# block 1

### Local utilization, block 1

The die is cut into 7 by 5 equal tiles; white is low, dark blue is high, 0 to 100% covered.
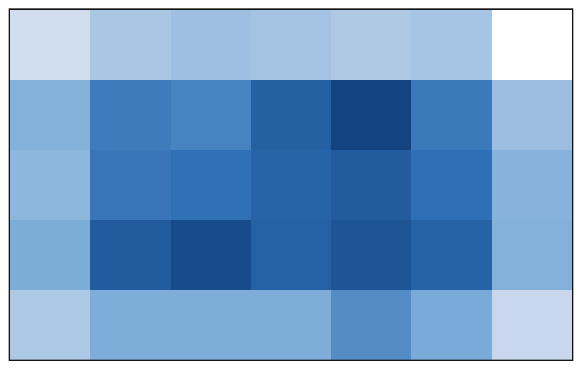

$ cat src/rtl/spi_pkg.sv
// spi_pkg: SPI data width, master FSM state type and CLK_DIV limits.
// Shared by spi_master and the SPI slave benches.
package spi_pkg;

  localparam int SPI_DATA_W      = 8;
  localparam int SPI_CLK_DIV_MIN = 1;
  localparam int SPI_CLK_DIV_MAX = 255;

  typedef enum logic [2:0] {
    ST_IDLE,
    ST_SETUP,
    ST_HIGH,
    ST_LOW,
    ST_DONE
  } spi_state_e;

  function automatic bit clk_div_ok(input int div);
    return (div >= SPI_CLK_DIV_MIN) && (div <= SPI_CLK_DIV_MAX);
  endfunction

endpackage

$ cat src/rtl/spi_clk_div.sv
// spi_clk_div: phase timer for the SPI master; flags the first and
// last clk cycle of each CLK_DIV-long SCK phase while enabled.
module spi_clk_div
  import spi_pkg::*;
#(
  parameter int CLK_DIV = 2
) (
  input  logic clk,
  input  logic rst,
  input  logic en,
  output logic first,
  output logic tick
);

  if (!clk_div_ok(CLK_DIV)) begin : g_bad_div
    $error("spi_clk_div: CLK_DIV must be 1..255");
  end

  localparam int CNT_W = $clog2(CLK_DIV + 1);
  localparam logic [CNT_W-1:0] LAST = CNT_W'(CLK_DIV - 1);

  logic [CNT_W-1:0] cnt_q;
  logic [CNT_W-1:0] cnt_d;

  assign first = en && (cnt_q == '0);
  assign tick  = en && (cnt_q == LAST);

  // Reload on every phase end so each phase starts from zero.
  always_comb begin
    cnt_d = cnt_q + 1'b1;
    if (!en || tick) begin
      cnt_d = '0;
    end
  end

  always_ff @(posedge clk) begin
    if (!rst) begin
      cnt_q <= '0;
    end else begin
      cnt_q <= cnt_d;
    end
  end

endmodule

$ cat src/rtl/spi_master.sv
// spi_master: mode-0 SPI master, one byte per transfer, MSB first.
// Define SPI_MASTER_BURST_EN to keep SS low across back-to-back bytes.
module spi_master
  import spi_pkg::*;
#(
  parameter int CLK_DIV = 2
) (
  input  logic                  clk,
  input  logic                  rst,
  input  logic                  start,
  input  logic [SPI_DATA_W-1:0] tx_data,
  output logic                  busy,
  output logic                  done,
  output logic [SPI_DATA_W-1:0] rx_data,
  output logic                  SCK,
  output logic                  MOSI,
  input  logic                  MISO,
  output logic                  SS
);

  localparam int BIT_W = $clog2(SPI_DATA_W);
  localparam logic [BIT_W-1:0] BIT_LAST =
    BIT_W'(SPI_DATA_W - 1);

  spi_state_e state_q, state_d;
  logic [SPI_DATA_W-1:0] tx_q, tx_d;
  logic [SPI_DATA_W-1:0] sh_q, sh_d;
  logic [SPI_DATA_W-1:0] rx_data_q, rx_data_d;
  logic [BIT_W-1:0] bit_q, bit_d;
  logic busy_q, busy_d;
  logic done_q, done_d;
  logic sck_q, sck_d;
  logic mosi_q, mosi_d;
  logic ss_q, ss_d;
  logic ph_first;
  logic ph_tick;

  spi_clk_div #(
    .CLK_DIV(CLK_DIV)
  ) u_clk_div (
    .clk  (clk),
    .rst  (rst),
    .en   (busy_q),
    .first(ph_first),
    .tick (ph_tick)
  );

  always_comb begin
    state_d   = state_q;
    tx_d      = tx_q;
    sh_d      = sh_q;
    rx_data_d = rx_data_q;
    bit_d     = bit_q;
    unique case (state_q)
      ST_IDLE, ST_DONE: begin
        state_d = ST_IDLE;
        if (start) begin
          state_d = ST_SETUP;
          tx_d    = tx_data;
          sh_d    = '0;
          bit_d   = '0;
        end
      end
      ST_SETUP: begin
        if (ph_tick) begin
          state_d = ST_HIGH;
        end
      end
      ST_HIGH: begin
        if (ph_first) begin
          sh_d = {sh_q[SPI_DATA_W-2:0], MISO};
        end
        if (ph_tick) begin
          state_d = ST_LOW;
          tx_d    = {tx_q[SPI_DATA_W-2:0], 1'b0};
        end
      end
      ST_LOW: begin
        if (ph_tick) begin
          bit_d   = bit_q + 1'b1;
          state_d = ST_HIGH;
          if (bit_q == BIT_LAST) begin
            state_d   = ST_DONE;
            rx_data_d = sh_q;
          end
        end
      end
      default: state_d = ST_IDLE;
    endcase

    busy_d = (state_d == ST_SETUP) ||
             (state_d == ST_HIGH) ||
             (state_d == ST_LOW);
    done_d = (state_d == ST_DONE);
    sck_d  = (state_d == ST_HIGH);
    mosi_d = busy_d && tx_d[SPI_DATA_W-1];
`ifdef SPI_MASTER_BURST_EN
    ss_d   = !(busy_d || done_d);
`else
    ss_d   = !busy_d;
`endif
  end

  always_ff @(posedge clk) begin
    if (!rst) begin
      state_q   <= ST_IDLE;
      tx_q      <= '0;
      sh_q      <= '0;
      rx_data_q <= '0;
      bit_q     <= '0;
      busy_q    <= 1'b0;
      done_q    <= 1'b0;
      sck_q     <= 1'b0;
      mosi_q    <= 1'b0;
      ss_q      <= 1'b1;
    end else begin
      state_q   <= state_d;
      tx_q      <= tx_d;
      sh_q      <= sh_d;
      rx_data_q <= rx_data_d;
      bit_q     <= bit_d;
      busy_q    <= busy_d;
      done_q    <= done_d;
      sck_q     <= sck_d;
      mosi_q    <= mosi_d;
      ss_q      <= ss_d;
    end
  end

  assign busy    = busy_q;
  assign done    = done_q;
  assign rx_data = rx_data_q;
  assign SCK     = sck_q;
  assign MOSI    = mosi_q;
  assign SS      = ss_q;

endmodule

$ cat config.mk
export PLATFORM = sky130hd
export DESIGN_NAME = spi_master
export DESIGN_NICKNAME = d
export VERILOG_FILES = /design/src/rtl/spi_pkg.sv /design/src/rtl/spi_clk_div.sv /design/src/rtl/spi_master.sv
export SDC_FILE = /design/constraint.sdc
export NUM_CORES = 1
export LEC_CHECK = 0
export CAP_MARGIN = 15
export CORE_ASPECT_RATIO = 0.6
export CORE_MARGIN = 2
export CORE_UTILIZATION = 56
export DETAILED_ROUTE_END_ITERATION = 16
export MAX_ROUTING_LAYER = met4
export PLACE_DENSITY = 0.83
export SYNTH_ARGS = -nofsm -noshare
export SYNTH_HDL_FRONTEND = slang
export SYNTH_SLANG_ARGS = --single-unit
$ cat constraint.sdc
create_clock -name clk -period 3.2 [get_ports clk]
set_clock_uncertainty 0.2 [all_clocks]
set_input_delay 0.8 -clock clk [delete_from_list [all_inputs] [get_ports clk]]
set_output_delay 0.8 -clock clk [all_outputs]
set_load 0.03 [all_outputs]
# block 2

[src/rtl/o_feature_writeback_pkg.sv]
// Shared constants, state encoding and requantization helper for the CLP
// output feature writeback block.
package o_feature_writeback_pkg;

    localparam int FEATURE_WIDTH = 16;
    localparam int SCALER_WIDTH  = 16;
    localparam int OUT_BUS_WIDTH = 128;
    localparam int FIFO_DEPTH    = 4;
    localparam int PROD_WIDTH    = FEATURE_WIDTH + SCALER_WIDTH;
    localparam int EXT_WIDTH     = PROD_WIDTH + 1;
    localparam int LANES         = OUT_BUS_WIDTH / FEATURE_WIDTH;
    localparam int LANE_W        = $clog2(LANES);

    typedef enum logic [1:0] {
        WB_IDLE  = 2'd0,
        WB_RUN   = 2'd1,
        WB_DRAIN = 2'd2,
        WB_DONE  = 2'd3
    } wb_state_e;

    localparam logic signed [EXT_WIDTH-1:0] SAT_HI = EXT_WIDTH'((2 ** (FEATURE_WIDTH - 1)) - 1);
    localparam logic signed [EXT_WIDTH-1:0] SAT_LO = -EXT_WIDTH'(2 ** (FEATURE_WIDTH - 1));

    // One extra bit of headroom keeps the rounding add from overflowing.
    function automatic logic [FEATURE_WIDTH-1:0] requant(
        input logic [PROD_WIDTH-1:0] x,
        input logic [4:0]            sh,
        input logic                  relu
    );
        logic signed [EXT_WIDTH-1:0] v;
        v = signed'({x[PROD_WIDTH-1], x});
        if (sh != 5'd0)
            v = v + (EXT_WIDTH'(1) << (sh - 5'd1));
        v = v >>> sh;
        if (v > SAT_HI)
            v = SAT_HI;
        else if (v < SAT_LO)
            v = SAT_LO;
        if (relu && v[EXT_WIDTH-1])
            v = '0;
        return v[FEATURE_WIDTH-1:0];
    endfunction

endpackage

[src/rtl/o_feature_writeback_fifo.sv]
// Packed-word FIFO between the lane packer and the output memory port.
// Registered full/empty flags; push and pop may happen in the same cycle.
module wb_word_fifo #(
    parameter int WIDTH = 128,
    parameter int DEPTH = 4
) (
    input  logic             clk,
    input  logic             rst,
    input  logic             push,
    input  logic [WIDTH-1:0] push_data,
    input  logic             pop,
    output logic [WIDTH-1:0] head,
    output logic             full,
    output logic             empty
);
    localparam int AW = $clog2(DEPTH);

    logic [WIDTH-1:0] mem [DEPTH];
    logic [AW-1:0]    wr_ptr;
    logic [AW-1:0]    rd_ptr;
    logic [AW:0]      count;
    logic [AW:0]      count_nxt;
    logic             do_push;
    logic             do_pop;

    assign do_pop    = pop && !empty;
    assign do_push   = push && !full;
    assign count_nxt = count + (AW+1)'(do_push) - (AW+1)'(do_pop);
    assign head      = mem[rd_ptr];

    always_ff @(posedge clk or negedge rst) begin
        if (!rst) begin
            for (int i = 0; i < DEPTH; i++)
                mem[i] <= '0;
            wr_ptr <= '0;
            rd_ptr <= '0;
            count  <= '0;
            full   <= 1'b0;
            empty  <= 1'b1;
        end else begin
            if (do_push) begin
                mem[wr_ptr] <= push_data;
                wr_ptr      <= wr_ptr + 1'b1;
            end
            if (do_pop)
                rd_ptr <= rd_ptr + 1'b1;
            count <= count_nxt;
            full  <= (count_nxt == (AW+1)'(DEPTH));
            empty <= (count_nxt == '0);
        end
    end

endmodule

[src/rtl/o_feature_writeback.sv]
// Requantizes CLP scaled features, packs LANES per bus word and streams the
// words to output feature memory at consecutive addresses.
module o_feature_writeback
    import o_feature_writeback_pkg::*;
(
    input  logic                     clk,
    input  logic                     rst,
    input  logic                     wb_enable,
    input  logic [15:0]              dst_addr,
    input  logic [7:0]               word_count,
    input  logic [4:0]               shift,
    input  logic                     relu_en,
    input  logic [PROD_WIDTH-1:0]    in_feature,
    input  logic                     in_valid,
    output logic                     in_ready,
    output logic [OUT_BUS_WIDTH-1:0] o_wr_data,
    output logic [15:0]              o_wr_addr,
    output logic                     o_wr_en,
    input  logic                     o_wr_ready,
    output logic                     wb_busy,
    output logic                     wb_done
);
    wb_state_e state, state_nxt;

    logic [15:0] base_addr;
    logic [7:0]  wc;
    logic [4:0]  shift_q;
    logic        relu_q;
    logic [7:0]  words_packed;
    logic [7:0]  words_written;
    logic [LANE_W-1:0] lane;
    logic [LANES-1:0][FEATURE_WIDTH-1:0] pack_reg;
    logic [LANES-1:0][FEATURE_WIDTH-1:0] push_word;

    logic [FEATURE_WIDTH-1:0] feat;
    logic accept, last_lane, push, pop, fifo_full, fifo_empty, start;

    assign start     = (state == WB_IDLE) && wb_enable;
    assign in_ready  = (state == WB_RUN) && !fifo_full && (words_packed < wc);
    assign accept    = in_valid && in_ready;
    assign feat      = requant(in_feature, shift_q, relu_q);
    assign last_lane = (lane == LANE_W'(LANES - 1));
    assign push      = accept && last_lane;
    assign o_wr_en   = !fifo_empty;
    assign pop       = o_wr_en && o_wr_ready;
    assign o_wr_addr = base_addr + {8'd0, words_written};
    assign wb_busy   = (state != WB_IDLE);
    assign wb_done   = (state == WB_DONE);

    // The final lane bypasses the pack register so the word enters the FIFO
    // in the same cycle it completes.
    always_comb begin
        push_word            = pack_reg;
        push_word[LANES-1]   = feat;
    end

    always_comb begin
        state_nxt = state;
        case (state)
            WB_IDLE:  if (wb_enable) state_nxt = (word_count == 8'd0) ? WB_DONE : WB_RUN;
            WB_RUN:   if (words_packed == wc) state_nxt = WB_DRAIN;
            WB_DRAIN: if (words_written == wc) state_nxt = WB_DONE;
            WB_DONE:  state_nxt = WB_IDLE;
            default:  state_nxt = WB_IDLE;
        endcase
    end

    always_ff @(posedge clk or negedge rst) begin
        if (!rst)
            state <= WB_IDLE;
        else
            state <= state_nxt;
    end

    always_ff @(posedge clk or negedge rst) begin
        if (!rst) begin
            base_addr     <= '0;
            wc            <= '0;
            shift_q       <= '0;
            relu_q        <= 1'b0;
            words_packed  <= '0;
            words_written <= '0;
            lane          <= '0;
            pack_reg      <= '0;
        end else begin
            if (start) begin
                base_addr     <= dst_addr;
                wc            <= word_count;
                shift_q       <= shift;
                relu_q        <= relu_en;
                words_packed  <= '0;
                words_written <= '0;
                lane          <= '0;
                pack_reg      <= '0;
            end else begin
                if (accept) begin
                    if (last_lane) begin
                        lane         <= '0;
                        pack_reg     <= '0;
                        words_packed <= words_packed + 8'd1;
                    end else begin
                        lane           <= lane + 1'b1;
                        pack_reg[lane] <= feat;
                    end
                end
                if (pop)
                    words_written <= words_written + 8'd1;
            end
        end
    end

    wb_word_fifo #(
        .WIDTH (OUT_BUS_WIDTH),
        .DEPTH (FIFO_DEPTH)
    ) u_fifo (
        .clk       (clk),
        .rst       (rst),
        .push      (push),
        .push_data (push_word),
        .pop       (pop),
        .head      (o_wr_data),
        .full      (fifo_full),
        .empty     (fifo_empty)
    );

endmodule

[config.mk]
export PLATFORM = sky130hd
export DESIGN_NAME = o_feature_writeback
export DESIGN_NICKNAME = d
export VERILOG_FILES = /design/src/rtl/o_feature_writeback_pkg.sv /design/src/rtl/o_feature_writeback_fifo.sv /design/src/rtl/o_feature_writeback.sv
export SDC_FILE = /design/constraint.sdc
export NUM_CORES = 1
export LEC_CHECK = 0
export CAP_MARGIN = 20
export CORE_MARGIN = 2
export CORE_UTILIZATION = 45
export CTS_BUF_LIST = sky130_fd_sc_hd__clkbuf_2
export DETAILED_ROUTE_END_ITERATION = 6
export MAX_ROUTING_LAYER = met4
export PLACE_DENSITY = 0.73
export SYNTH_ARGS = -nofsm -noshare
export SYNTH_HDL_FRONTEND = slang
export SYNTH_SLANG_ARGS = --single-unit
[constraint.sdc]
create_clock -name clk -period 19 [get_ports clk]
set_clock_uncertainty 0.15 [all_clocks]
set_input_delay 2.85 -clock clk [delete_from_list [all_inputs] [get_ports clk]]
set_output_delay 2.85 -clock clk [all_outputs]
set_load 0.02 [all_outputs]
# block 3

[src/rtl/axi4_stream_pkt_gen_pkg.sv]
// Shared types and helpers for the command-driven AXI4-Stream packet generator.
// Holds the FSM state encoding plus tkeep and word-count arithmetic.
package axi4_stream_pkt_gen_pkg;

    typedef enum logic [1:0] {
        ST_IDLE,
        ST_SEND,
        ST_GAP
    } state_t;

    localparam int unsigned MAX_B = 128;

    // Ones in the low L lanes, where L = bytes mod b and L = 0 means a full word.
    function automatic logic [MAX_B-1:0] keep_mask(
        input int unsigned bytes,
        input int unsigned b
    );
        int unsigned l;
        l = bytes % b;
        if (l == 0) begin
            l = b;
        end
        keep_mask = '0;
        for (int unsigned i = 0; i < MAX_B; i++) begin
            keep_mask[i] = (i < l);
        end
    endfunction

    // Wide enough that bytes = 2^PKT_SIZE_WIDTH-1 cannot overflow the rounding add.
    function automatic int unsigned word_count(
        input int unsigned bytes,
        input int unsigned b
    );
        return (bytes + b - 1) / b;
    endfunction

endpackage

[src/rtl/axi4_stream_if.sv]
// AXI4-Stream bundle with master/slave views.
// Width parameters must match the instance that drives it.
interface axi4_stream_if #(
    parameter int TDATA_WIDTH = 32,
    parameter int TUSER_WIDTH = 1,
    parameter int TDEST_WIDTH = 1,
    parameter int TID_WIDTH   = 1
);
    localparam int B = TDATA_WIDTH / 8;

    logic [TDATA_WIDTH-1:0] tdata;
    logic [B-1:0]           tstrb;
    logic [B-1:0]           tkeep;
    logic                   tlast;
    logic [TUSER_WIDTH-1:0] tuser;
    logic [TDEST_WIDTH-1:0] tdest;
    logic [TID_WIDTH-1:0]   tid;
    logic                   tvalid;
    logic                   tready;

    modport master (
        output tdata, tstrb, tkeep, tlast, tuser, tdest, tid, tvalid,
        input  tready
    );

    modport slave (
        input  tdata, tstrb, tkeep, tlast, tuser, tdest, tid, tvalid,
        output tready
    );

endinterface

[src/rtl/axi4_stream_pkt_gen.sv]
// Command-driven AXI4-Stream packet source: one packet per command with a
// counting byte pattern, partial tkeep on the last word and an idle gap after.
module axi4_stream_pkt_gen
    import axi4_stream_pkt_gen_pkg::*;
#(
    parameter int TDATA_WIDTH    = 32,
    parameter int TUSER_WIDTH    = 1,
    parameter int TDEST_WIDTH    = 1,
    parameter int TID_WIDTH      = 1,
    parameter int PKT_SIZE_WIDTH = 16,
    parameter int GAP_WIDTH      = 8
) (
    input  logic                      clk_i,
    input  logic                      rst_n_i,
    input  logic                      cmd_valid_i,
    output logic                      cmd_ready_o,
    input  logic [PKT_SIZE_WIDTH-1:0] cmd_size_i,
    input  logic [GAP_WIDTH-1:0]      cmd_gap_i,
    input  logic [TDEST_WIDTH-1:0]    cmd_tdest_i,
    input  logic [TID_WIDTH-1:0]      cmd_tid_i,
    output logic                      busy_o,
    output logic                      zero_size_o,
    output logic [31:0]               pkts_sent_o,
    axi4_stream_if.master             pkt_o
);

    localparam int unsigned B   = TDATA_WIDTH / 8;
    localparam int          WCW = PKT_SIZE_WIDTH + 1;

    state_t state_q, state_d;

    logic [WCW-1:0]         words_left_q;
    logic [7:0]             byte_base_q;
    logic [B-1:0]           last_keep_q;
    logic [GAP_WIDTH-1:0]   gap_q;
    logic [GAP_WIDTH-1:0]   gap_cnt_q;
    logic [TDEST_WIDTH-1:0] tdest_q;
    logic [TID_WIDTH-1:0]   tid_q;
    logic                   first_q;
    logic [31:0]            pkts_q;
    logic                   zero_q;

    logic cmd_fire;
    logic accept;
    logic send;
    logic is_last;
    logic hs;

    assign cmd_fire = cmd_valid_i && cmd_ready_o;
    assign accept   = cmd_fire && (cmd_size_i != '0);
    assign send     = (state_q == ST_SEND);
    assign is_last  = (words_left_q == WCW'(1));
    assign hs       = send && pkt_o.tready;

    assign pkts_sent_o = pkts_q;
    assign zero_size_o = zero_q;

    always_ff @(posedge clk_i or negedge rst_n_i) begin
        if (!rst_n_i) begin
            state_q <= ST_IDLE;
        end else begin
            state_q <= state_d;
        end
    end

    always_comb begin
        state_d     = state_q;
        cmd_ready_o = 1'b0;
        busy_o      = 1'b0;
        unique case (state_q)
            ST_IDLE: begin
                cmd_ready_o = 1'b1;
                if (accept) begin
                    state_d = ST_SEND;
                end
            end
            ST_SEND: begin
                busy_o = 1'b1;
                if (hs && is_last) begin
                    state_d = (gap_q != '0) ? ST_GAP : ST_IDLE;
                end
            end
            ST_GAP: begin
                busy_o = 1'b1;
                if (gap_cnt_q == GAP_WIDTH'(1)) begin
                    state_d = ST_IDLE;
                end
            end
            default: state_d = ST_IDLE;
        endcase
    end

    // The whole command is captured here; inputs are ignored until the next IDLE.
    always_ff @(posedge clk_i or negedge rst_n_i) begin
        if (!rst_n_i) begin
            words_left_q <= '0;
            byte_base_q  <= '0;
            last_keep_q  <= '0;
            gap_q        <= '0;
            gap_cnt_q    <= '0;
            tdest_q      <= '0;
            tid_q        <= '0;
            first_q      <= 1'b0;
            pkts_q       <= '0;
            zero_q       <= 1'b0;
        end else begin
            zero_q <= cmd_fire && (cmd_size_i == '0);
            if (accept) begin
                words_left_q <= WCW'(word_count(32'(cmd_size_i), B));
                last_keep_q  <= B'(keep_mask(32'(cmd_size_i), B));
                byte_base_q  <= pkts_q[7:0];
                gap_q        <= cmd_gap_i;
                tdest_q      <= cmd_tdest_i;
                tid_q        <= cmd_tid_i;
                first_q      <= 1'b1;
            end else if (hs) begin
                words_left_q <= words_left_q - WCW'(1);
                byte_base_q  <= byte_base_q + 8'(B);
                first_q      <= 1'b0;
                if (is_last) begin
                    pkts_q    <= pkts_q + 32'd1;
                    gap_cnt_q <= gap_q;
                end
            end else if (state_q == ST_GAP) begin
                gap_cnt_q <= gap_cnt_q - GAP_WIDTH'(1);
            end
        end
    end

    logic [B-1:0]           keep;
    logic [TDATA_WIDTH-1:0] data;
    logic [TUSER_WIDTH-1:0] user;

    always_comb begin
        keep = is_last ? last_keep_q : '1;
        data = '0;
        for (int i = 0; i < int'(B); i++) begin
            data[8*i +: 8] = keep[i] ? (byte_base_q + 8'(i)) : 8'h00;
        end
        user    = '0;
        user[0] = first_q;
    end

    // Fields are forced to zero whenever no word is being offered.
    always_comb begin
        pkt_o.tvalid = send;
        pkt_o.tdata  = send ? data : '0;
        pkt_o.tkeep  = send ? keep : '0;
        pkt_o.tstrb  = send ? keep : '0;
        pkt_o.tlast  = send && is_last;
        pkt_o.tuser  = send ? user : '0;
        pkt_o.tdest  = send ? tdest_q : '0;
        pkt_o.tid    = send ? tid_q : '0;
    end

endmodule

[src/flat_wrapper.sv]
// flat-port wrapper written by rule: the top's interface ports become plain ports
module axi4_stream_pkt_gen_flat import axi4_stream_pkt_gen_pkg::*;
#(
    parameter int TDATA_WIDTH    = 32,
    parameter int TUSER_WIDTH    = 1,
    parameter int TDEST_WIDTH    = 1,
    parameter int TID_WIDTH      = 1,
    parameter int PKT_SIZE_WIDTH = 16,
    parameter int GAP_WIDTH      = 8
)
  (clk_i, rst_n_i, cmd_valid_i, cmd_ready_o, cmd_size_i, cmd_gap_i, cmd_tdest_i, cmd_tid_i, busy_o, zero_size_o, pkts_sent_o, pkt_o_tdata, pkt_o_tstrb, pkt_o_tkeep, pkt_o_tlast, pkt_o_tuser, pkt_o_tdest, pkt_o_tid, pkt_o_tvalid, pkt_o_tready);
  axi4_stream_if #(.TDATA_WIDTH(TDATA_WIDTH), .TUSER_WIDTH(TUSER_WIDTH), .TDEST_WIDTH(TDEST_WIDTH), .TID_WIDTH(TID_WIDTH)) pkt_o_i ();
  input  logic clk_i;
  input  logic rst_n_i;
  input  logic cmd_valid_i;
  output logic cmd_ready_o;
  input  logic [PKT_SIZE_WIDTH-1:0] cmd_size_i;
  input  logic [GAP_WIDTH-1:0] cmd_gap_i;
  input  logic [TDEST_WIDTH-1:0] cmd_tdest_i;
  input  logic [TID_WIDTH-1:0] cmd_tid_i;
  output logic busy_o;
  output logic zero_size_o;
  output logic [31:0] pkts_sent_o;
  output wire logic [$bits(pkt_o_i.tdata)-1:0] pkt_o_tdata;
  output wire logic [$bits(pkt_o_i.tstrb)-1:0] pkt_o_tstrb;
  output wire logic [$bits(pkt_o_i.tkeep)-1:0] pkt_o_tkeep;
  output wire logic [$bits(pkt_o_i.tlast)-1:0] pkt_o_tlast;
  output wire logic [$bits(pkt_o_i.tuser)-1:0] pkt_o_tuser;
  output wire logic [$bits(pkt_o_i.tdest)-1:0] pkt_o_tdest;
  output wire logic [$bits(pkt_o_i.tid)-1:0] pkt_o_tid;
  output wire logic [$bits(pkt_o_i.tvalid)-1:0] pkt_o_tvalid;
  input wire logic [$bits(pkt_o_i.tready)-1:0] pkt_o_tready;
  assign pkt_o_tdata = pkt_o_i.tdata;
  assign pkt_o_tstrb = pkt_o_i.tstrb;
  assign pkt_o_tkeep = pkt_o_i.tkeep;
  assign pkt_o_tlast = pkt_o_i.tlast;
  assign pkt_o_tuser = pkt_o_i.tuser;
  assign pkt_o_tdest = pkt_o_i.tdest;
  assign pkt_o_tid = pkt_o_i.tid;
  assign pkt_o_tvalid = pkt_o_i.tvalid;
  assign pkt_o_i.tready = pkt_o_tready;
  axi4_stream_pkt_gen #(.TDATA_WIDTH(TDATA_WIDTH), .TUSER_WIDTH(TUSER_WIDTH), .TDEST_WIDTH(TDEST_WIDTH), .TID_WIDTH(TID_WIDTH), .PKT_SIZE_WIDTH(PKT_SIZE_WIDTH), .GAP_WIDTH(GAP_WIDTH)) u_core (.clk_i(clk_i), .rst_n_i(rst_n_i), .cmd_valid_i(cmd_valid_i), .cmd_ready_o(cmd_ready_o), .cmd_size_i(cmd_size_i), .cmd_gap_i(cmd_gap_i), .cmd_tdest_i(cmd_tdest_i), .cmd_tid_i(cmd_tid_i), .busy_o(busy_o), .zero_size_o(zero_size_o), .pkts_sent_o(pkts_sent_o), .pkt_o(pkt_o_i));
endmodule
[config.mk]
export PLATFORM = sky130hd
export DESIGN_NAME = axi4_stream_pkt_gen_flat
export DESIGN_NICKNAME = d
export VERILOG_FILES = /design/src/rtl/axi4_stream_pkt_gen_pkg.sv /design/src/rtl/axi4_stream_if.sv /design/src/rtl/axi4_stream_pkt_gen.sv /design/src/flat_wrapper.sv
export SDC_FILE = /design/constraint.sdc
export NUM_CORES = 1
export LEC_CHECK = 0
export CAP_MARGIN = 20
export CORE_MARGIN = 2
export CORE_UTILIZATION = 54
export CTS_BUF_LIST = sky130_fd_sc_hd__clkbuf_4 sky130_fd_sc_hd__clkbuf_8
export DETAILED_ROUTE_END_ITERATION = 12
export GPL_ROUTABILITY_DRIVEN = 1
export GPL_TIMING_DRIVEN = 0
export PLACE_DENSITY = 0.83
export SETUP_SLACK_MARGIN = 0.4
export SYNTH_ARGS = -nofsm -noshare
export SYNTH_HDL_FRONTEND = slang
export SYNTH_SLANG_ARGS = --single-unit
export TNS_END_PERCENT = 10
[constraint.sdc]
create_clock -name clk_i -period 3.1 [get_ports clk_i]
set_clock_uncertainty 0.15 [all_clocks]
set_input_delay 0.31 -clock clk_i [delete_from_list [all_inputs] [get_ports clk_i]]
set_output_delay 0.31 -clock clk_i [all_outputs]
set_load 0.02 [all_outputs]

==> notes/layouts.md <==
Pictures saved along the way, in no particular order.

Metal 2.
shot_01.png
Scale bar: 20 um.
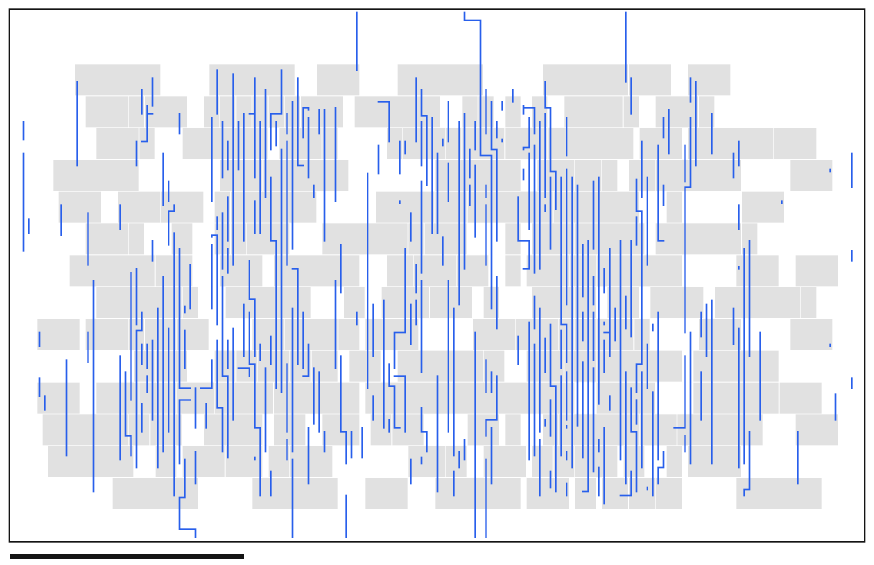
shot_02.png
Scale bar: 20 um.
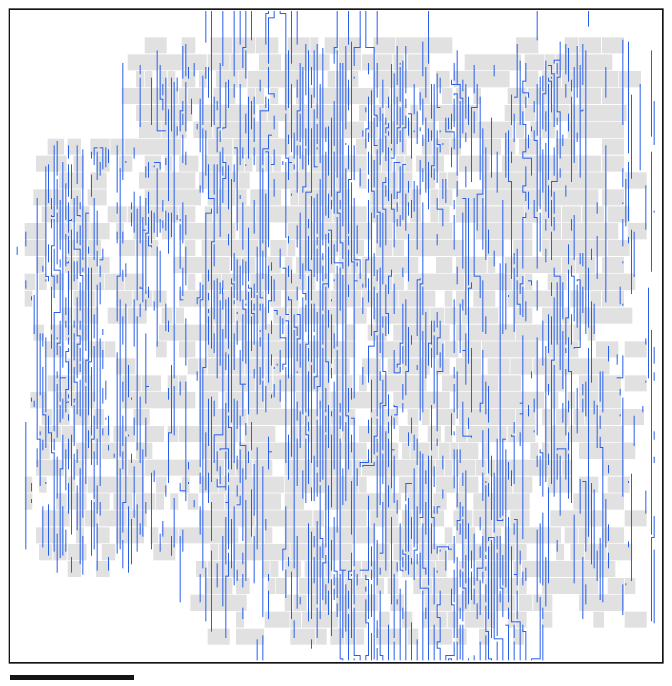
shot_03.png
Scale bar: 100 um.
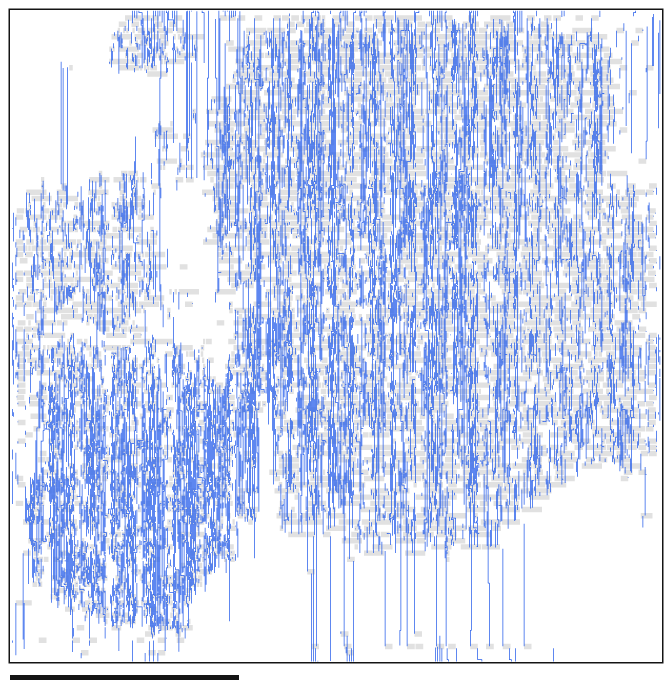
- shot_01.png = block 1
- shot_03.png = block 2
- shot_02.png = block 3
Of these, smallest die: shot_01.png

### Routing congestion map, block 2

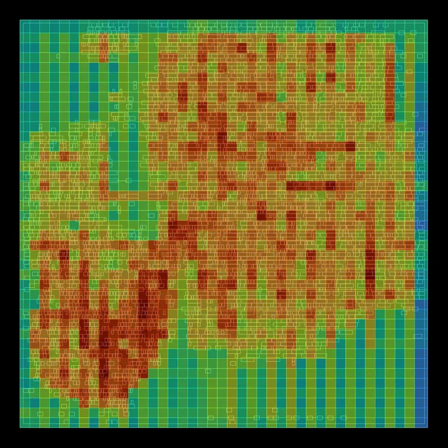
met2 Usage GRT: 0.376
Final Core Density: 0.510
gr usage total: 0.251
met1 Usage GRT: 0.339
GRT Max-Usage Layer: met2

==> flow_summary_export.csv, block 2 <==
group,metric,value,unit
run_status,status,"completed",
floorplan,io_pins,215,
clock_network,numCtsBuffers,167,
detailed_routing,wl_met1,43.0,mm
floorplan,fp.dieH,285,um
timing,fin_crit,7.91,ns
pwr,power_density,128,mW/mm2
layout,comb_cells,2108,
detailed_routing,wl_per_cell,22.5,um
clock_network,root_buffer,"clkbuf_2",
timing,hold_violations,0,
floorplan,fp_util,0.452,
clock_network,ctsLongestPathBuffers,3,
clock_network,cts_tree,"done",
timing,slew_viol_final,0,
setup_path,max_stage_delay,0.86,ns
layout,area_growth,12.7,%
timing,holdWs,0.341,ns
pwr,power.total,5.15,mW
layout,num-nonclk-inverters,41,
layout,fill_cells,7007,
layout,largest_class,"combinational gates",
layout,lay_top_cells,"680 x dfrtp_1, 457 x mux2_2, 323 x nand2_1",
yosys,syn_avg_cell_area,11.7,um2
place,placedCellCount,4136,
floorplan,core_area,0.0786,mm2
timing,slew_headroom,0.183,
layout,largest_reg_flops,512,
detailed_routing,wl,99.5,mm
floorplan,rows,103,
layout,nets,3394,
global_route,grt_pass1_vias,26416,
layout,sh_comb_area,0.437,
-- block 2: power breakdown --
group	total, mW	internal (mW)	switching, mW
combinational	1.80	0.949	0.848
sequential	2.40	1.96	0.441
clock	0.946	0.348	0.597
-- block 2: worst max-delay path, delay by kind of cell --
family / cells / cell delay [ns]
AOI/OAI and AO/OA: 8 / 3.17
and+or+nand+nor: 4 / 1.41
adders and majority gates: 2 / 0.60
buffers and inverters: 2 / 0.55
xor gates and xnor gates: 1 / 0.37
-- block 2: worst paths after layout --
check | from | endpoint | slack (ns) | cells past startpoint
worst max-delay path | in_feature[0] | pack_reg[78] | 11.09 | 17
worst min-delay path | u_fifo.mem[255] | u_fifo.mem[255] | 0.34 | 2
worst max register to register | shift_q[2] | pack_reg[78] | 11.10 | 21
worst min register to register | u_fifo.mem[255] | u_fifo.mem[255] | 0.34 | 2
max in group asynchronous | rst | u_fifo.rd_ptr[1] | 13.91 | 4
min in group asynchronous | rst | u_fifo.mem[155] | 1.35 | 1
-- block 2: per-layer routing --
layer  track usage  vias up
met5             -        -
met4        0.0914        0
met3        0.0526      196
met2         0.376     1119
met1         0.339    13480
li1              -    11838
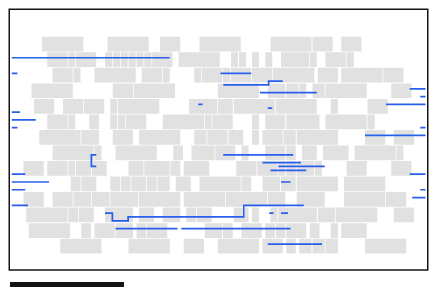
*The metal 3 layer, block 1*
Scale bar: 20 um.
main direction: horizontal
longest straight run: 27.4 um
share of all routed wire: 6.2%
wire length on this layer: 214 um

## Picture notes: 'Local utilization' of block 1
mean over tiles: 56%
emptiest ninth of the die: upper right
tiles over 75% full: 26%
fullest tile: 93%
nearly empty tiles: 2.9%

==> flow_summary_export.csv, block 1 <==
group,metric,value,unit
run_status,status,"completed",
detailed_routing,routed_via_density,5.89,
clock_network,cts_tree,"done",
setup_path,crit_fanout,10,
yosys,synth-simple-area-share,0.180,
layout,final_cells,216,
layout,n_sequential_cell,37,
clock_network,clk_latency,0.29,ns
floorplan,rows,14,
global_route,grt_start_max_net_pins,22,
timing,fin_crit,2.51,ns
layout,nets,199,
pwr,leakagePower,0.668,nW
clock_network,cts.htree.levels,2,
pwr,peakVddDrop,0.000456,V
place,placedCellCount,208,
layout,area_growth,18.5,%
layout,buffers_excl_clock,26,
layout,drive_gt1_frac,0.0652,
timing,slew_headroom,0.469,
pwr,power_frac_seq,0.552,
clock_network,clkTransAtPathRegs,0.07,ns
global_route,grt_pass1_vias,1186,
place,hpwl,2.37,mm
yosys,ys.flop_type,"dfxtp_1",
pwr,top_power_group,"registers",
clock_network,clock-sinks,37,
timing,hold_violations,0,
setup_path,path_cells,"clkdlybuf4s50_1",
pwr,power.total,0.885,mW
timing,holdWs,0.261,ns
setup_path,critPathTopFamily,"buffers and inverters",
timing,finalClockPeriodUsage,0.784,
setup_path,end_kind,"output port",
layout,clock_buffers,8,
layout,sh_comb_area,0.402,
pwr,p_seq,0.488,mW
layout,seqCellArea,741,um2
yosys,mux_share,0.106,
floorplan,fp.dieH,45.4,um
yosys,ys_seq_share,0.463,
layout,final-nonclk-buf-share,0.134,
yosys,ys.flops,37,
detailed_routing,first_pass_iters,4,
yosys,synth_top_area_share,0.463,
yosys,synth_stat.cells,162,
yosys,top_cells_by_count,"37 x dfxtp_1, 27 x nand2_1, 17 x mux2i_1",
-- block 1: routing by layer --
metal	up-vias	wire [um]	global-route usage
li1	626	-	-
met1	593	1580	0.296
met2	50	1600	0.384
met3	4	213	0.0664
met4	0	38	0.0667
met5	-	0	-
-- block 1: layout by cell type, fill, tap and decap left out, types with 2 or more instances in the layout --
| master | count |
|---|---|
| nor4bb_1 | 2 |
| and4b_1 | 3 |
| a21oi_1 | 13 |
| nand3_1 | 6 |
| ha_1 | 4 |
| nand4b_1 | 2 |
| clkdlybuf4s50_1 | 24 |
| clkbuf_8 | 5 |
| and2_1 | 2 |
| a32oi_1 | 6 |
| a31oi_1 | 2 |
| nand2_1 | 27 |
| inv_1 | 5 |
| buf_4 | 2 |
| nand2b_1 | 3 |
| dfxtp_1 | 37 |
| clkbuf_1 | 3 |
| o211ai_1 | 10 |
| mux2i_1 | 17 |
-- block 1: worst paths after layout --
kind                            slack, ns  cells past startpoint  startpoint          to
worst max register to register       1.10                      3  state_q[0]    bit_q[0]
worst max-delay path                 0.69                      1        busy        busy
worst min-delay path                 0.26                      2  rx_data[2]  rx_data[2]
worst min register to register       0.26                      2  rx_data[2]  rx_data[2]
### Signal wires on met4, block 3

Scale bar: 20 um.
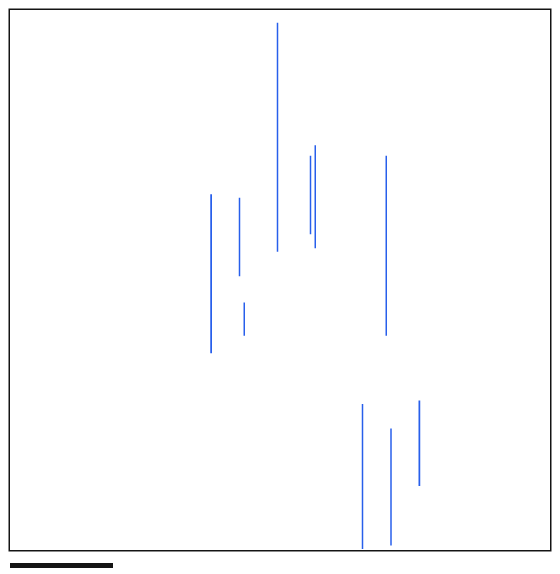
longest straight run: 44.2 um
share of all routed wire: 1.5%
wire length on this layer: 232 um
main direction: vertical
Vias: 5250
detailed-route wire length: 15.6 mm

==> flow_summary_export.csv, block 3 <==
group,metric,value,unit
run_status,status,"completed",
layout,clock_buffers,9,
global_route,grt_overflow,0,
timing,finalClockPeriodUsage,0.900,
setup_path,path_buffers,3,
hold_path,whs_path_depth,3,
global_route,use_met1,0.347,
setup_path,rr_worst_depth,9,
detailed_routing,first_pass_iters,6,
global_route,grt_start_max_net_pins,43,
yosys,aoi_share,0.112,
setup_path,end_kind,"output port",
yosys,yosys_area,0.00551,mm2
clock_network,cts_resized,191,
layout,layout_top_cell,"nand2_1",
floorplan,fp.dieH,105,um
detailed_routing,top_layer,"met4",
setup_path,crit_fanout,7,
global_route,grt_util_met3,0.0299,
detailed_routing,route.met2.wl,8.13,mm
timing,slew_headroom,0.578,
place,port_buffers,100,
timing,finalSetupTns,0,ns
clock_network,clk_latency,0.35,ns
layout,logic_area,0.00330,mm2
yosys,synth_stat.cells,639,
floorplan,die_w,105,um
floorplan,die_area,0.0110,mm2
yosys,top_logic_kind,"simple AND/OR/NAND/NOR gates",
place,place.gp.congestion,0.872,
yosys,synth-xor-area-share,0.134,
timing,rsz0062_at_grt,"yes",
layout,antenna_cells,0,
yosys,syn_nets,688,
yosys,ys.flops,83,
timing,fmax,358,MHz
layout,seqCellArea,0.00208,mm2
layout,num-nonclk-inverters,22,
layout,area_growth,28.5,%
detailed_routing,wl_met3,948,um
layout,lay_top_cells,"88 x nand2_1, 81 x dfrtp_1, 56 x xnor2_1",
yosys,mux_share,0.00955,
yosys,synth_adder_area_share,0.0432,
setup_path,startpoint_type,"register",
detailed_routing,wl_per_cell,17.1,um
clock_network,clkTransAtPathRegs,0.09,ns
global_route,grt_pass1_vias,5084,
clock_network,clock-sinks,83,
-- block 3: sequential cells by signal, indices dropped and copies added (netlist names) --
name	flops
u_core.byte_base_q	8
u_core.words_left_q	17
u_core.pkts_sent_o	32
u_core.first_q	1
u_core.gap_cnt_q	8
u_core.tdest_q	1
u_core.state_q	2
u_core.zero_size_o	1
u_core.gap_q	8
u_core.last_keep_q	4
u_core.tid_q	1
-- block 3: power by group --
| part | leakage (nW) | internal, mW | switching (mW) |
|---|---|---|---|
| logic | 1.88 | 0.837 | 1.17 |
| registers | 1.08 | 1.35 | 0.277 |
| clock network | 0.117 | 0.471 | 0.425 |
| total | 3.07 | 2.66 | 1.87 |
-- block 3: metrics by stage --
stage               hold slack [ns]  instances  utilization  setup WS (ns)
floorplan                    -0.136        639            -          0.496
global placement              0.306        872        0.680          -1.26
detailed placement            0.186        873        0.681         -0.351
CTS                           0.290        903        0.711          0.282
global route                  0.297        908        0.720          0.215
finish                        0.255        908        0.720          0.309
-- block 3: worst min-delay path, cell delays in order --
cell	delay, ns
clkbuf_2	0.19
xor2_1	0.09
o21ai_0	0.13

# block 4

### Local utilization, block 4

The die is cut into 10 by 10 equal tiles; white is low, dark blue is high, 0 to 100% covered.
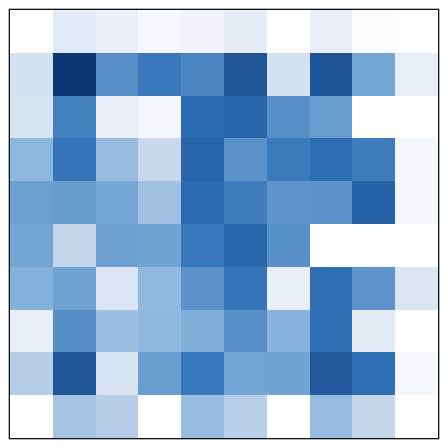

## config.mk

```make
export PLATFORM = sky130hd
export DESIGN_NAME = bus_access_ctrl
export DESIGN_NICKNAME = d
export VERILOG_FILES = /design/src/rtl/bus_access_ctrl.sv
export SDC_FILE = /design/constraint.sdc
export NUM_CORES = 1
export LEC_CHECK = 0
export CELL_PAD_IN_SITES_DETAIL_PLACEMENT = 1
export CELL_PAD_IN_SITES_GLOBAL_PLACEMENT = 1
export CORE_MARGIN = 1.5
export CORE_UTILIZATION = 40
export DETAILED_ROUTE_END_ITERATION = 7
export PLACE_DENSITY_LB_ADDON = 0.1
export SYNTH_ARGS = -nofsm -noshare
export SYNTH_HDL_FRONTEND = slang
export SYNTH_SLANG_ARGS = --single-unit
```

## constraint.sdc

```tcl
create_clock -name clk -period 3.2 [get_ports clk]
set_clock_uncertainty 0.1 [all_clocks]
set_input_delay 0.64 -clock clk [delete_from_list [all_inputs] [get_ports clk]]
set_output_delay 0.64 -clock clk [all_outputs]
set_load 0.05 [all_outputs]
```

## src/rtl/bus_access_ctrl.sv

```systemverilog
// bus_access_ctrl: sequences the 8-bit bidirectional data-bus buffer from
// the CPU strobes. It issues direction codes, internal read requests and
// write pulses, and never drives both buses in the same cycle.
//
// Ports:
//   clk, rst         clock, synchronous active-low reset
//   CS_n, RD_n, WR_n external strobes, active low
//   A[1:0]           register address from the external bus
//   Internal_RD_WR   buffer direction, internal side
//   RD_WR            buffer direction, external side
//   sel[1:0]         address frozen at access start
//   int_rd_req       internal read request (held through R_FETCH)
//   int_wr           one-cycle internal register load pulse
//   busy             high outside IDLE
//   err              sticky RD_n/WR_n conflict flag
//
// Parameter WAIT_CYCLES (1..15): internal read latency in clk cycles.
// Optional macro STROBE_SYNC_EN: adds a 2-flop synchronizer on each strobe
// (and a matching 2-stage delay on A), which adds 2 cycles to every latency.
module bus_access_ctrl #(
    parameter int unsigned WAIT_CYCLES = 1
) (
    input  logic       clk,
    input  logic       rst,
    input  logic       CS_n,
    input  logic       RD_n,
    input  logic       WR_n,
    input  logic [1:0] A,
    output logic       Internal_RD_WR,
    output logic       RD_WR,
    output logic [1:0] sel,
    output logic       int_rd_req,
    output logic       int_wr,
    output logic       busy,
    output logic       err
);

    typedef enum logic [2:0] {
        S_IDLE,
        S_WLATCH,
        S_WPUSH,
        S_WWAIT,
        S_RFETCH,
        S_RDRIVE
    } state_t;

    logic       cs_s;
    logic       rd_s;
    logic       wr_s;
    logic [1:0] a_s;

`ifdef STROBE_SYNC_EN
    // Strobe order in the vectors: {CS_n, RD_n, WR_n}.
    logic [2:0] sync1_q, sync1_d;
    logic [2:0] sync2_q, sync2_d;
    logic [1:0] adly1_q, adly1_d;
    logic [1:0] adly2_q, adly2_d;

    always_comb begin
        sync1_d = {CS_n, RD_n, WR_n};
        sync2_d = sync1_q;
        adly1_d = A;
        adly2_d = adly1_q;
    end

    // Synchronizers reset to the inactive (high) level.
    always_ff @(posedge clk) begin
        if (!rst) begin
            sync1_q <= 3'b111;
            sync2_q <= 3'b111;
            adly1_q <= 2'b00;
            adly2_q <= 2'b00;
        end else begin
            sync1_q <= sync1_d;
            sync2_q <= sync2_d;
            adly1_q <= adly1_d;
            adly2_q <= adly2_d;
        end
    end

    assign cs_s = sync2_q[2];
    assign rd_s = sync2_q[1];
    assign wr_s = sync2_q[0];
    assign a_s  = adly2_q;
`else
    assign cs_s = CS_n;
    assign rd_s = RD_n;
    assign wr_s = WR_n;
    assign a_s  = A;
`endif

    state_t     state_q, state_d;
    logic [3:0] cnt_q, cnt_d;
    logic [1:0] sel_q, sel_d;
    logic       err_q, err_d;
    logic       irw_q, irw_d;
    logic       rw_q, rw_d;
    logic       rq_q, rq_d;
    logic       iw_q, iw_d;
    logic       busy_q, busy_d;

    logic rd_start;
    logic wr_start;
    logic conflict;

    always_comb begin
        rd_start = !cs_s && !rd_s && wr_s;
        wr_start = !cs_s && !wr_s && rd_s;
        conflict = !cs_s && !rd_s && !wr_s;

        state_d = state_q;
        cnt_d   = cnt_q;
        sel_d   = sel_q;
        err_d   = err_q | conflict;

        unique case (state_q)
            S_IDLE: begin
                if (wr_start) begin
                    state_d = S_WLATCH;
                    sel_d   = a_s;
                end else if (rd_start) begin
                    state_d = S_RFETCH;
                    sel_d   = a_s;
                    cnt_d   = 4'(WAIT_CYCLES);
                end
            end
            // Write strobe is not checked here: a latched write always
            // reaches the internal register.
            S_WLATCH: state_d = S_WPUSH;
            S_WPUSH:  state_d = S_WWAIT;
            S_WWAIT: begin
                if (wr_s || cs_s) state_d = S_IDLE;
            end
            S_RFETCH: begin
                cnt_d = (cnt_q != 4'd0) ? cnt_q - 4'd1 : 4'd0;
                // Release wins over completion so the external bus is
                // never driven for an abandoned read.
                if (rd_s || cs_s) begin
                    state_d = S_IDLE;
                end else if (cnt_q == 4'd0) begin
                    state_d = S_RDRIVE;
                end
            end
            S_RDRIVE: begin
                if (rd_s || cs_s) state_d = S_IDLE;
            end
            default: state_d = S_IDLE;
        endcase

        // Outputs decode the next state so they leave straight from flops.
        irw_d  = 1'b0;
        rw_d   = 1'b1;
        rq_d   = 1'b0;
        iw_d   = 1'b0;
        busy_d = (state_d != S_IDLE);
        unique case (state_d)
            S_WLATCH: begin
                irw_d = 1'b1;
                rw_d  = 1'b1;
            end
            S_WPUSH: begin
                irw_d = 1'b0;
                rw_d  = 1'b0;
                iw_d  = 1'b1;
            end
            S_RFETCH: rq_d = 1'b1;
            S_RDRIVE: begin
                irw_d = 1'b1;
                rw_d  = 1'b0;
            end
            default: begin
                irw_d = 1'b0;
                rw_d  = 1'b1;
            end
        endcase
    end

    always_ff @(posedge clk) begin
        if (!rst) begin
            state_q <= S_IDLE;
            cnt_q   <= 4'd0;
            sel_q   <= 2'd0;
            err_q   <= 1'b0;
            irw_q   <= 1'b0;
            rw_q    <= 1'b1;
            rq_q    <= 1'b0;
            iw_q    <= 1'b0;
            busy_q  <= 1'b0;
        end else begin
            state_q <= state_d;
            cnt_q   <= cnt_d;
            sel_q   <= sel_d;
            err_q   <= err_d;
            irw_q   <= irw_d;
            rw_q    <= rw_d;
            rq_q    <= rq_d;
            iw_q    <= iw_d;
            busy_q  <= busy_d;
        end
    end

    assign Internal_RD_WR = irw_q;
    assign RD_WR          = rw_q;
    assign sel            = sel_q;
    assign int_rd_req     = rq_q;
    assign int_wr         = iw_q;
    assign busy           = busy_q;
    assign err            = err_q;

endmodule

```

# block 5

===== config.mk =====
export PLATFORM = sky130hd
export DESIGN_NAME = lsu_mem_ctrl
export DESIGN_NICKNAME = d
export VERILOG_FILES = /design/src/rtl/lsu_mem_ctrl.sv
export SDC_FILE = /design/constraint.sdc
export NUM_CORES = 1
export LEC_CHECK = 0
export CORE_MARGIN = 5
export CORE_UTILIZATION = 40
export DETAILED_ROUTE_END_ITERATION = 8
export PLACE_DENSITY = 0.84
export SYNTH_ARGS = -nofsm -noshare
export SYNTH_HDL_FRONTEND = slang
export SYNTH_SLANG_ARGS = --single-unit

===== constraint.sdc =====
create_clock -name clk -period 4.3 [get_ports clk]
set_input_delay 1.075 -clock clk [delete_from_list [all_inputs] [get_ports clk]]
set_output_delay 1.075 -clock clk [all_outputs]
set_load 0.005 [all_outputs]

===== src/rtl/lsu_mem_ctrl.sv =====
// Load/store initiator for the word-only single-port data RAM; sub-word stores use read-modify-write.
// Latency accept->resp_valid: LW/LB/LH 3, SW 2, SB/SH 4, any error 1 cycle.
// Backpressure: req_ready only in IDLE, one request in flight. Optional macro LSU_MISALIGN_TRAP_EN traps misaligned H/W.

`ifndef MEM_READ
`define MEM_READ 1'b0
`endif
`ifndef MEM_WRITE
`define MEM_WRITE 1'b1
`endif

module lsu_mem_ctrl #(
   parameter logic [31:0] RAM_BASE  = 32'h0000_0000,
   parameter int unsigned RAM_WORDS = 4096
) (
   input  logic        clk,
   input  logic        rst_n,
   input  logic        req_valid,
   output logic        req_ready,
   input  logic        req_store,
   input  logic [2:0]  req_funct3,
   input  logic [31:0] req_addr,
   input  logic [31:0] req_wdata,
   output logic        resp_valid,
   output logic        resp_err,
   output logic [31:0] resp_rdata,
   output logic        mem_ena,
   output logic        mem_rw,
   output logic [31:0] mem_addr,
   input  logic [31:0] mem_rdata,
   output logic [31:0] mem_wdata
);

   typedef enum logic [2:0] {IDLE, RD, LD, MRG, WR, DONE, ERR} state_t;

   localparam logic [32:0] RAM_BYTES = 33'(RAM_WORDS) << 2;

   state_t      state;
   logic        store_q;
   logic [2:0]  funct3_q;
   logic [1:0]  off_q;
   logic [31:0] wdata_q;

   logic [31:0] req_rel;
   logic        range_err;
   logic        f3_bad;
   logic        mis_err;
   logic        req_err;
   logic [1:0]  req_off;
   logic [7:0]  ld_byte;
   logic [15:0] ld_half;
   logic [31:0] ld_data;
   logic [31:0] merge;

   assign req_ready = (state == IDLE);

   // Classify the incoming request: legality, range, alignment and effective lane offset.
   always_comb begin
      req_rel   = req_addr - RAM_BASE;
      range_err = ({1'b0, req_rel} >= RAM_BYTES);
      if (req_store)
         f3_bad = !(req_funct3 inside {3'b000, 3'b001, 3'b010});
      else
         f3_bad = !(req_funct3 inside {3'b000, 3'b001, 3'b010, 3'b100, 3'b101});
      mis_err = 1'b0;
      req_off = req_addr[1:0];
      case (req_funct3[1:0])
         2'b01: begin
`ifdef LSU_MISALIGN_TRAP_EN
            mis_err = req_addr[0];
`else
            req_off = {req_addr[1], 1'b0};
`endif
         end
         2'b10: begin
`ifdef LSU_MISALIGN_TRAP_EN
            mis_err = (req_addr[1:0] != 2'b00);
`else
            req_off = 2'b00;
`endif
         end
         default: ;
      endcase
      req_err = f3_bad | range_err | mis_err;
   end

   // Lane extraction for loads and lane merge for sub-word stores, both off the returning read data.
   always_comb begin
      case (off_q)
         2'd0:    ld_byte = mem_rdata[7:0];
         2'd1:    ld_byte = mem_rdata[15:8];
         2'd2:    ld_byte = mem_rdata[23:16];
         default: ld_byte = mem_rdata[31:24];
      endcase
      ld_half = off_q[1] ? mem_rdata[31:16] : mem_rdata[15:0];
      case (funct3_q)
         3'b000:  ld_data = {{24{ld_byte[7]}}, ld_byte};
         3'b100:  ld_data = {24'h0, ld_byte};
         3'b001:  ld_data = {{16{ld_half[15]}}, ld_half};
         3'b101:  ld_data = {16'h0, ld_half};
         default: ld_data = mem_rdata;
      endcase
      merge = mem_rdata;
      if (funct3_q[1:0] == 2'b00) begin
         case (off_q)
            2'd0:    merge[7:0]   = wdata_q[7:0];
            2'd1:    merge[15:8]  = wdata_q[7:0];
            2'd2:    merge[23:16] = wdata_q[7:0];
            default: merge[31:24] = wdata_q[7:0];
         endcase
      end else if (off_q[1]) begin
         merge[31:16] = wdata_q[15:0];
      end else begin
         merge[15:0] = wdata_q[15:0];
      end
   end

   // Request FSM; every output is registered alongside the state it belongs to.
   always_ff @(posedge clk) begin
      if (!rst_n) begin
         state      <= IDLE;
         resp_valid <= 1'b0;
         resp_err   <= 1'b0;
         resp_rdata <= 32'h0;
         mem_ena    <= 1'b0;
         mem_rw     <= `MEM_READ;
         mem_addr   <= 32'h0;
         mem_wdata  <= 32'h0;
         store_q    <= 1'b0;
         funct3_q   <= 3'b000;
         off_q      <= 2'b00;
         wdata_q    <= 32'h0;
      end else begin
         resp_valid <= 1'b0;
         resp_err   <= 1'b0;
         mem_ena    <= 1'b0;
         mem_rw     <= `MEM_READ;
         case (state)
            IDLE: begin
               if (req_valid) begin
                  store_q  <= req_store;
                  funct3_q <= req_funct3;
                  off_q    <= req_off;
                  wdata_q  <= req_wdata;
                  if (req_err) begin
                     state      <= ERR;
                     resp_valid <= 1'b1;
                     resp_err   <= 1'b1;
                     resp_rdata <= 32'h0;
                  end else begin
                     mem_ena  <= 1'b1;
                     mem_addr <= {req_rel[31:2], 2'b00};
                     if (!req_store || req_funct3[1:0] != 2'b10) begin
                        state <= RD;
                     end else begin
                        state     <= WR;
                        mem_rw    <= `MEM_WRITE;
                        mem_wdata <= req_wdata;
                     end
                  end
               end
            end
            RD:  state <= store_q ? MRG : LD;
            LD: begin
               resp_rdata <= ld_data;
               resp_valid <= 1'b1;
               state      <= DONE;
            end
            MRG: begin
               mem_wdata <= merge;
               mem_ena   <= 1'b1;
               mem_rw    <= `MEM_WRITE;
               state     <= WR;
            end
            WR: begin
               resp_rdata <= 32'h0;
               resp_valid <= 1'b1;
               state      <= DONE;
            end
            DONE:    state <= IDLE;
            ERR:     state <= IDLE;
            default: state <= IDLE;
         endcase
      end
   end

endmodule


# block 6

<file path="config.mk">
export PLATFORM = sky130hd
export DESIGN_NAME = gps_fix_flash_ctrl
export DESIGN_NICKNAME = d
export VERILOG_FILES = /design/src/rtl/ssd_pkg.sv /design/src/rtl/sync_deglitch.sv /design/src/rtl/gps_fix_flash_ctrl.sv
export SDC_FILE = /design/constraint.sdc
export NUM_CORES = 1
export LEC_CHECK = 0
export ABC_CLOCK_PERIOD_IN_PS = 1600
export CAP_MARGIN = 20
export CORE_ASPECT_RATIO = 1.75
export CORE_UTILIZATION = 30
export CTS_BUF_LIST = sky130_fd_sc_hd__clkbuf_2 sky130_fd_sc_hd__clkbuf_4 sky130_fd_sc_hd__clkbuf_8
export DETAILED_ROUTE_END_ITERATION = 12
export PLACE_DENSITY = 0.57
export SLEW_MARGIN = 40
export SYNTH_ARGS = -nofsm -noshare
export SYNTH_HDL_FRONTEND = slang
export SYNTH_SLANG_ARGS = --single-unit
export TNS_END_PERCENT = 30
</file>
<file path="constraint.sdc">
create_clock -name clk_i -period 1.6 [get_ports clk_i]
set_input_delay 0.4 -clock clk_i [delete_from_list [all_inputs] [get_ports clk_i]]
set_output_delay 0.4 -clock clk_i [all_outputs]
set_load 0.005 [all_outputs]
</file>
<file path="src/rtl/ssd_pkg.sv">
// Shared types and constants for the seven-segment display and GPS fix flash path.
package ssd_pkg;

    typedef enum logic [1:0] {
        FIX_STEADY = 2'd0,
        FIX_ACQ    = 2'd1,
        FIX_FLASH  = 2'd2
    } fix_state_e;

    // Active-low segment pattern with every segment off.
    localparam logic [6:0] SSD_BLANK = 7'b1111111;

endpackage

</file>
<file path="src/rtl/sync_deglitch.sv">
// Synchroniser plus persistence filter for a slow asynchronous level input.
// A new level must be seen for GLITCH_CYC consecutive synchronised cycles before it is accepted.
module sync_deglitch #(
    parameter int unsigned SYNC_STAGES = 2,
    parameter int unsigned GLITCH_CYC  = 1200
) (
    input  logic clk_i,
    input  logic reset_i,
    input  logic d_i,
    output logic q_o,
    output logic edge_o
);

    localparam int unsigned GW = $clog2(GLITCH_CYC + 1);

    logic [SYNC_STAGES-1:0] sync_q;
    logic [GW-1:0]          gcnt;
    logic                   s;

    assign s = sync_q[SYNC_STAGES-1];

    // Metastability chain; the last stage is the usable synchronised level.
    always_ff @(posedge clk_i) begin
        if (reset_i) begin
            sync_q <= '0;
        end else begin
            sync_q <= {sync_q[SYNC_STAGES-2:0], d_i};
        end
    end

    // Persistence counter; edge_o is high in the first cycle q_o shows its new level.
    always_ff @(posedge clk_i) begin
        if (reset_i) begin
            gcnt   <= '0;
            q_o    <= 1'b0;
            edge_o <= 1'b0;
        end else begin
            edge_o <= 1'b0;
            if (s == q_o) begin
                gcnt <= '0;
            end else if (gcnt == GW'(GLITCH_CYC - 1)) begin
                q_o    <= s;
                gcnt   <= '0;
                edge_o <= 1'b1;
            end else begin
                gcnt <= gcnt + GW'(1);
            end
        end
    end

endmodule

</file>
<file path="src/rtl/gps_fix_flash_ctrl.sv">
// Classifies the PmodGPS 3DF pin: a toggling pin (no fix) requests segment flashing,
// a steady pin lets the segments pass through.
module gps_fix_flash_ctrl
    import ssd_pkg::*;
#(
    parameter int unsigned CLK_HZ        = 12_000_000,
    parameter int unsigned SYNC_STAGES   = 2,
    parameter int unsigned GLITCH_CYC    = 1200,
    parameter int unsigned TIMEOUT_MS    = 1500,
    parameter int unsigned CONFIRM_EDGES = 2
) (
    input  logic clk_i,
    input  logic reset_i,
    input  logic threedf_pin_i,
    input  logic enable_i,
    output logic state_o,
    output logic threedf_o,
    output logic edge_o
);

    localparam int unsigned MS_CYC = CLK_HZ / 1000;
    localparam int unsigned PW     = (MS_CYC > 1) ? $clog2(MS_CYC) : 1;
    localparam int unsigned MW     = $clog2(TIMEOUT_MS + 1);
    localparam int unsigned EW     = $clog2(CONFIRM_EDGES + 1);

    // The edge cycle itself is the first cycle of the new millisecond.
    localparam logic [PW-1:0] PRESC_RESTART = (MS_CYC > 1) ? PW'(1) : '0;

    fix_state_e    state;
    logic          filt;
    logic          raw_edge;
    logic [PW-1:0] presc;
    logic [MW-1:0] mscnt;
    logic [EW-1:0] ecnt;
    logic          ms_tick;
    logic          timeout;

    sync_deglitch #(
        .SYNC_STAGES (SYNC_STAGES),
        .GLITCH_CYC  (GLITCH_CYC)
    ) u_sd (
        .clk_i   (clk_i),
        .reset_i (reset_i),
        .d_i     (threedf_pin_i),
        .q_o     (filt),
        .edge_o  (raw_edge)
    );

    assign edge_o    = raw_edge & enable_i;
    assign ms_tick   = (presc == PW'(MS_CYC - 1));
    assign timeout   = (mscnt == MW'(TIMEOUT_MS));
    assign threedf_o = state_o ? filt : 1'b1;

    // Millisecond prescaler and saturating silence timer, restarted by every accepted edge.
    always_ff @(posedge clk_i) begin
        if (reset_i || !enable_i) begin
            presc <= '0;
            mscnt <= '0;
        end else if (edge_o) begin
            presc <= PRESC_RESTART;
            mscnt <= '0;
        end else if (ms_tick) begin
            presc <= '0;
            if (!timeout) begin
                mscnt <= mscnt + MW'(1);
            end
        end else begin
            presc <= presc + PW'(1);
        end
    end

    // Fix classifier; an edge beats a coincident timeout.
    always_ff @(posedge clk_i) begin
        if (reset_i || !enable_i) begin
            state   <= FIX_STEADY;
            ecnt    <= '0;
            state_o <= 1'b0;
        end else begin
            case (state)
                FIX_STEADY: begin
                    if (edge_o) begin
                        if (CONFIRM_EDGES == 1) begin
                            state   <= FIX_FLASH;
                            ecnt    <= '0;
                            state_o <= 1'b1;
                        end else begin
                            state <= FIX_ACQ;
                            ecnt  <= EW'(1);
                        end
                    end
                end
                FIX_ACQ: begin
                    if (edge_o) begin
                        if ((ecnt + EW'(1)) == EW'(CONFIRM_EDGES)) begin
                            state   <= FIX_FLASH;
                            ecnt    <= '0;
                            state_o <= 1'b1;
                        end else begin
                            ecnt <= ecnt + EW'(1);
                        end
                    end else if (timeout) begin
                        state <= FIX_STEADY;
                        ecnt  <= '0;
                    end
                end
                FIX_FLASH: begin
                    if (!edge_o && timeout) begin
                        state   <= FIX_STEADY;
                        state_o <= 1'b0;
                    end
                end
                default: begin
                    state   <= FIX_STEADY;
                    ecnt    <= '0;
                    state_o <= 1'b0;
                end
            endcase
        end
    end

endmodule

</file>
### Routing congestion map, block 4

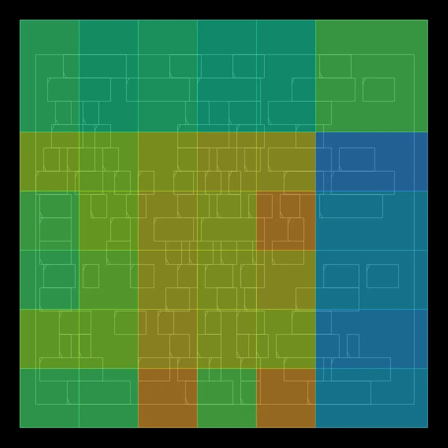
met2 Usage GRT: 0.241
routing usage on met3: 0.0340
Final Core Density: 0.526

### M1 wires, block 4

Scale bar: 10 um.
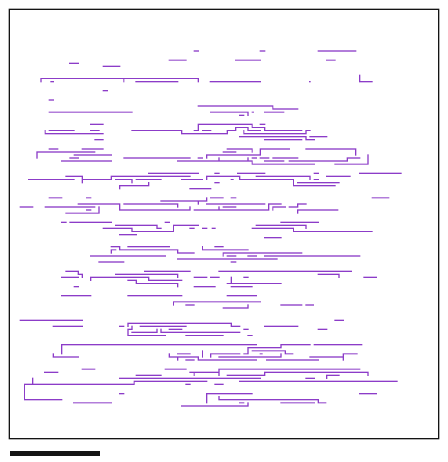
longest straight run: 21.6 um
nets with wire on the layer: 90
wire length on this layer: 868 um

## Picture notes: 'Local utilization' of block 4
emptiest ninth of the die: upper right
mean over tiles: 41%
fullest tile: 97%
densest ninth of the die: center
tiles over 75% full: 12%

==> flow_summary_export.csv, block 4 <==
group,metric,value,unit
yosys,top_cells_by_count,"15 x dfxtp_1, 5 x o21ai_1, 5 x or3_1",
global_route,busiest_layer,"met1",
place,port_buffers,14,
layout,fin_area,947,um2
layout,top_register,"cnt_q",
clock_network,postCtsHoldBufs,0,
setup_path,regToRegStartpoint,"cnt_q[0]",
layout,clock_buffers,3,
layout,antenna_cells,0,
run_status,status,"completed",
layout,largest_reg_flops,4,
clock_network,post_cts_buffers,0,
detailed_routing,wl,1.62,mm
hold_path,whs_path_depth,2,
clock_network,clkTransAtPathRegs,0.10,ns
yosys,ys.flop_type,"dfxtp_1",
detailed_routing,wl_met3,51,um
setup_path,path_cells,"clkdlybuf4s50_1",
floorplan,taps,25,
global_route,grt_pass1_vias,608,
yosys,ys.flops,15,
setup_path,r2r_slack,1.53,ns
layout,logic_area,433,um2
setup_path,arrival,1.44,ns
layout,n_sequential_cell,15,
yosys,ys_seq_share,0.378,
layout,layout_top_cell,"dfxtp_1",
yosys,async_flop_share,0,
setup_path,crit_type,"register to output port",
yosys,synth_stat.cells,83,
setup_path,startpoint_type,"register",
pwr,power_switching,0.136,mW
timing,slew_headroom,0.668,
setup_path,crit_slowest_cell,"clkdlybuf4s50_1",
detailed_routing,vias,662,
timing,hold_violations,0,
detailed_routing,top_layer,"met4",
clock_network,ctsLongestPathBuffers,2,
yosys,synth_cell_types,42,
place,placed_area,920,um2
global_route,grt_start_max_net_pins,17,
==> block 4: per-stage QoR <==
step / utilization / hold WS (ns) / setup slack [ns] / total power [mW]
floorplan: - / 0.348 / 1.50 / 0.284
global placement: 0.510 / 0.360 / 0.972 / 0.311
detailed placement: 0.510 / 0.363 / 0.927 / 0.312
CTS: 0.526 / 0.390 / 1.01 / 0.423
global route: 0.526 / 0.419 / 0.964 / 0.443
finish: 0.526 / 0.379 / 1.02 / 0.421
==> block 4: worst max path at each step <==
stage / startpoint / to / slack (ns) / cells past startpoint
6_report: sel[1] / sel[1] / 1.02 / 1
2_1_floorplan: CS_n / sel[0] / 1.50 / 4
5_1_grt: sel[0] / sel[0] / 0.96 / 1
3_5_place_dp: CS_n / sel[1] / 0.93 / 4
4_1_cts: sel[1] / sel[1] / 1.01 / 1
3_3_place_gp: CS_n / sel[1] / 0.97 / 4
==> block 4: logic make-up (layout without fill, tap and decap cells) <==
family,after synthesis,count (layout),share of synthesized area
simple gates,32,32,0.295
compound gates,21,21,0.197
xor+xnor,2,2,0.0221
fa+ha+maj,2,2,0.0315
flops,15,15,0.378
buf+inv,11,22,0.0772
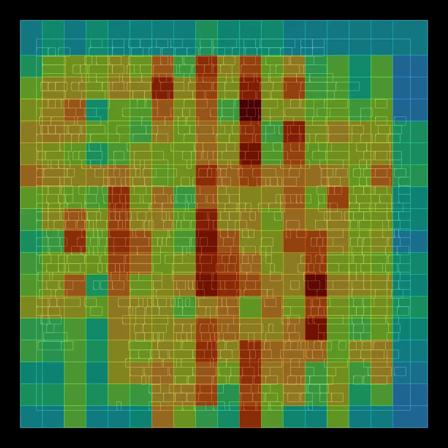
*Routing congestion map, block 5*
GRT Max-Usage Layer: met2
met1 Usage GRT: 0.274
routing usage on met3: 0.0750
met2 Usage GRT: 0.371

==> flow_summary_export.csv, block 5 <==
group,metric,value,unit
yosys,top_area_cell,"dfxtp_1",
clock_network,cts.htree.levels,4,
run_status,status,"completed",
global_route,grt_usage,0.225,
timing,layout_setup_ws,1.14,ns
yosys,synth-edff-count,0,
timing,tightest_slew,1.21,ns
yosys,topCellsByArea,"dfxtp_1 44%, a21boi_0 7.5%, o221a_2 5.8%, mux2i_1 5.7%, nand2_1 3.6%",
timing,holdWs,0.452,ns
setup_path,end_kind,"register",
yosys,ys_seq_share,0.440,
layout,num-nonclk-inverters,10,
clock_network,post_cts_buffers,0,
place,port_buffers,201,
run,maxCapViolations,0,
clock_network,clkTransAtPathRegs,0.06,ns
setup_path,max_stage_delay,0.54,ns
timing,slew_viol_final,0,
setup_path,arrival,3.52,ns
layout,nets,861,
yosys,synth_top_area_share,0.440,
block 5: report_power, final:
part / internal, mW / switching (mW)
Sequential: 1.26 / 0.119
Clock: 1.09 / 0.532
Combinational: 0.445 / 0.456
block 5: layer usage:
layer  share of wire  GRT usage  wire (um)
met1            0.41      0.274       7780
met2            0.48      0.371       9070
met3           0.084     0.0750       1570
met4           0.022     0.0787        408
met5               0          0          0
block 5: Yosys cell counts, types with 6 or more instances:
cell type / n
a21boi_0: 56
a21o_1: 7
a21oi_1: 8
a22o_1: 16
and3_1: 19
buf_2: 6
buf_4: 8
clkbuf_1: 35
dfxtp_1: 123
inv_1: 10
mux2i_1: 32
nand2_1: 53
nand2b_1: 22
nor2_1: 10
nor2b_1: 12
nor4_1: 7
o21ai_0: 30
o221a_2: 29
o22ai_1: 7
o2bb2ai_1: 19
or4b_2: 7
block 5: kinds of logic after synthesis:
family / after synthesis / share of synthesized area
flops: 123 / 0.440
other cells: 1 / 0.000670
mux: 36 / 0.0653
simple gates: 155 / 0.154
buf+inv: 61 / 0.0476
xor+xnor: 1 / 0.00157
compound gates: 196 / 0.284
fa+ha+maj: 3 / 0.00671
### M1 wires, block 6

Scale bar: 20 um.
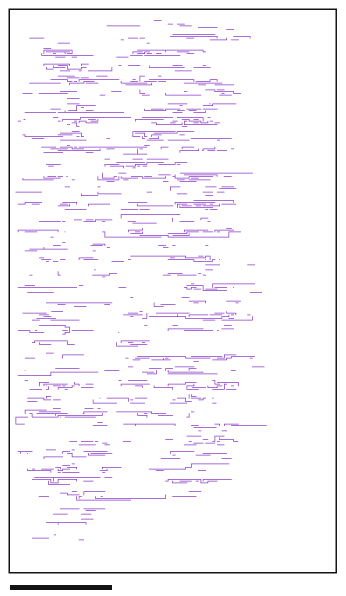
longest straight run: 14.1 um
wire length on this layer: 1770 um
Vias: 1799
detailed-route wire length: 4.52 mm
met1 Usage GRT: 0.136

==> flow_summary_export.csv, block 6 <==
group,metric,value,unit
timing,setup_violations,11,
floorplan,rows,39,
clock_network,numCtsBuffers,5,
clock_network,clk_latency,0.31,ns
setup_path,arrival,1.98,ns
pwr,comb_power_share,0.029,
run_status,status,"finished with violations",
run_status,violations,"setup timing",
place,port_buffers,6,
clock_network,ctsLongestPathBuffers,2,
yosys,synth-simple-area-share,0.298,
timing,slew_viol_final,0,
yosys,topCellsByArea,"dfxtp_1 45%, nor2_1 5.6%, xor2_1 4.3%, xnor2_1 3.9%, a21oi_1 3.7%",
global_route,grt_pass1_wl,7.85,mm
timing,layout_setup_ws,-0.129,ns
yosys,mux_share,0.00497,
layout,area_growth,40.1,%
pwr,power_switching,0.431,mW
layout,antenna_cells,0,
setup_path,crit_fanout,5,
yosys,top_area_cell,"dfxtp_1",
setup_path,rr_worst_depth,7,
layout,fill_cells,642,
global_route,grt_overflow,0,
pwr,power_density,783,mW/mm2
clock_network,post_cts_buffers,5,
yosys,synth_cell_types,45,
detailed_routing,drcViolationCount,0,
==> block 6: critical path: cells and delay by family (launching register included) <==
kind	cells	cell delay [ns]
simple gates	3	0.79
buf+inv	2	0.26
fa+ha+maj	1	0.13
compound gates	1	0.14
flops	1	0.36
==> block 6: logic make-up (layout without fill, tap and decap cells) <==
kind of cell    count (synthesis)  in the layout
compound gates                 37             37
xor+xnor                       19             19
fa+ha+maj                       4              4
buf+inv                        11             67
flops                          45             45
mux                             1              1
simple gates                  109            109
==> block 6: Yosys cell counts, types with 2 or more instances <==
library cell  number
nand4_1            7
ha_1               4
nand3_1           13
nand2_1           13
nand3b_1           2
nand2b_1           2
dfxtp_1           45
inv_1              6
and3_1             7
nor2_1            30
xnor2_1            9
nor2b_1            4
or3_1              3
nor4b_1            2
a21oi_1           15
or4_1              5
or3_2              3
xor2_1            10
o21ai_0            7
buf_4              3
nor3_1             5
nand4b_1           3
o31ai_1            6
==> block 6: metal layers <==
metal	vias to the layer above	part of all wire
li1	924	-
met1	851	0.39
met3	8	0.017
met4	0	0.025
met2	16	0.56
met5	-	0

==> layout pictures side by side <==
The metal 3 layer.
panel A
Scale bar: 20 um.
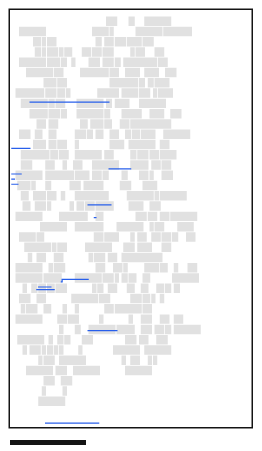
panel B
Scale bar: 10 um.
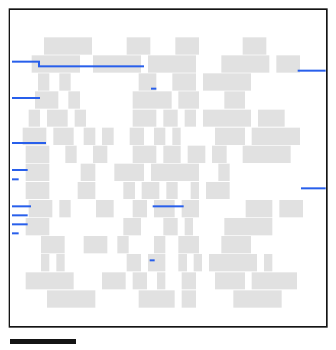
panel C
Scale bar: 50 um.
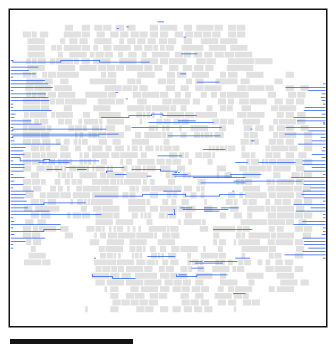
Panel B comes from block 4.
Panel A comes from block 6.
Panel C comes from block 5.


# block 7

<file path="config.mk">
export PLATFORM = sky130hd
export DESIGN_NAME = mem_bus_arbiter
export DESIGN_NICKNAME = d
export VERILOG_FILES = /design/src/rtl/mem_bus_arbiter_pkg.sv /design/src/rtl/mem_bus_arbiter.sv
export SDC_FILE = /design/constraint.sdc
export NUM_CORES = 1
export LEC_CHECK = 0
export CORE_MARGIN = 8
export CORE_UTILIZATION = 37
export DETAILED_ROUTE_END_ITERATION = 16
export PLACE_DENSITY_LB_ADDON = 0.3
export SKIP_CTS_REPAIR_TIMING = 1
export SLEW_MARGIN = 20
export SYNTH_ARGS = -nofsm -noshare
export SYNTH_HDL_FRONTEND = slang
export SYNTH_SLANG_ARGS = --single-unit
</file>
<file path="constraint.sdc">
create_clock -name clk -period 5.53 [get_ports clk]
set_clock_uncertainty 0.1 [all_clocks]
set_input_delay 1.659 -clock clk [delete_from_list [all_inputs] [get_ports clk]]
set_output_delay 1.659 -clock clk [all_outputs]
set_load 0.02 [all_outputs]
</file>
<file path="src/rtl/mem_bus_arbiter_pkg.sv">
// Shared types and bus widths for the instruction/data memory bus arbiter.
package mem_bus_arbiter_pkg;

  localparam int unsigned ADDR_W = 32;
  localparam int unsigned DATA_W = 32;
  localparam int unsigned STRB_W = 4;

  typedef enum logic [1:0] {
    StIdle = 2'd0,
    StGntI = 2'd1,
    StGntD = 2'd2
  } arb_state_e;

endpackage

</file>
<file path="src/rtl/mem_bus_arbiter.sv">
// Arbitrates one memory bus port between instruction fetch and data load/store.
// Define BUS_TIMEOUT_EN to abort accesses that wait TIMEOUT_CYCLES for mem_ready.
module mem_bus_arbiter
  import mem_bus_arbiter_pkg::*;
#(
  parameter int unsigned TIMEOUT_CYCLES = 255
) (
  input  logic              clk,
  input  logic              reset,
  input  logic              ifetch_req,
  input  logic [ADDR_W-1:0] ifetch_addr,
  output logic [DATA_W-1:0] ifetch_rdata,
  output logic              ifetch_ready,
  output logic              ifetch_stall,
  input  logic              data_req,
  input  logic              data_we,
  input  logic [ADDR_W-1:0] data_addr,
  input  logic [DATA_W-1:0] data_wdata,
  input  logic [STRB_W-1:0] data_wstrb,
  output logic [DATA_W-1:0] data_rdata,
  output logic              data_ready,
  output logic              data_stall,
  output logic              mem_valid,
  output logic              mem_we,
  output logic [ADDR_W-1:0] mem_addr,
  output logic [DATA_W-1:0] mem_wdata,
  output logic [STRB_W-1:0] mem_wstrb,
  input  logic              mem_ready,
  input  logic [DATA_W-1:0] mem_rdata,
  output logic              bus_error
);

  arb_state_e        state_q;
  logic              mem_valid_q;
  logic              mem_we_q;
  logic [ADDR_W-1:0] mem_addr_q;
  logic [DATA_W-1:0] mem_wdata_q;
  logic [STRB_W-1:0] mem_wstrb_q;
  logic [DATA_W-1:0] ifetch_rdata_q;
  logic [DATA_W-1:0] data_rdata_q;
  logic              ifetch_ready_q;
  logic              data_ready_q;
  logic              fair_q;

  logic              pick_i;
  logic              pick_d;
  logic              timeout;
  logic              finish;
  logic [DATA_W-1:0] resp_data;

  // Fetch wins only when data is idle or fetch was starved by the last data access.
  assign pick_i = ifetch_req & (fair_q | ~data_req);
  assign pick_d = data_req & ~pick_i;

`ifdef BUS_TIMEOUT_EN
  localparam int unsigned CntW = (TIMEOUT_CYCLES < 1) ? 1 : $clog2(TIMEOUT_CYCLES + 1);

  logic [CntW-1:0] wait_cnt_q;
  logic            bus_error_q;

  // Abort on the wait cycle that would bring the count up to TIMEOUT_CYCLES.
  assign timeout   = mem_valid_q & ~mem_ready & (wait_cnt_q == CntW'(TIMEOUT_CYCLES - 1));
  assign bus_error = bus_error_q;
`else
  logic unused_timeout_cfg;

  assign unused_timeout_cfg = ^TIMEOUT_CYCLES;
  assign timeout            = 1'b0;
  assign bus_error          = 1'b0;
`endif

  assign finish    = (mem_valid_q & mem_ready) | timeout;
  assign resp_data = timeout ? '0 : mem_rdata;

  always_ff @(posedge clk or posedge reset) begin
    if (reset) begin
      state_q        <= StIdle;
      mem_valid_q    <= 1'b0;
      mem_we_q       <= 1'b0;
      mem_addr_q     <= '0;
      mem_wdata_q    <= '0;
      mem_wstrb_q    <= '0;
      ifetch_rdata_q <= '0;
      data_rdata_q   <= '0;
      ifetch_ready_q <= 1'b0;
      data_ready_q   <= 1'b0;
      fair_q         <= 1'b0;
`ifdef BUS_TIMEOUT_EN
      wait_cnt_q     <= '0;
      bus_error_q    <= 1'b0;
`endif
    end else begin
      ifetch_ready_q <= 1'b0;
      data_ready_q   <= 1'b0;
`ifdef BUS_TIMEOUT_EN
      bus_error_q    <= 1'b0;
`endif
      unique case (state_q)
        StIdle: begin
          if (pick_i) begin
            state_q     <= StGntI;
            mem_valid_q <= 1'b1;
            mem_we_q    <= 1'b0;
            mem_addr_q  <= ifetch_addr;
            mem_wdata_q <= '0;
            mem_wstrb_q <= '0;
            fair_q      <= 1'b0;
`ifdef BUS_TIMEOUT_EN
            wait_cnt_q  <= '0;
`endif
          end else if (pick_d) begin
            state_q     <= StGntD;
            mem_valid_q <= 1'b1;
            mem_we_q    <= data_we;
            mem_addr_q  <= data_addr;
            mem_wdata_q <= data_wdata;
            mem_wstrb_q <= data_we ? data_wstrb : '0;
            fair_q      <= 1'b0;
`ifdef BUS_TIMEOUT_EN
            wait_cnt_q  <= '0;
`endif
          end
        end
        StGntI, StGntD: begin
          if (finish) begin
            state_q     <= StIdle;
            mem_valid_q <= 1'b0;
`ifdef BUS_TIMEOUT_EN
            bus_error_q <= timeout;
`endif
            if (state_q == StGntI) begin
              ifetch_rdata_q <= resp_data;
              ifetch_ready_q <= 1'b1;
            end else begin
              data_rdata_q <= mem_we_q ? '0 : resp_data;
              data_ready_q <= 1'b1;
              fair_q       <= ifetch_req;
            end
          end
`ifdef BUS_TIMEOUT_EN
          else begin
            wait_cnt_q <= wait_cnt_q + CntW'(1);
          end
`endif
        end
        default: begin
          state_q     <= StIdle;
          mem_valid_q <= 1'b0;
        end
      endcase
    end
  end

  assign mem_valid    = mem_valid_q;
  assign mem_we       = mem_we_q;
  assign mem_addr     = mem_addr_q;
  assign mem_wdata    = mem_wdata_q;
  assign mem_wstrb    = mem_wstrb_q;
  assign ifetch_rdata = ifetch_rdata_q;
  assign data_rdata   = data_rdata_q;
  assign ifetch_ready = ifetch_ready_q;
  assign data_ready   = data_ready_q;
  assign ifetch_stall = ifetch_req & ~ifetch_ready_q;
  assign data_stall   = data_req & ~data_ready_q;

endmodule

</file>
# block 8

$ cat config.mk
export PLATFORM = sky130hd
export DESIGN_NAME = fetch_stage
export DESIGN_NICKNAME = d
export VERILOG_FILES = /design/src/rtl/fetch_stage.sv
export SDC_FILE = /design/constraint.sdc
export NUM_CORES = 1
export LEC_CHECK = 0
export ABC_AREA = 1
export CORE_MARGIN = 4
export CORE_UTILIZATION = 35
export DETAILED_ROUTE_END_ITERATION = 16
export PLACE_DENSITY_LB_ADDON = 0.05
export RECOVER_POWER = 25
export SYNTH_ARGS = -nofsm -noshare
export SYNTH_HDL_FRONTEND = slang
export SYNTH_SLANG_ARGS = --single-unit
$ cat constraint.sdc
create_clock -name clk -period 1.65 [get_ports clk]
set_input_delay 0.2475 -clock clk [delete_from_list [all_inputs] [get_ports clk]]
set_output_delay 0.2475 -clock clk [all_outputs]
set_load 0.01 [all_outputs]
$ cat src/rtl/fetch_stage.sv
// MIPS instruction-fetch stage: PC register, instruction-memory address, IF/ID register, fetch counter.
// Optional FETCH_DELAY_SLOT_EN: branches keep the delay-slot fetch instead of squashing it.
module fetch_stage #(
    parameter logic [7:0] RESET_PC = 8'h00
) (
    input  logic        clk,
    input  logic        reset,
    input  logic        stall,
    input  logic        branch_taken,
    input  logic [7:0]  branch_target,
    output logic [7:0]  i_address,
    input  logic [31:0] instruction,
    output logic [31:0] if_id_instr,
    output logic [7:0]  if_id_pc_plus4,
    output logic        if_id_valid,
    output logic [15:0] fetch_count
);

    logic [7:0]  pc;
    logic [7:0]  pc_plus4;
    logic [7:0]  target;
    logic [15:0] count_inc;

    assign i_address = pc;
    assign pc_plus4  = pc + 8'd4;
    assign target    = {branch_target[7:2], 2'b00};

    always_comb begin
        count_inc = fetch_count;
        if (fetch_count != 16'hFFFF) begin
            count_inc = fetch_count + 16'd1;
        end
    end

`ifdef FETCH_DELAY_SLOT_EN
    localparam logic [0:0] RUN  = 1'b0;
    localparam logic [0:0] PEND = 1'b1;

    logic [0:0] state;
    logic [7:0] pend_target;
    logic [7:0] redirect;

    // A branch arriving while already pending replaces the stored target.
    assign redirect = branch_taken ? target : pend_target;

    always_ff @(posedge clk) begin
        if (reset) begin
            pc             <= RESET_PC;
            if_id_instr    <= '0;
            if_id_pc_plus4 <= '0;
            if_id_valid    <= 1'b0;
            fetch_count    <= '0;
            state          <= RUN;
            pend_target    <= '0;
        end else if (state == PEND || branch_taken) begin
            if (!stall) begin
                pc             <= (state == PEND) ? redirect : target;
                if_id_instr    <= instruction;
                if_id_pc_plus4 <= pc_plus4;
                if_id_valid    <= 1'b1;
                fetch_count    <= count_inc;
                state          <= RUN;
            end else begin
                pend_target <= redirect;
                state       <= PEND;
            end
        end else if (!stall) begin
            pc             <= pc_plus4;
            if_id_instr    <= instruction;
            if_id_pc_plus4 <= pc_plus4;
            if_id_valid    <= 1'b1;
            fetch_count    <= count_inc;
        end
    end
`else
    always_ff @(posedge clk) begin
        if (reset) begin
            pc             <= RESET_PC;
            if_id_instr    <= '0;
            if_id_pc_plus4 <= '0;
            if_id_valid    <= 1'b0;
            fetch_count    <= '0;
        end else if (branch_taken) begin
            // Redirect overrides stall; instr/pc_plus4 hold under the squashed valid.
            pc          <= target;
            if_id_valid <= 1'b0;
        end else if (!stall) begin
            pc             <= pc_plus4;
            if_id_instr    <= instruction;
            if_id_pc_plus4 <= pc_plus4;
            if_id_valid    <= 1'b1;
            fetch_count    <= count_inc;
        end
    end
`endif

endmodule

# block 9

`src/rtl/agc_step24_pkg.sv`:
```
// Shared definitions for the AGC step generator: state encodings,
// step width and the decay-step negation helper.
package agc_step24_pkg;

   localparam int STEP_W = 24;

   typedef enum logic [1:0] {
      ST_DECAY  = 2'd0,
      ST_ATTACK = 2'd1,
      ST_HANG   = 2'd2
   } agc_st_e;

   // Two's-complement negative of a zero-extended 16-bit decay magnitude.
   // A zero magnitude yields a zero step.
   function automatic logic [STEP_W-1:0] neg_step(input logic [15:0] m);
      return ~{8'h00, m} + 24'd1;
   endfunction

endpackage

```
`src/rtl/agc_step24_scale.sv`:
```
// Attack-step scaler: zero-extends the excess over threshold to the step
// width and shifts it left by the attack gain. With MW+7 <= 23 the result
// always stays positive as a signed 24-bit step.
module agc_step_scale
   import agc_step24_pkg::*;
#(
   parameter int MW = 16
) (
   input  logic [MW-1:0]     ex,
   input  logic [2:0]        sh,
   output logic [STEP_W-1:0] step
);

   // Barrel shift of the widened excess.
   always_comb begin
      step = {{(STEP_W-MW){1'b0}}, ex} << sh;
   end

endmodule

```
`src/rtl/agc_step24.sv`:
```
// AGC error/step generator. Two-stage pipeline: stage 1 compares the
// envelope magnitude with the threshold, stage 2 runs the attack/hang/decay
// state machine and registers the signed step together with its enable.
// The downstream accumulator does all saturation; no clamping here.
module agc_step24
   import agc_step24_pkg::*;
#(
   parameter int MW = 16,
   parameter int HW = 16
) (
   input  logic              clk,
   input  logic              rst,
   input  logic [MW-1:0]     mag,
   input  logic              mag_v,
   input  logic [MW-1:0]     thresh,
   input  logic [2:0]        atk_sh,
   input  logic [15:0]       dcy,
   input  logic [HW-1:0]     hang,
   input  logic              freeze,
   output logic [STEP_W-1:0] d,
   output logic              ce,
   output logic [1:0]        st
);

   // Stage-1 pipeline registers
   logic              s1_v_q, s1_v_d;
   logic              ovr_q, ovr_d;
   logic [MW-1:0]     ex_q, ex_d;

   // Stage-2 state and output registers
   agc_st_e           state_q, state_d;
   logic [HW-1:0]     cnt_q, cnt_d;
   logic [STEP_W-1:0] d_q, d_d;
   logic              ce_q, ce_d;

   logic [STEP_W-1:0] scaled_s;
   logic [STEP_W-1:0] decay_s;

   agc_step_scale #(.MW(MW)) u_scale (
      .ex   (ex_q),
      .sh   (atk_sh),
      .step (scaled_s)
   );

   assign decay_s = neg_step(dcy);

   // Stage 1: capture the over-threshold flag and excess for each sample.
   always_comb begin
      s1_v_d = mag_v;
      ovr_d  = ovr_q;
      ex_d   = ex_q;
      if (mag_v) begin
         ovr_d = (mag > thresh);
         if (mag > thresh) begin
            ex_d = mag - thresh;
         end else begin
            ex_d = {MW{1'b0}};
         end
      end else begin
         ovr_d = ovr_q;
      end
   end

   // Stage 2: attack/hang/decay transitions and step selection per sample.
   always_comb begin
      state_d = state_q;
      cnt_d   = cnt_q;
      d_d     = {STEP_W{1'b0}};
      ce_d    = 1'b0;
      if (s1_v_q) begin
         ce_d = 1'b1;
         if (freeze) begin
            // Sample consumed with a zero step; state and counter hold.
            d_d = {STEP_W{1'b0}};
         end else if (ovr_q) begin
            state_d = ST_ATTACK;
            cnt_d   = hang;
            d_d     = scaled_s;
         end else begin
            case (state_q)
               ST_ATTACK: begin
                  if (hang != {HW{1'b0}}) begin
                     state_d = ST_HANG;
                     cnt_d   = hang - {{(HW-1){1'b0}}, 1'b1};
                  end else begin
                     state_d = ST_DECAY;
                     d_d     = decay_s;
                  end
               end
               ST_HANG: begin
                  if (cnt_q != {HW{1'b0}}) begin
                     cnt_d = cnt_q - {{(HW-1){1'b0}}, 1'b1};
                  end else begin
                     state_d = ST_DECAY;
                     d_d     = decay_s;
                  end
               end
               ST_DECAY: begin
                  d_d = decay_s;
               end
               default: begin
                  // Unused encoding recovers to decay.
                  state_d = ST_DECAY;
                  d_d     = decay_s;
               end
            endcase
         end
      end else begin
         ce_d = 1'b0;
      end
   end

   // All pipeline and state registers; reset drops any in-flight sample.
   always_ff @(posedge clk or negedge rst) begin
      if (!rst) begin
         s1_v_q  <= 1'b0;
         ovr_q   <= 1'b0;
         ex_q    <= {MW{1'b0}};
         state_q <= ST_DECAY;
         cnt_q   <= {HW{1'b0}};
         d_q     <= {STEP_W{1'b0}};
         ce_q    <= 1'b0;
      end else begin
         s1_v_q  <= s1_v_d;
         ovr_q   <= ovr_d;
         ex_q    <= ex_d;
         state_q <= state_d;
         cnt_q   <= cnt_d;
         d_q     <= d_d;
         ce_q    <= ce_d;
      end
   end

   assign d  = d_q;
   assign ce = ce_q;
   assign st = state_q;

endmodule

```
`config.mk`:
```
export PLATFORM = sky130hd
export DESIGN_NAME = agc_step24
export DESIGN_NICKNAME = d
export VERILOG_FILES = /design/src/rtl/agc_step24_pkg.sv /design/src/rtl/agc_step24_scale.sv /design/src/rtl/agc_step24.sv
export SDC_FILE = /design/constraint.sdc
export NUM_CORES = 1
export LEC_CHECK = 0
export CAP_MARGIN = 20
export CORE_MARGIN = 1
export CORE_UTILIZATION = 57
export DETAILED_ROUTE_END_ITERATION = 12
export PLACE_DENSITY = 0.87
export RECOVER_POWER = 25
export REMOVE_ABC_BUFFERS = 1
export SLEW_MARGIN = 0
export SYNTH_ARGS = -nofsm -noshare
export SYNTH_HDL_FRONTEND = slang
export SYNTH_SLANG_ARGS = --single-unit
```
`constraint.sdc`:
```
create_clock -name clk -period 7.8 [get_ports clk]
set_input_delay 1.56 -clock clk [delete_from_list [all_inputs] [get_ports clk]]
set_output_delay 1.56 -clock clk [all_outputs]
set_load 0.02 [all_outputs]
```
# block 10

`config.mk`:
```
export PLATFORM = sky130hd
export DESIGN_NAME = wishbone_1mst_to_nslv
export DESIGN_NICKNAME = d
export VERILOG_FILES = /design/src/rtl/wb_xbar_pkg.sv /design/src/rtl/wb_addr_decoder.sv /design/src/rtl/wishbone_1mst_to_nslv.sv
export SDC_FILE = /design/constraint.sdc
export NUM_CORES = 1
export LEC_CHECK = 0
export CAP_MARGIN = 30
export CORE_MARGIN = 3
export CORE_UTILIZATION = 35
export CTS_CLUSTER_DIAMETER = 50
export DETAILED_ROUTE_END_ITERATION = 8
export GPL_TIMING_DRIVEN = 0
export PLACE_DENSITY = 0.78
export SLEW_MARGIN = 30
export SYNTH_ARGS = -nofsm -noshare
export SYNTH_HDL_FRONTEND = slang
export SYNTH_HIERARCHICAL = 1
export SYNTH_SLANG_ARGS = --single-unit
```
`constraint.sdc`:
```
create_clock -name clk -period 1.7 [get_ports clk]
set_input_delay 0.34 -clock clk [delete_from_list [all_inputs] [get_ports clk]]
set_output_delay 0.34 -clock clk [all_outputs]
set_load 0.02 [all_outputs]
```
`src/rtl/wb_xbar_pkg.sv`:
```
// Shared types and constants for the single-master Wishbone splitter.
package wb_xbar_pkg;

    localparam int unsigned MAX_SLV = 16;

    localparam logic [31:0] DEF_UNMAPPED_DATA = 32'hBADA_DD00;
    localparam logic [31:0] DEF_TIMEOUT_DATA  = 32'hDEAD_0000;

    typedef enum logic [1:0] {
        IDLE = 2'd0,
        BUSY = 2'd1,
        RESP = 2'd2
    } wb_state_e;

    // Index width that stays legal for a single slave.
    function automatic int unsigned idx_width(input int unsigned n);
        return (n > 1) ? $clog2(n) : 1;
    endfunction

endpackage

```
`src/rtl/wb_addr_decoder.sv`:
```
// Combinational base/mask address decoder; lowest matching slave index wins.
module wb_addr_decoder
    import wb_xbar_pkg::*;
#(
    parameter int unsigned           NB_SLV = 4,
    parameter int unsigned           IDX_W  = 2,
    parameter logic [32*MAX_SLV-1:0] ADDR_S = {MAX_SLV{32'h3000_0000}},
    parameter logic [32*MAX_SLV-1:0] MASK_S = {MAX_SLV{32'hFFFF_0000}}
) (
    input  logic [31:0]       adr,
    output logic              hit,
    output logic [NB_SLV-1:0] onehot,
    output logic [IDX_W-1:0]  idx
);

    always_comb begin
        hit    = 1'b0;
        onehot = '0;
        idx    = '0;
        for (int i = 0; i < NB_SLV; i++) begin
            if (!hit && ((adr & MASK_S[32*i +: 32]) == (ADDR_S[32*i +: 32] & MASK_S[32*i +: 32]))) begin
                hit       = 1'b1;
                onehot[i] = 1'b1;
                idx       = IDX_W'(i);
            end
        end
    end

endmodule

```
`src/rtl/wishbone_1mst_to_nslv.sv`:
```
// One Wishbone master to NB_SLV slaves with registered request path and error termination.
// Optional slave-ack timeout is built when WB_XBAR_TIMEOUT_EN is defined.
module wishbone_1mst_to_nslv
    import wb_xbar_pkg::*;
#(
    parameter int unsigned           NB_SLV        = 4,
    parameter logic [32*MAX_SLV-1:0] ADDR_S        = {MAX_SLV{32'h3000_0000}},
    parameter logic [32*MAX_SLV-1:0] MASK_S        = {MAX_SLV{32'hFFFF_0000}},
    parameter int unsigned           TIMEOUT       = 255,
    parameter logic [31:0]           UNMAPPED_DATA = DEF_UNMAPPED_DATA,
    parameter logic [31:0]           TIMEOUT_DATA  = DEF_TIMEOUT_DATA
) (
    input  logic                  clk,
    input  logic                  rst_n,
    input  logic                  wbs_m_cyc_i,
    input  logic                  wbs_m_stb_i,
    input  logic                  wbs_m_we_i,
    input  logic [31:0]           wbs_m_adr_i,
    input  logic [31:0]           wbs_m_dat_i,
    input  logic [3:0]            wbs_m_sel_i,
    output logic                  wbs_m_ack_o,
    output logic                  wbs_m_err_o,
    output logic [31:0]           wbs_m_dat_o,
    output logic [NB_SLV-1:0]     wbs_s_cyc_o,
    output logic [NB_SLV-1:0]     wbs_s_stb_o,
    output logic                  wbs_s_we_o,
    output logic [31:0]           wbs_s_adr_o,
    output logic [31:0]           wbs_s_dat_o,
    output logic [3:0]            wbs_s_sel_o,
    input  logic [32*NB_SLV-1:0]  wbs_s_dat_i,
    input  logic [NB_SLV-1:0]     wbs_s_ack_i,
    output logic                  err_irq
);

    localparam int unsigned IDX_W = idx_width(NB_SLV);

    if (NB_SLV < 1 || NB_SLV > MAX_SLV || TIMEOUT < 2) begin : g_cfg_check
        $error("wishbone_1mst_to_nslv: NB_SLV must be 1..16 and TIMEOUT >= 2");
    end

    wb_state_e          state_q, state_d;
    logic [IDX_W-1:0]   idx_q, idx_d;
    logic [NB_SLV-1:0]  slv_cyc_q, slv_cyc_d;
    logic               we_q, we_d;
    logic [31:0]        adr_q, adr_d;
    logic [31:0]        wdat_q, wdat_d;
    logic [3:0]         sel_q, sel_d;
    logic [31:0]        m_dat_q, m_dat_d;
    logic               ack_q, ack_d;
    logic               err_q, err_d;
    logic               irq_q, irq_d;

    logic               dec_hit;
    logic [NB_SLV-1:0]  dec_onehot;
    logic [IDX_W-1:0]   dec_idx;
    logic               slv_ack;
    logic [31:0]        slv_rdat;
    logic               tmo_hit;

    wb_addr_decoder #(
        .NB_SLV (NB_SLV),
        .IDX_W  (IDX_W),
        .ADDR_S (ADDR_S),
        .MASK_S (MASK_S)
    ) u_dec (
        .adr    (wbs_m_adr_i),
        .hit    (dec_hit),
        .onehot (dec_onehot),
        .idx    (dec_idx)
    );

`ifdef WB_XBAR_TIMEOUT_EN
    localparam int unsigned TMR_W = $clog2(TIMEOUT + 1);

    logic [TMR_W-1:0] timer_q, timer_d;

    assign tmo_hit = (timer_q == TMR_W'(TIMEOUT - 1));
`else
    assign tmo_hit = 1'b0;
`endif

    // Mux ack and read data of the latched slave.
    always_comb begin
        slv_ack  = 1'b0;
        slv_rdat = '0;
        for (int i = 0; i < NB_SLV; i++) begin
            if (idx_q == IDX_W'(i)) begin
                slv_ack  = wbs_s_ack_i[i];
                slv_rdat = wbs_s_dat_i[32*i +: 32];
            end
        end
    end

    always_comb begin
        state_d   = state_q;
        idx_d     = idx_q;
        slv_cyc_d = slv_cyc_q;
        we_d      = we_q;
        adr_d     = adr_q;
        wdat_d    = wdat_q;
        sel_d     = sel_q;
        m_dat_d   = m_dat_q;
        ack_d     = 1'b0;
        err_d     = 1'b0;
        irq_d     = 1'b0;
`ifdef WB_XBAR_TIMEOUT_EN
        timer_d   = timer_q;
`endif
        case (state_q)
            IDLE: begin
                if (wbs_m_cyc_i && wbs_m_stb_i) begin
                    we_d   = wbs_m_we_i;
                    adr_d  = wbs_m_adr_i;
                    wdat_d = wbs_m_dat_i;
                    sel_d  = wbs_m_sel_i;
                    if (dec_hit) begin
                        idx_d     = dec_idx;
                        slv_cyc_d = dec_onehot;
`ifdef WB_XBAR_TIMEOUT_EN
                        timer_d   = '0;
`endif
                        state_d   = BUSY;
                    end else begin
                        m_dat_d = UNMAPPED_DATA;
                        ack_d   = 1'b1;
                        err_d   = 1'b1;
                        irq_d   = 1'b1;
                        state_d = RESP;
                    end
                end
            end
            BUSY: begin
                if (!wbs_m_cyc_i) begin
                    slv_cyc_d = '0;
                    state_d   = IDLE;
                end else if (slv_ack) begin
                    m_dat_d   = slv_rdat;
                    slv_cyc_d = '0;
                    ack_d     = 1'b1;
                    state_d   = RESP;
                end else if (tmo_hit) begin
                    m_dat_d   = TIMEOUT_DATA;
                    slv_cyc_d = '0;
                    ack_d     = 1'b1;
                    err_d     = 1'b1;
                    irq_d     = 1'b1;
                    state_d   = RESP;
                end else begin
`ifdef WB_XBAR_TIMEOUT_EN
                    if (timer_q != {TMR_W{1'b1}}) begin
                        timer_d = timer_q + TMR_W'(1);
                    end
`endif
                end
            end
            RESP: begin
                state_d = IDLE;
            end
            default: begin
                slv_cyc_d = '0;
                state_d   = IDLE;
            end
        endcase
    end

    always_ff @(posedge clk or negedge rst_n) begin
        if (!rst_n) begin
            state_q   <= IDLE;
            idx_q     <= '0;
            slv_cyc_q <= '0;
            we_q      <= 1'b0;
            adr_q     <= '0;
            wdat_q    <= '0;
            sel_q     <= '0;
            m_dat_q   <= '0;
            ack_q     <= 1'b0;
            err_q     <= 1'b0;
            irq_q     <= 1'b0;
`ifdef WB_XBAR_TIMEOUT_EN
            timer_q   <= '0;
`endif
        end else begin
            state_q   <= state_d;
            idx_q     <= idx_d;
            slv_cyc_q <= slv_cyc_d;
            we_q      <= we_d;
            adr_q     <= adr_d;
            wdat_q    <= wdat_d;
            sel_q     <= sel_d;
            m_dat_q   <= m_dat_d;
            ack_q     <= ack_d;
            err_q     <= err_d;
            irq_q     <= irq_d;
`ifdef WB_XBAR_TIMEOUT_EN
            timer_q   <= timer_d;
`endif
        end
    end

    assign wbs_m_ack_o = ack_q;
    assign wbs_m_err_o = err_q;
    assign wbs_m_dat_o = m_dat_q;
    assign wbs_s_cyc_o = slv_cyc_q;
    assign wbs_s_stb_o = slv_cyc_q;
    assign wbs_s_we_o  = we_q;
    assign wbs_s_adr_o = adr_q;
    assign wbs_s_dat_o = wdat_q;
    assign wbs_s_sel_o = sel_q;
    assign err_irq     = irq_q;

endmodule

```
### Metal 2, block 7

Scale bar: 50 um.
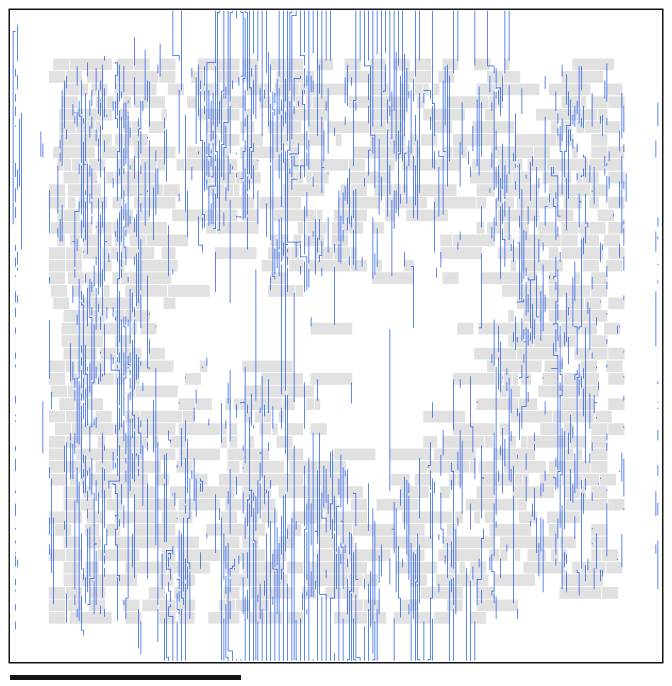
longest straight run: 51.7 um
wire length on this layer: 8940 um

==> flow_summary_export.csv, block 7 <==
group,metric,value,unit
global_route,grt_pass1_vias,5372,
global_route,grt_pass1_wl,29.3,mm
clock_network,clk_latency,0.41,ns
pwr,power.total,5.51,mW
timing,fin_crit,4.94,ns
layout,clk_share,0.0658,
timing,setup_violations,0,
global_route,busiest_layer,"met2",
timing,slew_headroom,0.384,
setup_path,path_buffers,2,
clock_network,numCtsBuffers,17,
yosys,syn_avg_cell_area,11.1,um2
floorplan,die_area,0.0199,mm2
setup_path,crit_type,"input pin to output port",
place,place.gp.congestion,0.758,
yosys,yosysWarnings,0,
detailed_routing,drcViolationCount,0,
setup_path,crit_path_end,"data_stall",
pwr,power_frac_seq,0.321,
setup_path,crit_top_cell,"clkdlybuf4s50_1",
layout,drive_gt1_frac,0.0987,
place,placed_area,0.00862,mm2
timing,layout_setup_ws,0.586,ns
setup_path,max_stage_delay,0.69,ns
detailed_routing,wl_per_cell,18.7,um
yosys,top_cell,"dfrtp_1",
run_status,status,"completed",
timing,hold_violations,0,
setup_path,critPathTopFamily,"buffers and inverters",
pwr,peakVddDrop,0.000317,V
pwr,swShare,0.375,
yosys,top_cells_by_count,"139 x dfrtp_1, 67 x o21ai_0, 42 x nand2_1",
global_route,use_met1,0.208,
yosys,synth_stat.cells,519,
yosys,ys.flop_type,"dfrtp_1",
clock_network,cts_tree,"done",
yosys,yosys_area,0.00578,mm2
run,maxCapViolations,0,
place,port_buffers,275,
floorplan,fp.dieH,141,um
detailed_routing,wl,18.7,mm
floorplan,taps,211,
layout,comb_cells,330,
layout,logic_area,0.00204,mm2
## block 7: registers in the layout (all words and copies together) (netlist names)
register and flops:
mem_valid 1, state_q 2, data_ready 1, mem_wdata 32, mem_we 1, data_rdata 32, mem_wstrb 4, ifetch_rdata 32
fair_q 1, ifetch_ready 1, mem_addr 32
## block 7: cells in the final DEF, fill, tap and decap left out, drive strengths merged, types with 2 or more instances in the layout
cell type,n
buf,7
inv,9
a21oi,35
mux2,32
nand2b,34
clkinvlp,3
a31oi,32
a22o,32
clkbuf,18
clkdlybuf4s50,275
nand3,2
bufinv,3
nor2,34
ha,2
nand2,42
dfrtp,139
clkinv,6
o21ai,73
## block 7: power by group through the flow
stage | clock (mW) | combinational [mW] | sequential (mW)
finish | 1.16 | 2.58 | 1.77
global route | 1.24 | 2.76 | 1.83
CTS | 1.19 | 2.62 | 1.77
detailed placement | 0 | 2.62 | 1.78
global placement | 0 | 2.57 | 1.76
floorplan | 0 | 0.837 | 2.27
## block 7: worst min-delay path, cell delays in order, from the launching register on
cell and delay [ns]:
dfrtp_1 0.33, nand2_1 0.05, o21ai_0 0.06
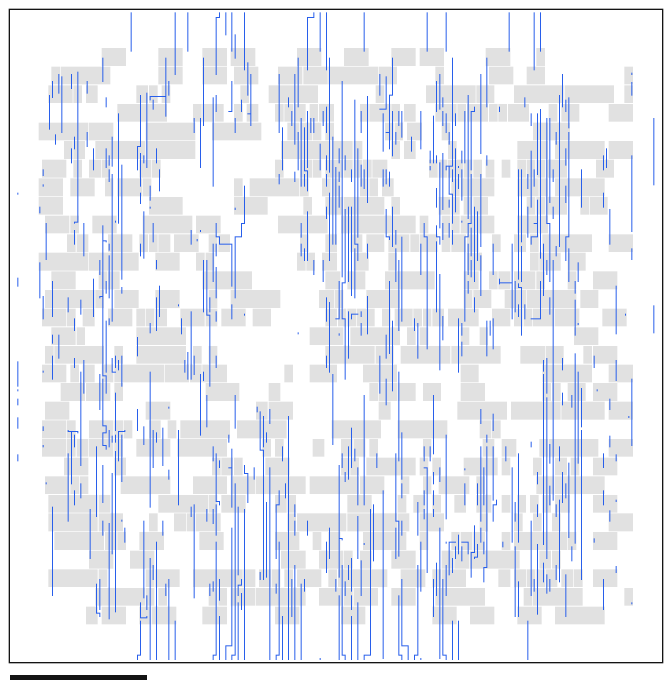
*Metal 2, block 8*
Scale bar: 20 um.
share of all routed wire: 44%
nets with wire on the layer: 411
longest straight run: 35.5 um
detailed-route wire length: 7.18 mm
met2 Usage GRT: 0.261
Vias: 2677

==> flow_summary_export.csv, block 8 <==
group,metric,value,unit
pwr,comb_power_share,0.144,
detailed_routing,wl_met1,3.15,mm
layout,clk_share,0.0479,
run,maxCapViolations,0,
floorplan,taps,99,
run_status,status,"completed",
layout,n_sequential_cell,61,
yosys,ys.flops,61,
run,warnings,28,
setup_path,path_buffers,2,
detailed_routing,wl_met3,756,um
detailed_routing,wl_per_cell,12.1,um
setup_path,crit_path_end,"fetch_count[6]",
setup_path,path_cells,"buf_4, clkdlybuf4s50_1",
setup_path,end_kind,"output port",
[block 8: logic make-up after synthesis]
logic type	count (synthesis)
AND/OR/NAND/NOR	196
AND-OR/OR-AND	61
flip-flops	61
buffers and inverters	40
XOR/XNOR	6
adder cells (fa/ha/maj)	2
other	1
[block 8: synth_stat cells, types with 2 or more instances]
cell type and n:
buf_4 4, xor2_1 3, ha_1 2, buf_6 3
nand2_2 3, nand3_1 16, a21oi_1 10, nand4_1 6
o21ai_0 33, a21oi_2 10, nand2_1 73, dfxtp_1 61
inv_1 18, buf_2 2, nor2_2 4, o21ai_1 3
clkbuf_1 12, a31oi_1 3, nor2_1 89, xnor2_1 3
[block 8: placed cells by master, fill, tap and decap left out, drive strengths merged]
master         instances
conb                   4
buf                   28
nor2                  95
xnor2                  3
a211oi                 1
a31oi                  3
dlygate4sd3            1
inv                   19
clkdlybuf4s25          4
nor3b                  1
clkdlybuf4s50         97
nor3                   1
or2                    1
xor2                   3
clkbuf                15
nand4                  6
bufinv                 1
o21ai                 37
nand2                 76
a21oi                 20
dfxtp                 61
ha                     2
nand3                 16
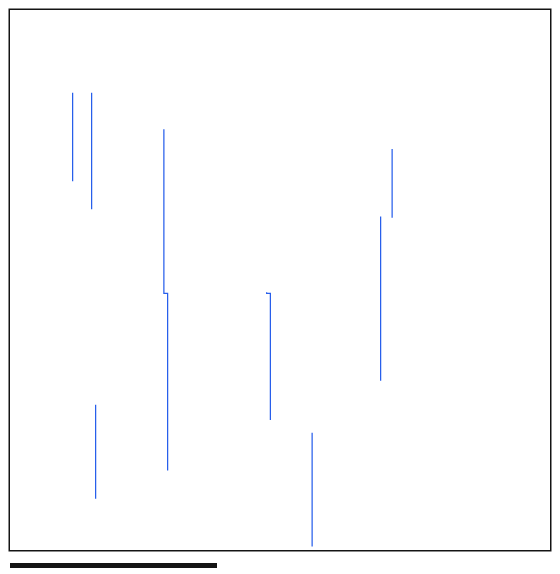
*Signal wires on met4, block 10*
Scale bar: 50 um.
wire length on this layer: 269 um
nets with wire on the layer: 6
share of all routed wire: 1.4%
main direction: vertical
detailed-route wire length: 19.1 mm
Vias: 5036

==> flow_summary_export.csv, block 10 <==
group,metric,value,unit
layout,area_growth,77.4,%
global_route,grt_overflow,0,
clock_network,cts_tree,"done",
timing,fin_skew,0.00897,ns
timing,setup_violations,34,
run_status,violations,"setup timing",
yosys,ys.flop_type,"dfrtp_1",
timing,holdWs,0.284,ns
setup_path,regToRegStartpoint,"idx_q[0]",
floorplan,die_area,0.0171,mm2
clock_network,ctsLongestPathBuffers,2,
yosys,synth_adder_area_share,0,
yosys,synth_stat.cells,505,
yosys,topCellsByArea,"dfrtp_1 51%, nand2_1 14%, mux4_2 14%, mux2i_1 3.7%, mux2_4 3.3%",
setup_path,crit_path_end,"wbs_m_dat_o[25]",
timing,layout_setup_ws,-0.143,ns
run_status,status,"finished with violations",
timing,fmax,542,MHz
yosys,yosysWarnings,6,
layout,num-nonclk-inverters,16,
place,placedCellCount,1010,
detailed_routing,routed_via_density,4.83,
place,preCtsSetupSlack,-0.953,ns
global_route,grt_start_max_net_pins,63,
[block 10: where the power goes]
| group | switching (mW) | internal, mW |
|---|---|---|
| Combinational | 0.828 | 0.992 |
| Sequential | 0.130 | 2.89 |
| Clock | 0.995 | 1.15 |
| Total | 1.95 | 5.03 |
[block 10: critical path: stages (launching register included)]
cell and delay (ns):
dfrtp_1 0.36, buf_6 0.12, mux4_2 0.56, nand2b_4 0.11, buf_12 0.14, clkbuf_16 0.15, mux2_4 0.29
[block 10: per-layer routing]
| layer | vias up | global-route usage | wire length [um] |
|---|---|---|---|
| met5 | - | 0 | 0 |
| met4 | 0 | 0.0629 | 269 |
| met3 | 21 | 0.0805 | 1910 |
| met2 | 220 | 0.386 | 10100 |
| met1 | 2417 | 0.230 | 6840 |
| li1 | 2378 | - | - |
[block 10: flip-flops by register name, indices dropped and copies added (netlist names)]
| name | cells |
|---|---|
| wbs_m_dat_o | 32 |
| wbs_s_dat_o | 32 |
| state_q | 2 |
| idx_q | 2 |
| wbs_s_adr_o | 32 |
| wbs_s_we_o | 1 |
| wbs_m_ack_o | 1 |
| wbs_s_cyc_o | 4 |
| wbs_s_sel_o | 4 |
| err_irq | 1 |
### Signal wires on met4, block 9

Scale bar: 20 um.
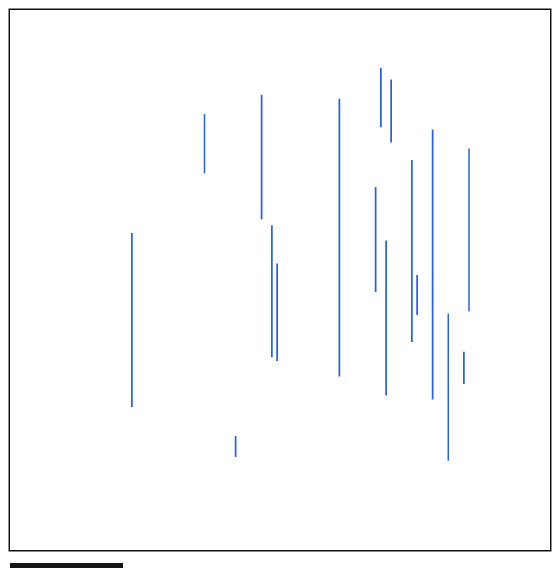
wire length on this layer: 368 um
longest straight run: 49.0 um
share of all routed wire: 2.6%

==> flow_summary_export.csv, block 9 <==
group,metric,value,unit
place,preCtsSetupSlack,2.79,ns
clock_network,cts.htree.levels,3,
setup_path,crit_type,"input pin to register",
setup_path,startpoint_type,"input pin",
timing,holdWs,0.427,ns
clock_network,postCtsHoldBufs,0,
timing,slew_viol_final,62,
global_route,grt_overflow,0,
run_status,status,"finished with violations",
run,maxCapViolations,1,
yosys,yosys_area,0.00501,mm2
floorplan,fp.dieH,95.8,um
clock_network,post_cts_buffers,0,
layout,drive_gt1_frac,0.0601,
setup_path,arrival,4.86,ns
clock_network,numCtsBuffers,9,
timing,layout_setup_ws,3.12,ns
setup_path,end_kind,"register",
yosys,synth-edff-count,0,
layout,clk_share,0.0237,
layout,fill_cells,644,
layout,antenna_cells,0,
layout,seqCellArea,0.00153,mm2
yosys,synth_cell_types,68,
yosys,netlist_instances,614,
detailed_routing,vias,5119,
floorplan,taps,105,
setup_path,crit_fanout,16,
run,warnings,27,
pwr,swShare,0.412,
floorplan,core_area,0.00838,mm2
layout,logic_area,0.00318,mm2
global_route,grt_usage,0.325,
layout,seq_area_frac,0.247,
pwr,power_frac_seq,0.377,
timing,rsz0062_at_grt,"no",
run_status,violations,"capacitance limit, slew limit",
floorplan,rows,33,
yosys,ys_seq_share,0.304,
detailed_routing,routed_via_density,6.37,
yosys,ys.flop_type,"dfrtp_1",
yosys,top_logic_kind,"AND-OR/OR-AND gates",
layout,lay_top_cells,"96 x clkdlybuf4s50_1, 61 x dfrtp_1, 57 x nand2_1",
clock_network,ctsLongestPathBuffers,2,
setup_path,critPathRequiredTime,7.98,ns
layout,buffers_excl_clock,102,
floorplan,die_area,0.00917,mm2
pwr,powerComb,0.555,mW
yosys,mux_share,0.0634,
layout,comb_cells,476,
[block 9: critical path: stages]
cell,delay (ns)
clkdlybuf4s50_1,0.46
ha_1,0.15
inv_1,0.05
fa_1,0.39
a21oi_1,0.22
o22ai_1,0.17
o41ai_1,0.69
a211oi_1,0.17
nor2b_1,0.78
o32ai_1,0.22
[block 9: worst paths after layout]
| kind | from | to | slack [ns] | depth (start not counted) |
|---|---|---|---|---|
| min | s1_v_q | ce | 0.43 | 0 |
| max in group asynchronous | rst | d[4] | 3.48 | 2 |
| max reg2reg | st[0] | cnt_q[14] | 4.54 | 10 |
| min in group asynchronous | rst | cnt_q[12] | 2.42 | 2 |
| min reg2reg | s1_v_q | ce | 0.43 | 0 |
| max | thresh[0] | ex_q[3] | 3.12 | 10 |
[block 9: layer usage]
metal | vias up | track usage | share of wire
li1 | 2425 | - | -
met1 | 2423 | 0.407 | 0.42
met2 | 234 | 0.557 | 0.49
met3 | 37 | 0.0553 | 0.063
met4 | 0 | 0.128 | 0.026
met5 | - | 0 | 0
[block 9: sequential cells by signal (all words and copies together) (netlist names)]
name	cells
ce	1
cnt_q	16
d	24
ex_q	16
ovr_q	1
s1_v_q	1
st	2

## Gallery

M1 wires.
picture 1
Scale bar: 20 um.
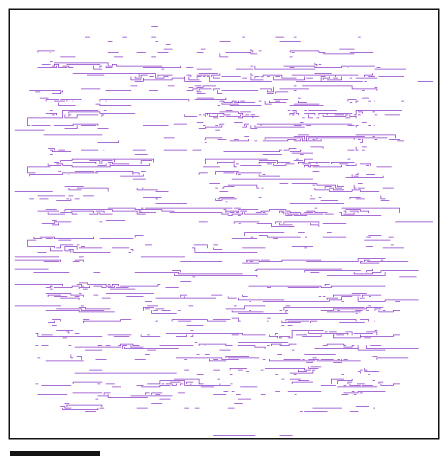
picture 2
Scale bar: 50 um.
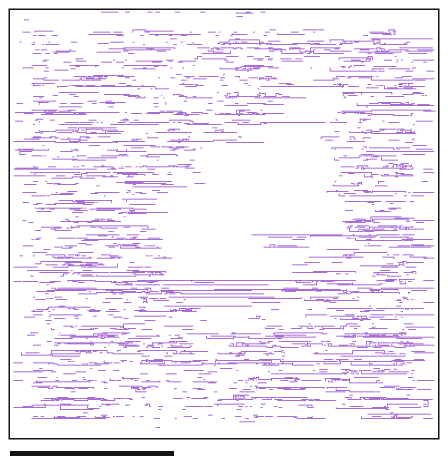
picture 3
Scale bar: 20 um.
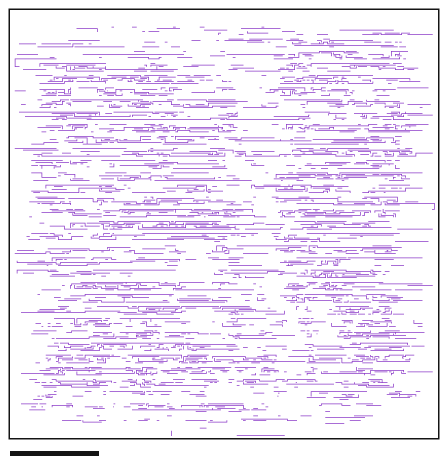
picture 4
Scale bar: 50 um.
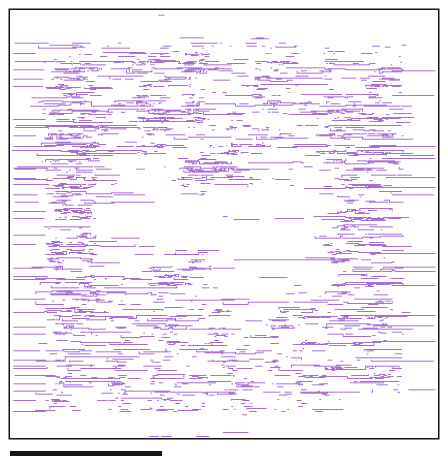
Of these, largest die: picture 4
| picture | from |
|---|---|
| picture 1 | block 8 |
| picture 3 | block 9 |
| picture 4 | block 7 |
| picture 2 | block 10 |

Key to picture 3:
share of all routed wire: 42%
nets with wire on the layer: 717


# block 11

### M1 wires, block 11

Scale bar: 50 um.
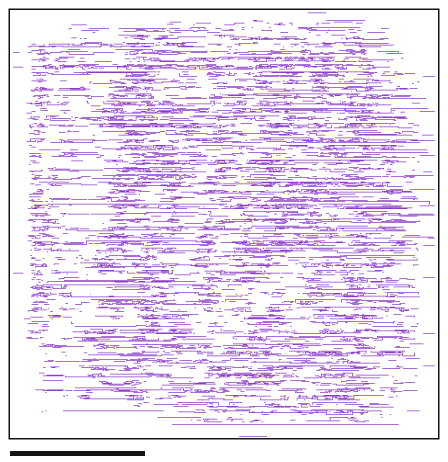
### Metal 2, block 11

Scale bar: 50 um.
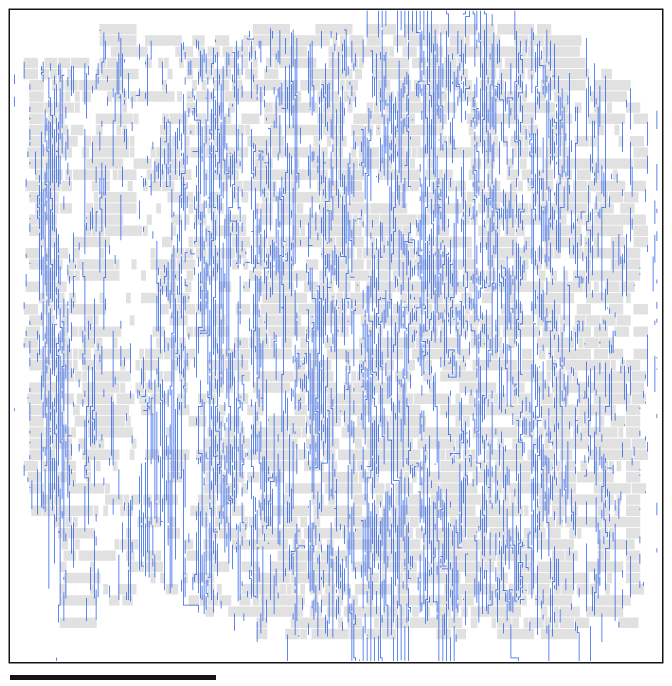
### The metal 3 layer, block 11

Scale bar: 50 um.
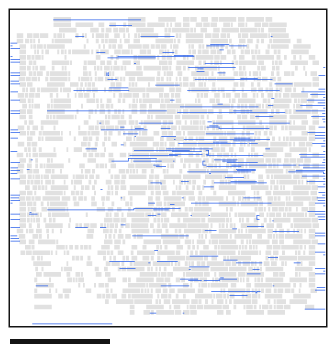
[src/rtl/div_lz_unit.sv]
// rtl/div_lz_unit.sv - multi-cycle restoring divider for MIPS DIV/DIVU with leading-zero skip
//
// Purpose:
//   Restoring divider for the EX stage. The dividend's leading-zero count
//   (from the upstream count_leading_zero) lets the unit skip the iterations
//   that can only produce zero quotient bits. Quotient goes to LO, remainder
//   to HI; div_done pulses once per completed operation.
//
// Build option:
//   DIV_EARLY_TERM_EN  defined   : N = 32 - div_a_lz, dividend pre-shifted by div_a_lz
//                      undefined : div_a_lz ignored, always 32 iterations
//
// Ports:
//   clk         in   rising-edge clock
//   resetn      in   asynchronous active-low reset
//   div_start   in   request, sampled only while div_ready=1
//   div_signed  in   1 = DIV (two's complement), 0 = DIVU
//   div_a       in   dividend (raw register value)
//   div_b       in   divisor (raw register value)
//   div_a_lz    in   leading zeros of |div_a| (0..32, larger values clamp to 32)
//   div_cancel  in   pipeline flush, aborts any operation in flight
//   div_ready   out  idle, able to accept div_start
//   div_busy    out  operation in flight
//   div_done    out  one-cycle pulse, div_q/div_r valid
//   div_q       out  quotient
//   div_r       out  remainder

module div_lz_unit #(
   parameter int DW  = 32,
   parameter int LZW = 6
) (
   input  logic           clk,
   input  logic           resetn,
   input  logic           div_start,
   input  logic           div_signed,
   input  logic [DW-1:0]  div_a,
   input  logic [DW-1:0]  div_b,
   input  logic [LZW-1:0] div_a_lz,
   input  logic           div_cancel,
   output logic           div_ready,
   output logic           div_busy,
   output logic           div_done,
   output logic [DW-1:0]  div_q,
   output logic [DW-1:0]  div_r
);

   typedef enum logic [1:0] {
      S_IDLE = 2'd0,
      S_ITER = 2'd1,
      S_FIX  = 2'd2
   } state_t;

   state_t         r_state;
   logic [DW-1:0]  r_dvd;     // working dividend, consumed MSB first
   logic [DW-1:0]  r_absb;
   logic [DW-1:0]  r_quo;
   logic [DW-1:0]  r_rem;     // always < |b|, so DW bits suffice between steps
   logic [LZW-1:0] r_cnt;     // iterations still to run
   logic           r_sq;
   logic           r_sr;
   logic           r_dbz;
   logic           r_done;
   logic [DW-1:0]  r_q;
   logic [DW-1:0]  r_r;

   logic [DW-1:0]  w_abs_a;
   logic [DW-1:0]  w_abs_b;
   logic [LZW-1:0] w_shift;
   logic [LZW-1:0] w_n;
   logic [DW-1:0]  w_dvd_init;
   logic [DW:0]    w_rem_sh;
   logic           w_fits;
   logic [DW-1:0]  w_sub;
   logic [DW-1:0]  w_rem_next;

   assign w_abs_a = (div_signed && div_a[DW-1]) ? -div_a : div_a;
   assign w_abs_b = (div_signed && div_b[DW-1]) ? -div_b : div_b;

`ifdef DIV_EARLY_TERM_EN
   logic [LZW-1:0] w_lz_clamp;
   assign w_lz_clamp = (div_a_lz > LZW'(DW)) ? LZW'(DW) : div_a_lz;
   assign w_shift    = w_lz_clamp;
   assign w_n        = LZW'(DW) - w_lz_clamp;
`else
   logic w_unused_lz;
   assign w_unused_lz = ^div_a_lz;
   assign w_shift     = '0;
   assign w_n         = LZW'(DW);
`endif

   // A shift of DW (dividend zero) yields 0, which is what we want.
   assign w_dvd_init = w_abs_a << w_shift;

   // One restoring step: bring in the next dividend bit, try to subtract |b|.
   assign w_rem_sh   = {r_rem, r_dvd[DW-1]};
   assign w_fits     = (w_rem_sh >= {1'b0, r_absb});
   assign w_sub      = w_rem_sh[DW-1:0] - r_absb;   // exact when w_fits
   assign w_rem_next = w_fits ? w_sub : w_rem_sh[DW-1:0];

   always_ff @(posedge clk or negedge resetn) begin
      if (!resetn) begin
         r_state <= S_IDLE;
         r_dvd   <= '0;
         r_absb  <= '0;
         r_quo   <= '0;
         r_rem   <= '0;
         r_cnt   <= '0;
         r_sq    <= 1'b0;
         r_sr    <= 1'b0;
         r_dbz   <= 1'b0;
         r_done  <= 1'b0;
         r_q     <= '0;
         r_r     <= '0;
      end else begin
         r_done <= 1'b0;
         if (div_cancel) begin
            // Flush wins over start and completion; results are left untouched.
            r_state <= S_IDLE;
         end else begin
            case (r_state)
               S_IDLE: begin
                  if (div_start) begin
                     r_sq  <= div_signed & (div_a[DW-1] ^ div_b[DW-1]);
                     r_sr  <= div_signed & div_a[DW-1];
                     r_absb <= w_abs_b;
                     r_quo <= '0;
                     r_rem <= '0;
                     r_cnt <= w_n;
                     r_dbz <= (div_b == '0);
                     // Divide-by-zero reports the raw dividend, so park it here.
                     r_dvd <= (div_b == '0) ? div_a : w_dvd_init;
                     r_state <= S_ITER;
                  end
               end
               S_ITER: begin
                  // Special cases spend this one cycle without stepping, which
                  // lands their completion where a one-step divide would.
                  if (r_dbz || (r_cnt == '0)) begin
                     r_state <= S_FIX;
                  end else begin
                     r_rem <= w_rem_next;
                     r_quo <= {r_quo[DW-2:0], w_fits};
                     r_dvd <= {r_dvd[DW-2:0], 1'b0};
                     r_cnt <= r_cnt - 1'b1;
                     if (r_cnt == LZW'(1)) begin
                        r_state <= S_FIX;
                     end
                  end
               end
               S_FIX: begin
                  if (r_dbz) begin
                     r_q <= '1;
                     r_r <= r_dvd;
                  end else begin
                     // 0x80000000 / -1 falls out as q=0x80000000 since sq=0.
                     r_q <= r_sq ? -r_quo : r_quo;
                     r_r <= r_sr ? -r_rem : r_rem;
                  end
                  r_done  <= 1'b1;
                  r_state <= S_IDLE;
               end
               default: r_state <= S_IDLE;
            endcase
         end
      end
   end

   assign div_ready = (r_state == S_IDLE);
   assign div_busy  = (r_state != S_IDLE);
   assign div_done  = r_done;
   assign div_q     = r_q;
   assign div_r     = r_r;

endmodule

[config.mk]
export PLATFORM = sky130hd
export DESIGN_NAME = div_lz_unit
export DESIGN_NICKNAME = d
export VERILOG_FILES = /design/src/rtl/div_lz_unit.sv
export SDC_FILE = /design/constraint.sdc
export NUM_CORES = 1
export LEC_CHECK = 0
export CAP_MARGIN = 20
export CORE_MARGIN = 3
export CORE_UTILIZATION = 55
export DETAILED_ROUTE_END_ITERATION = 10
export PLACE_DENSITY = 0.78
export SYNTH_ARGS = -nofsm -noshare
export SYNTH_HDL_FRONTEND = slang
export SYNTH_SLANG_ARGS = --single-unit
export TNS_END_PERCENT = 10
[constraint.sdc]
create_clock -name clk -period 4.3 [get_ports clk]
set_input_delay 1.075 -clock clk [delete_from_list [all_inputs] [get_ports clk]]
set_output_delay 1.075 -clock clk [all_outputs]
set_load 0.02 [all_outputs]
==> flow_summary_export.csv <==
group,metric,value,unit
detailed_routing,wl_per_cell,17.4,um
layout,area_growth,19.4,%
pwr,top_power_group,"combinational cells",
hold_path,whs_path_depth,2,
timing,hold_violations,0,
timing,rsz0062_at_grt,"no",
yosys,topCellsByArea,"dfrtp_1 40%, nand2_1 6.3%, xor2_1 6.2%, a21oi_1 5.4%, o21ai_0 5.2%",
timing,slew_headroom,0.339,
timing,fin_crit,3.70,ns
pwr,leakagePower,6.71,nW
pwr,power_frac_seq,0.295,
hold_path,min_path_type,"register to register",
timing,setup_violations,0,
pwr,comb_power_share,0.519,
layout,drive_gt1_frac,0.0561,
floorplan,fp.dieH,158,um
setup_path,startpoint_type,"input pin",
yosys,synth-simple-area-share,0.201,
run_status,status,"completed",
global_route,busiest_layer,"met2",
About 'M1 wires' of block 11:
main direction: horizontal
longest straight run: 83.7 um

About 'Metal 2' of block 11:
longest straight run: 53.7 um
main direction: vertical
wire length on this layer: 15500 um

About 'The metal 3 layer' of block 11:
wire length on this layer: 2100 um
nets with wire on the layer: 182
share of all routed wire: 6.2%
main direction: horizontal
longest straight run: 59.8 um

cell usage in the layout, fill, tap and decap left out, drive strengths merged, types with 4 or more instances in the layout:
| cell type | instances |
|---|---|
| or3 | 37 |
| nand2 | 215 |
| a2111oi | 4 |
| a211oi | 5 |
| nand4 | 5 |
| o21bai | 4 |
| a31oi | 12 |
| o31ai | 25 |
| clkbuf | 29 |
| o21ai | 175 |
| nand2b | 9 |
| nor2b | 10 |
| a32oi | 7 |
| mux2i | 18 |
| nor4 | 13 |
| nand3 | 60 |
| nor3 | 24 |
| o22ai | 5 |
| nand3b | 6 |
| xnor2 | 52 |
| clkdlybuf4s50 | 134 |
| bufinv | 4 |
| a21o | 10 |
| and3 | 13 |
| nor2 | 107 |
| o21a | 7 |
| buf | 35 |
| or2 | 8 |
| o211ai | 10 |
| inv | 58 |
| or4 | 22 |
| a21oi | 138 |
| ha | 39 |
| a311oi | 4 |
| dfrtp | 204 |
| o41ai | 12 |
| xor2 | 90 |
area by class of cell:
class	count	area (um2)
Sequential cell	204	5110
Fill cell	1911	7470
Tap cell	285	357
Inverter	56	210
Clock buffer	28	614
Clock inverter	10	164
Multi-Input combinational cell	1189	7150
Timing Repair Buffer	170	1640


## Gallery

Routing congestion map.
Plate I
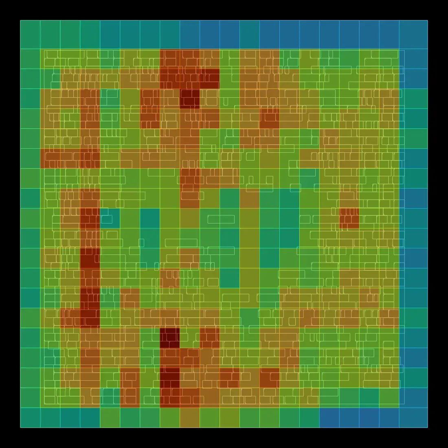
Plate II
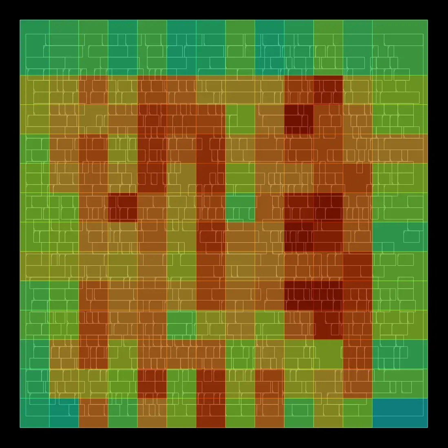
Plate III
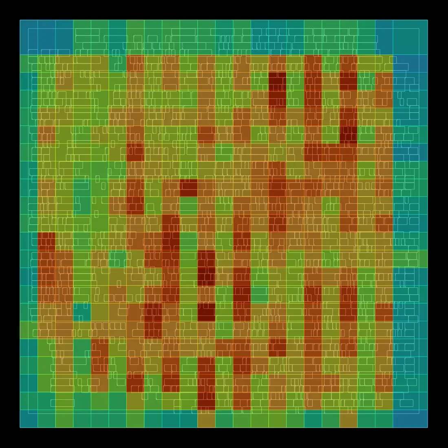
Plate IV
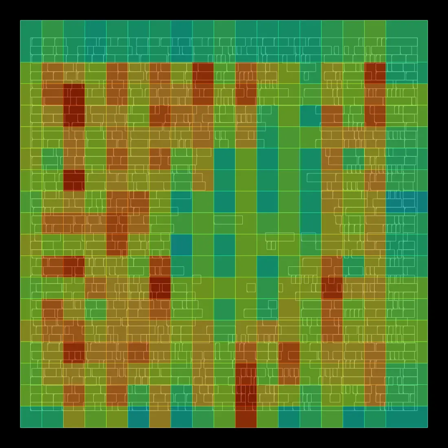
Plate V
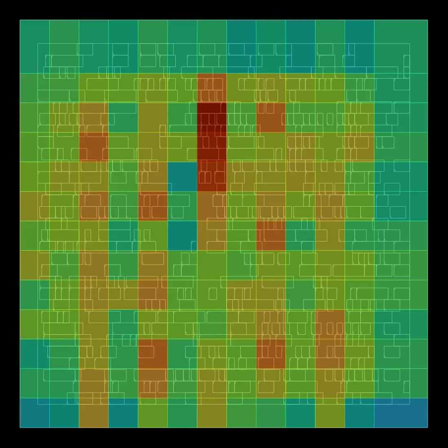
Plate VI
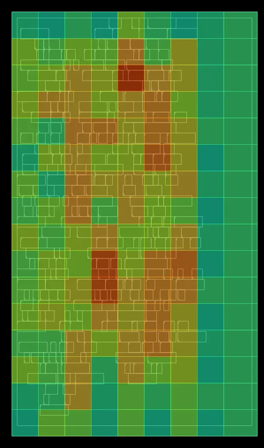
For block 8, see Plate V.
For block 7, see Plate I.
For block 9, see Plate II.
For block 10, see Plate IV.
For block 6, see Plate VI.
For block 11, see Plate III.
Of these, highest track usage: Plate II
Of these, lowest utilization: Plate VI


==> screenshots <==
Signal wires on met4.
(a)
Scale bar: 50 um.
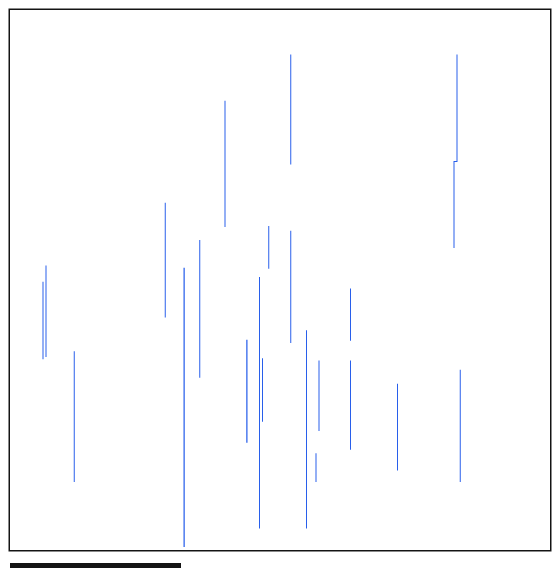
(b)
Scale bar: 50 um.
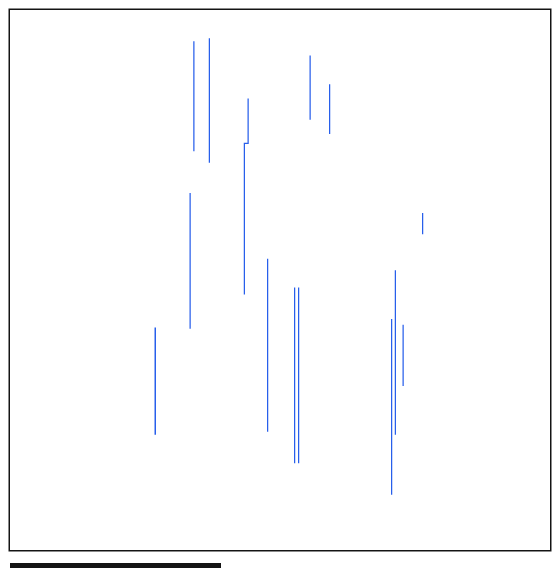
(c)
Scale bar: 100 um.
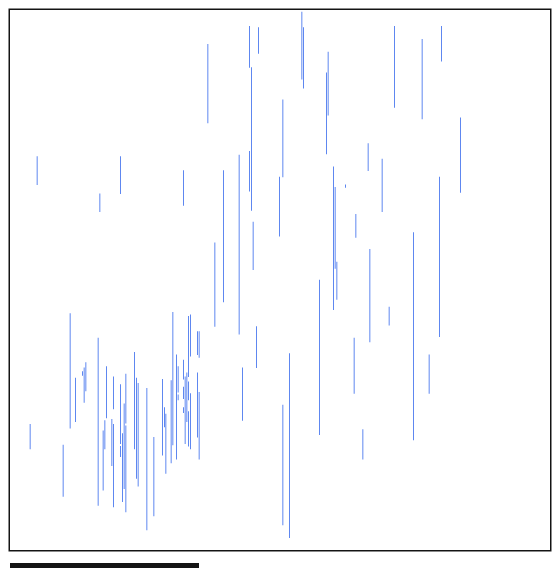
| from | picture |
|---|---|
| block 11 | (a) |
| block 2 | (c) |
| block 5 | (b) |
- largest die: (c)
- smallest die: (b)

Key to (b):
share of all routed wire: 2.2%
nets with wire on the layer: 11
longest straight run: 41.5 um

No activity file was given, so power comes from the tool's default toggle rates.
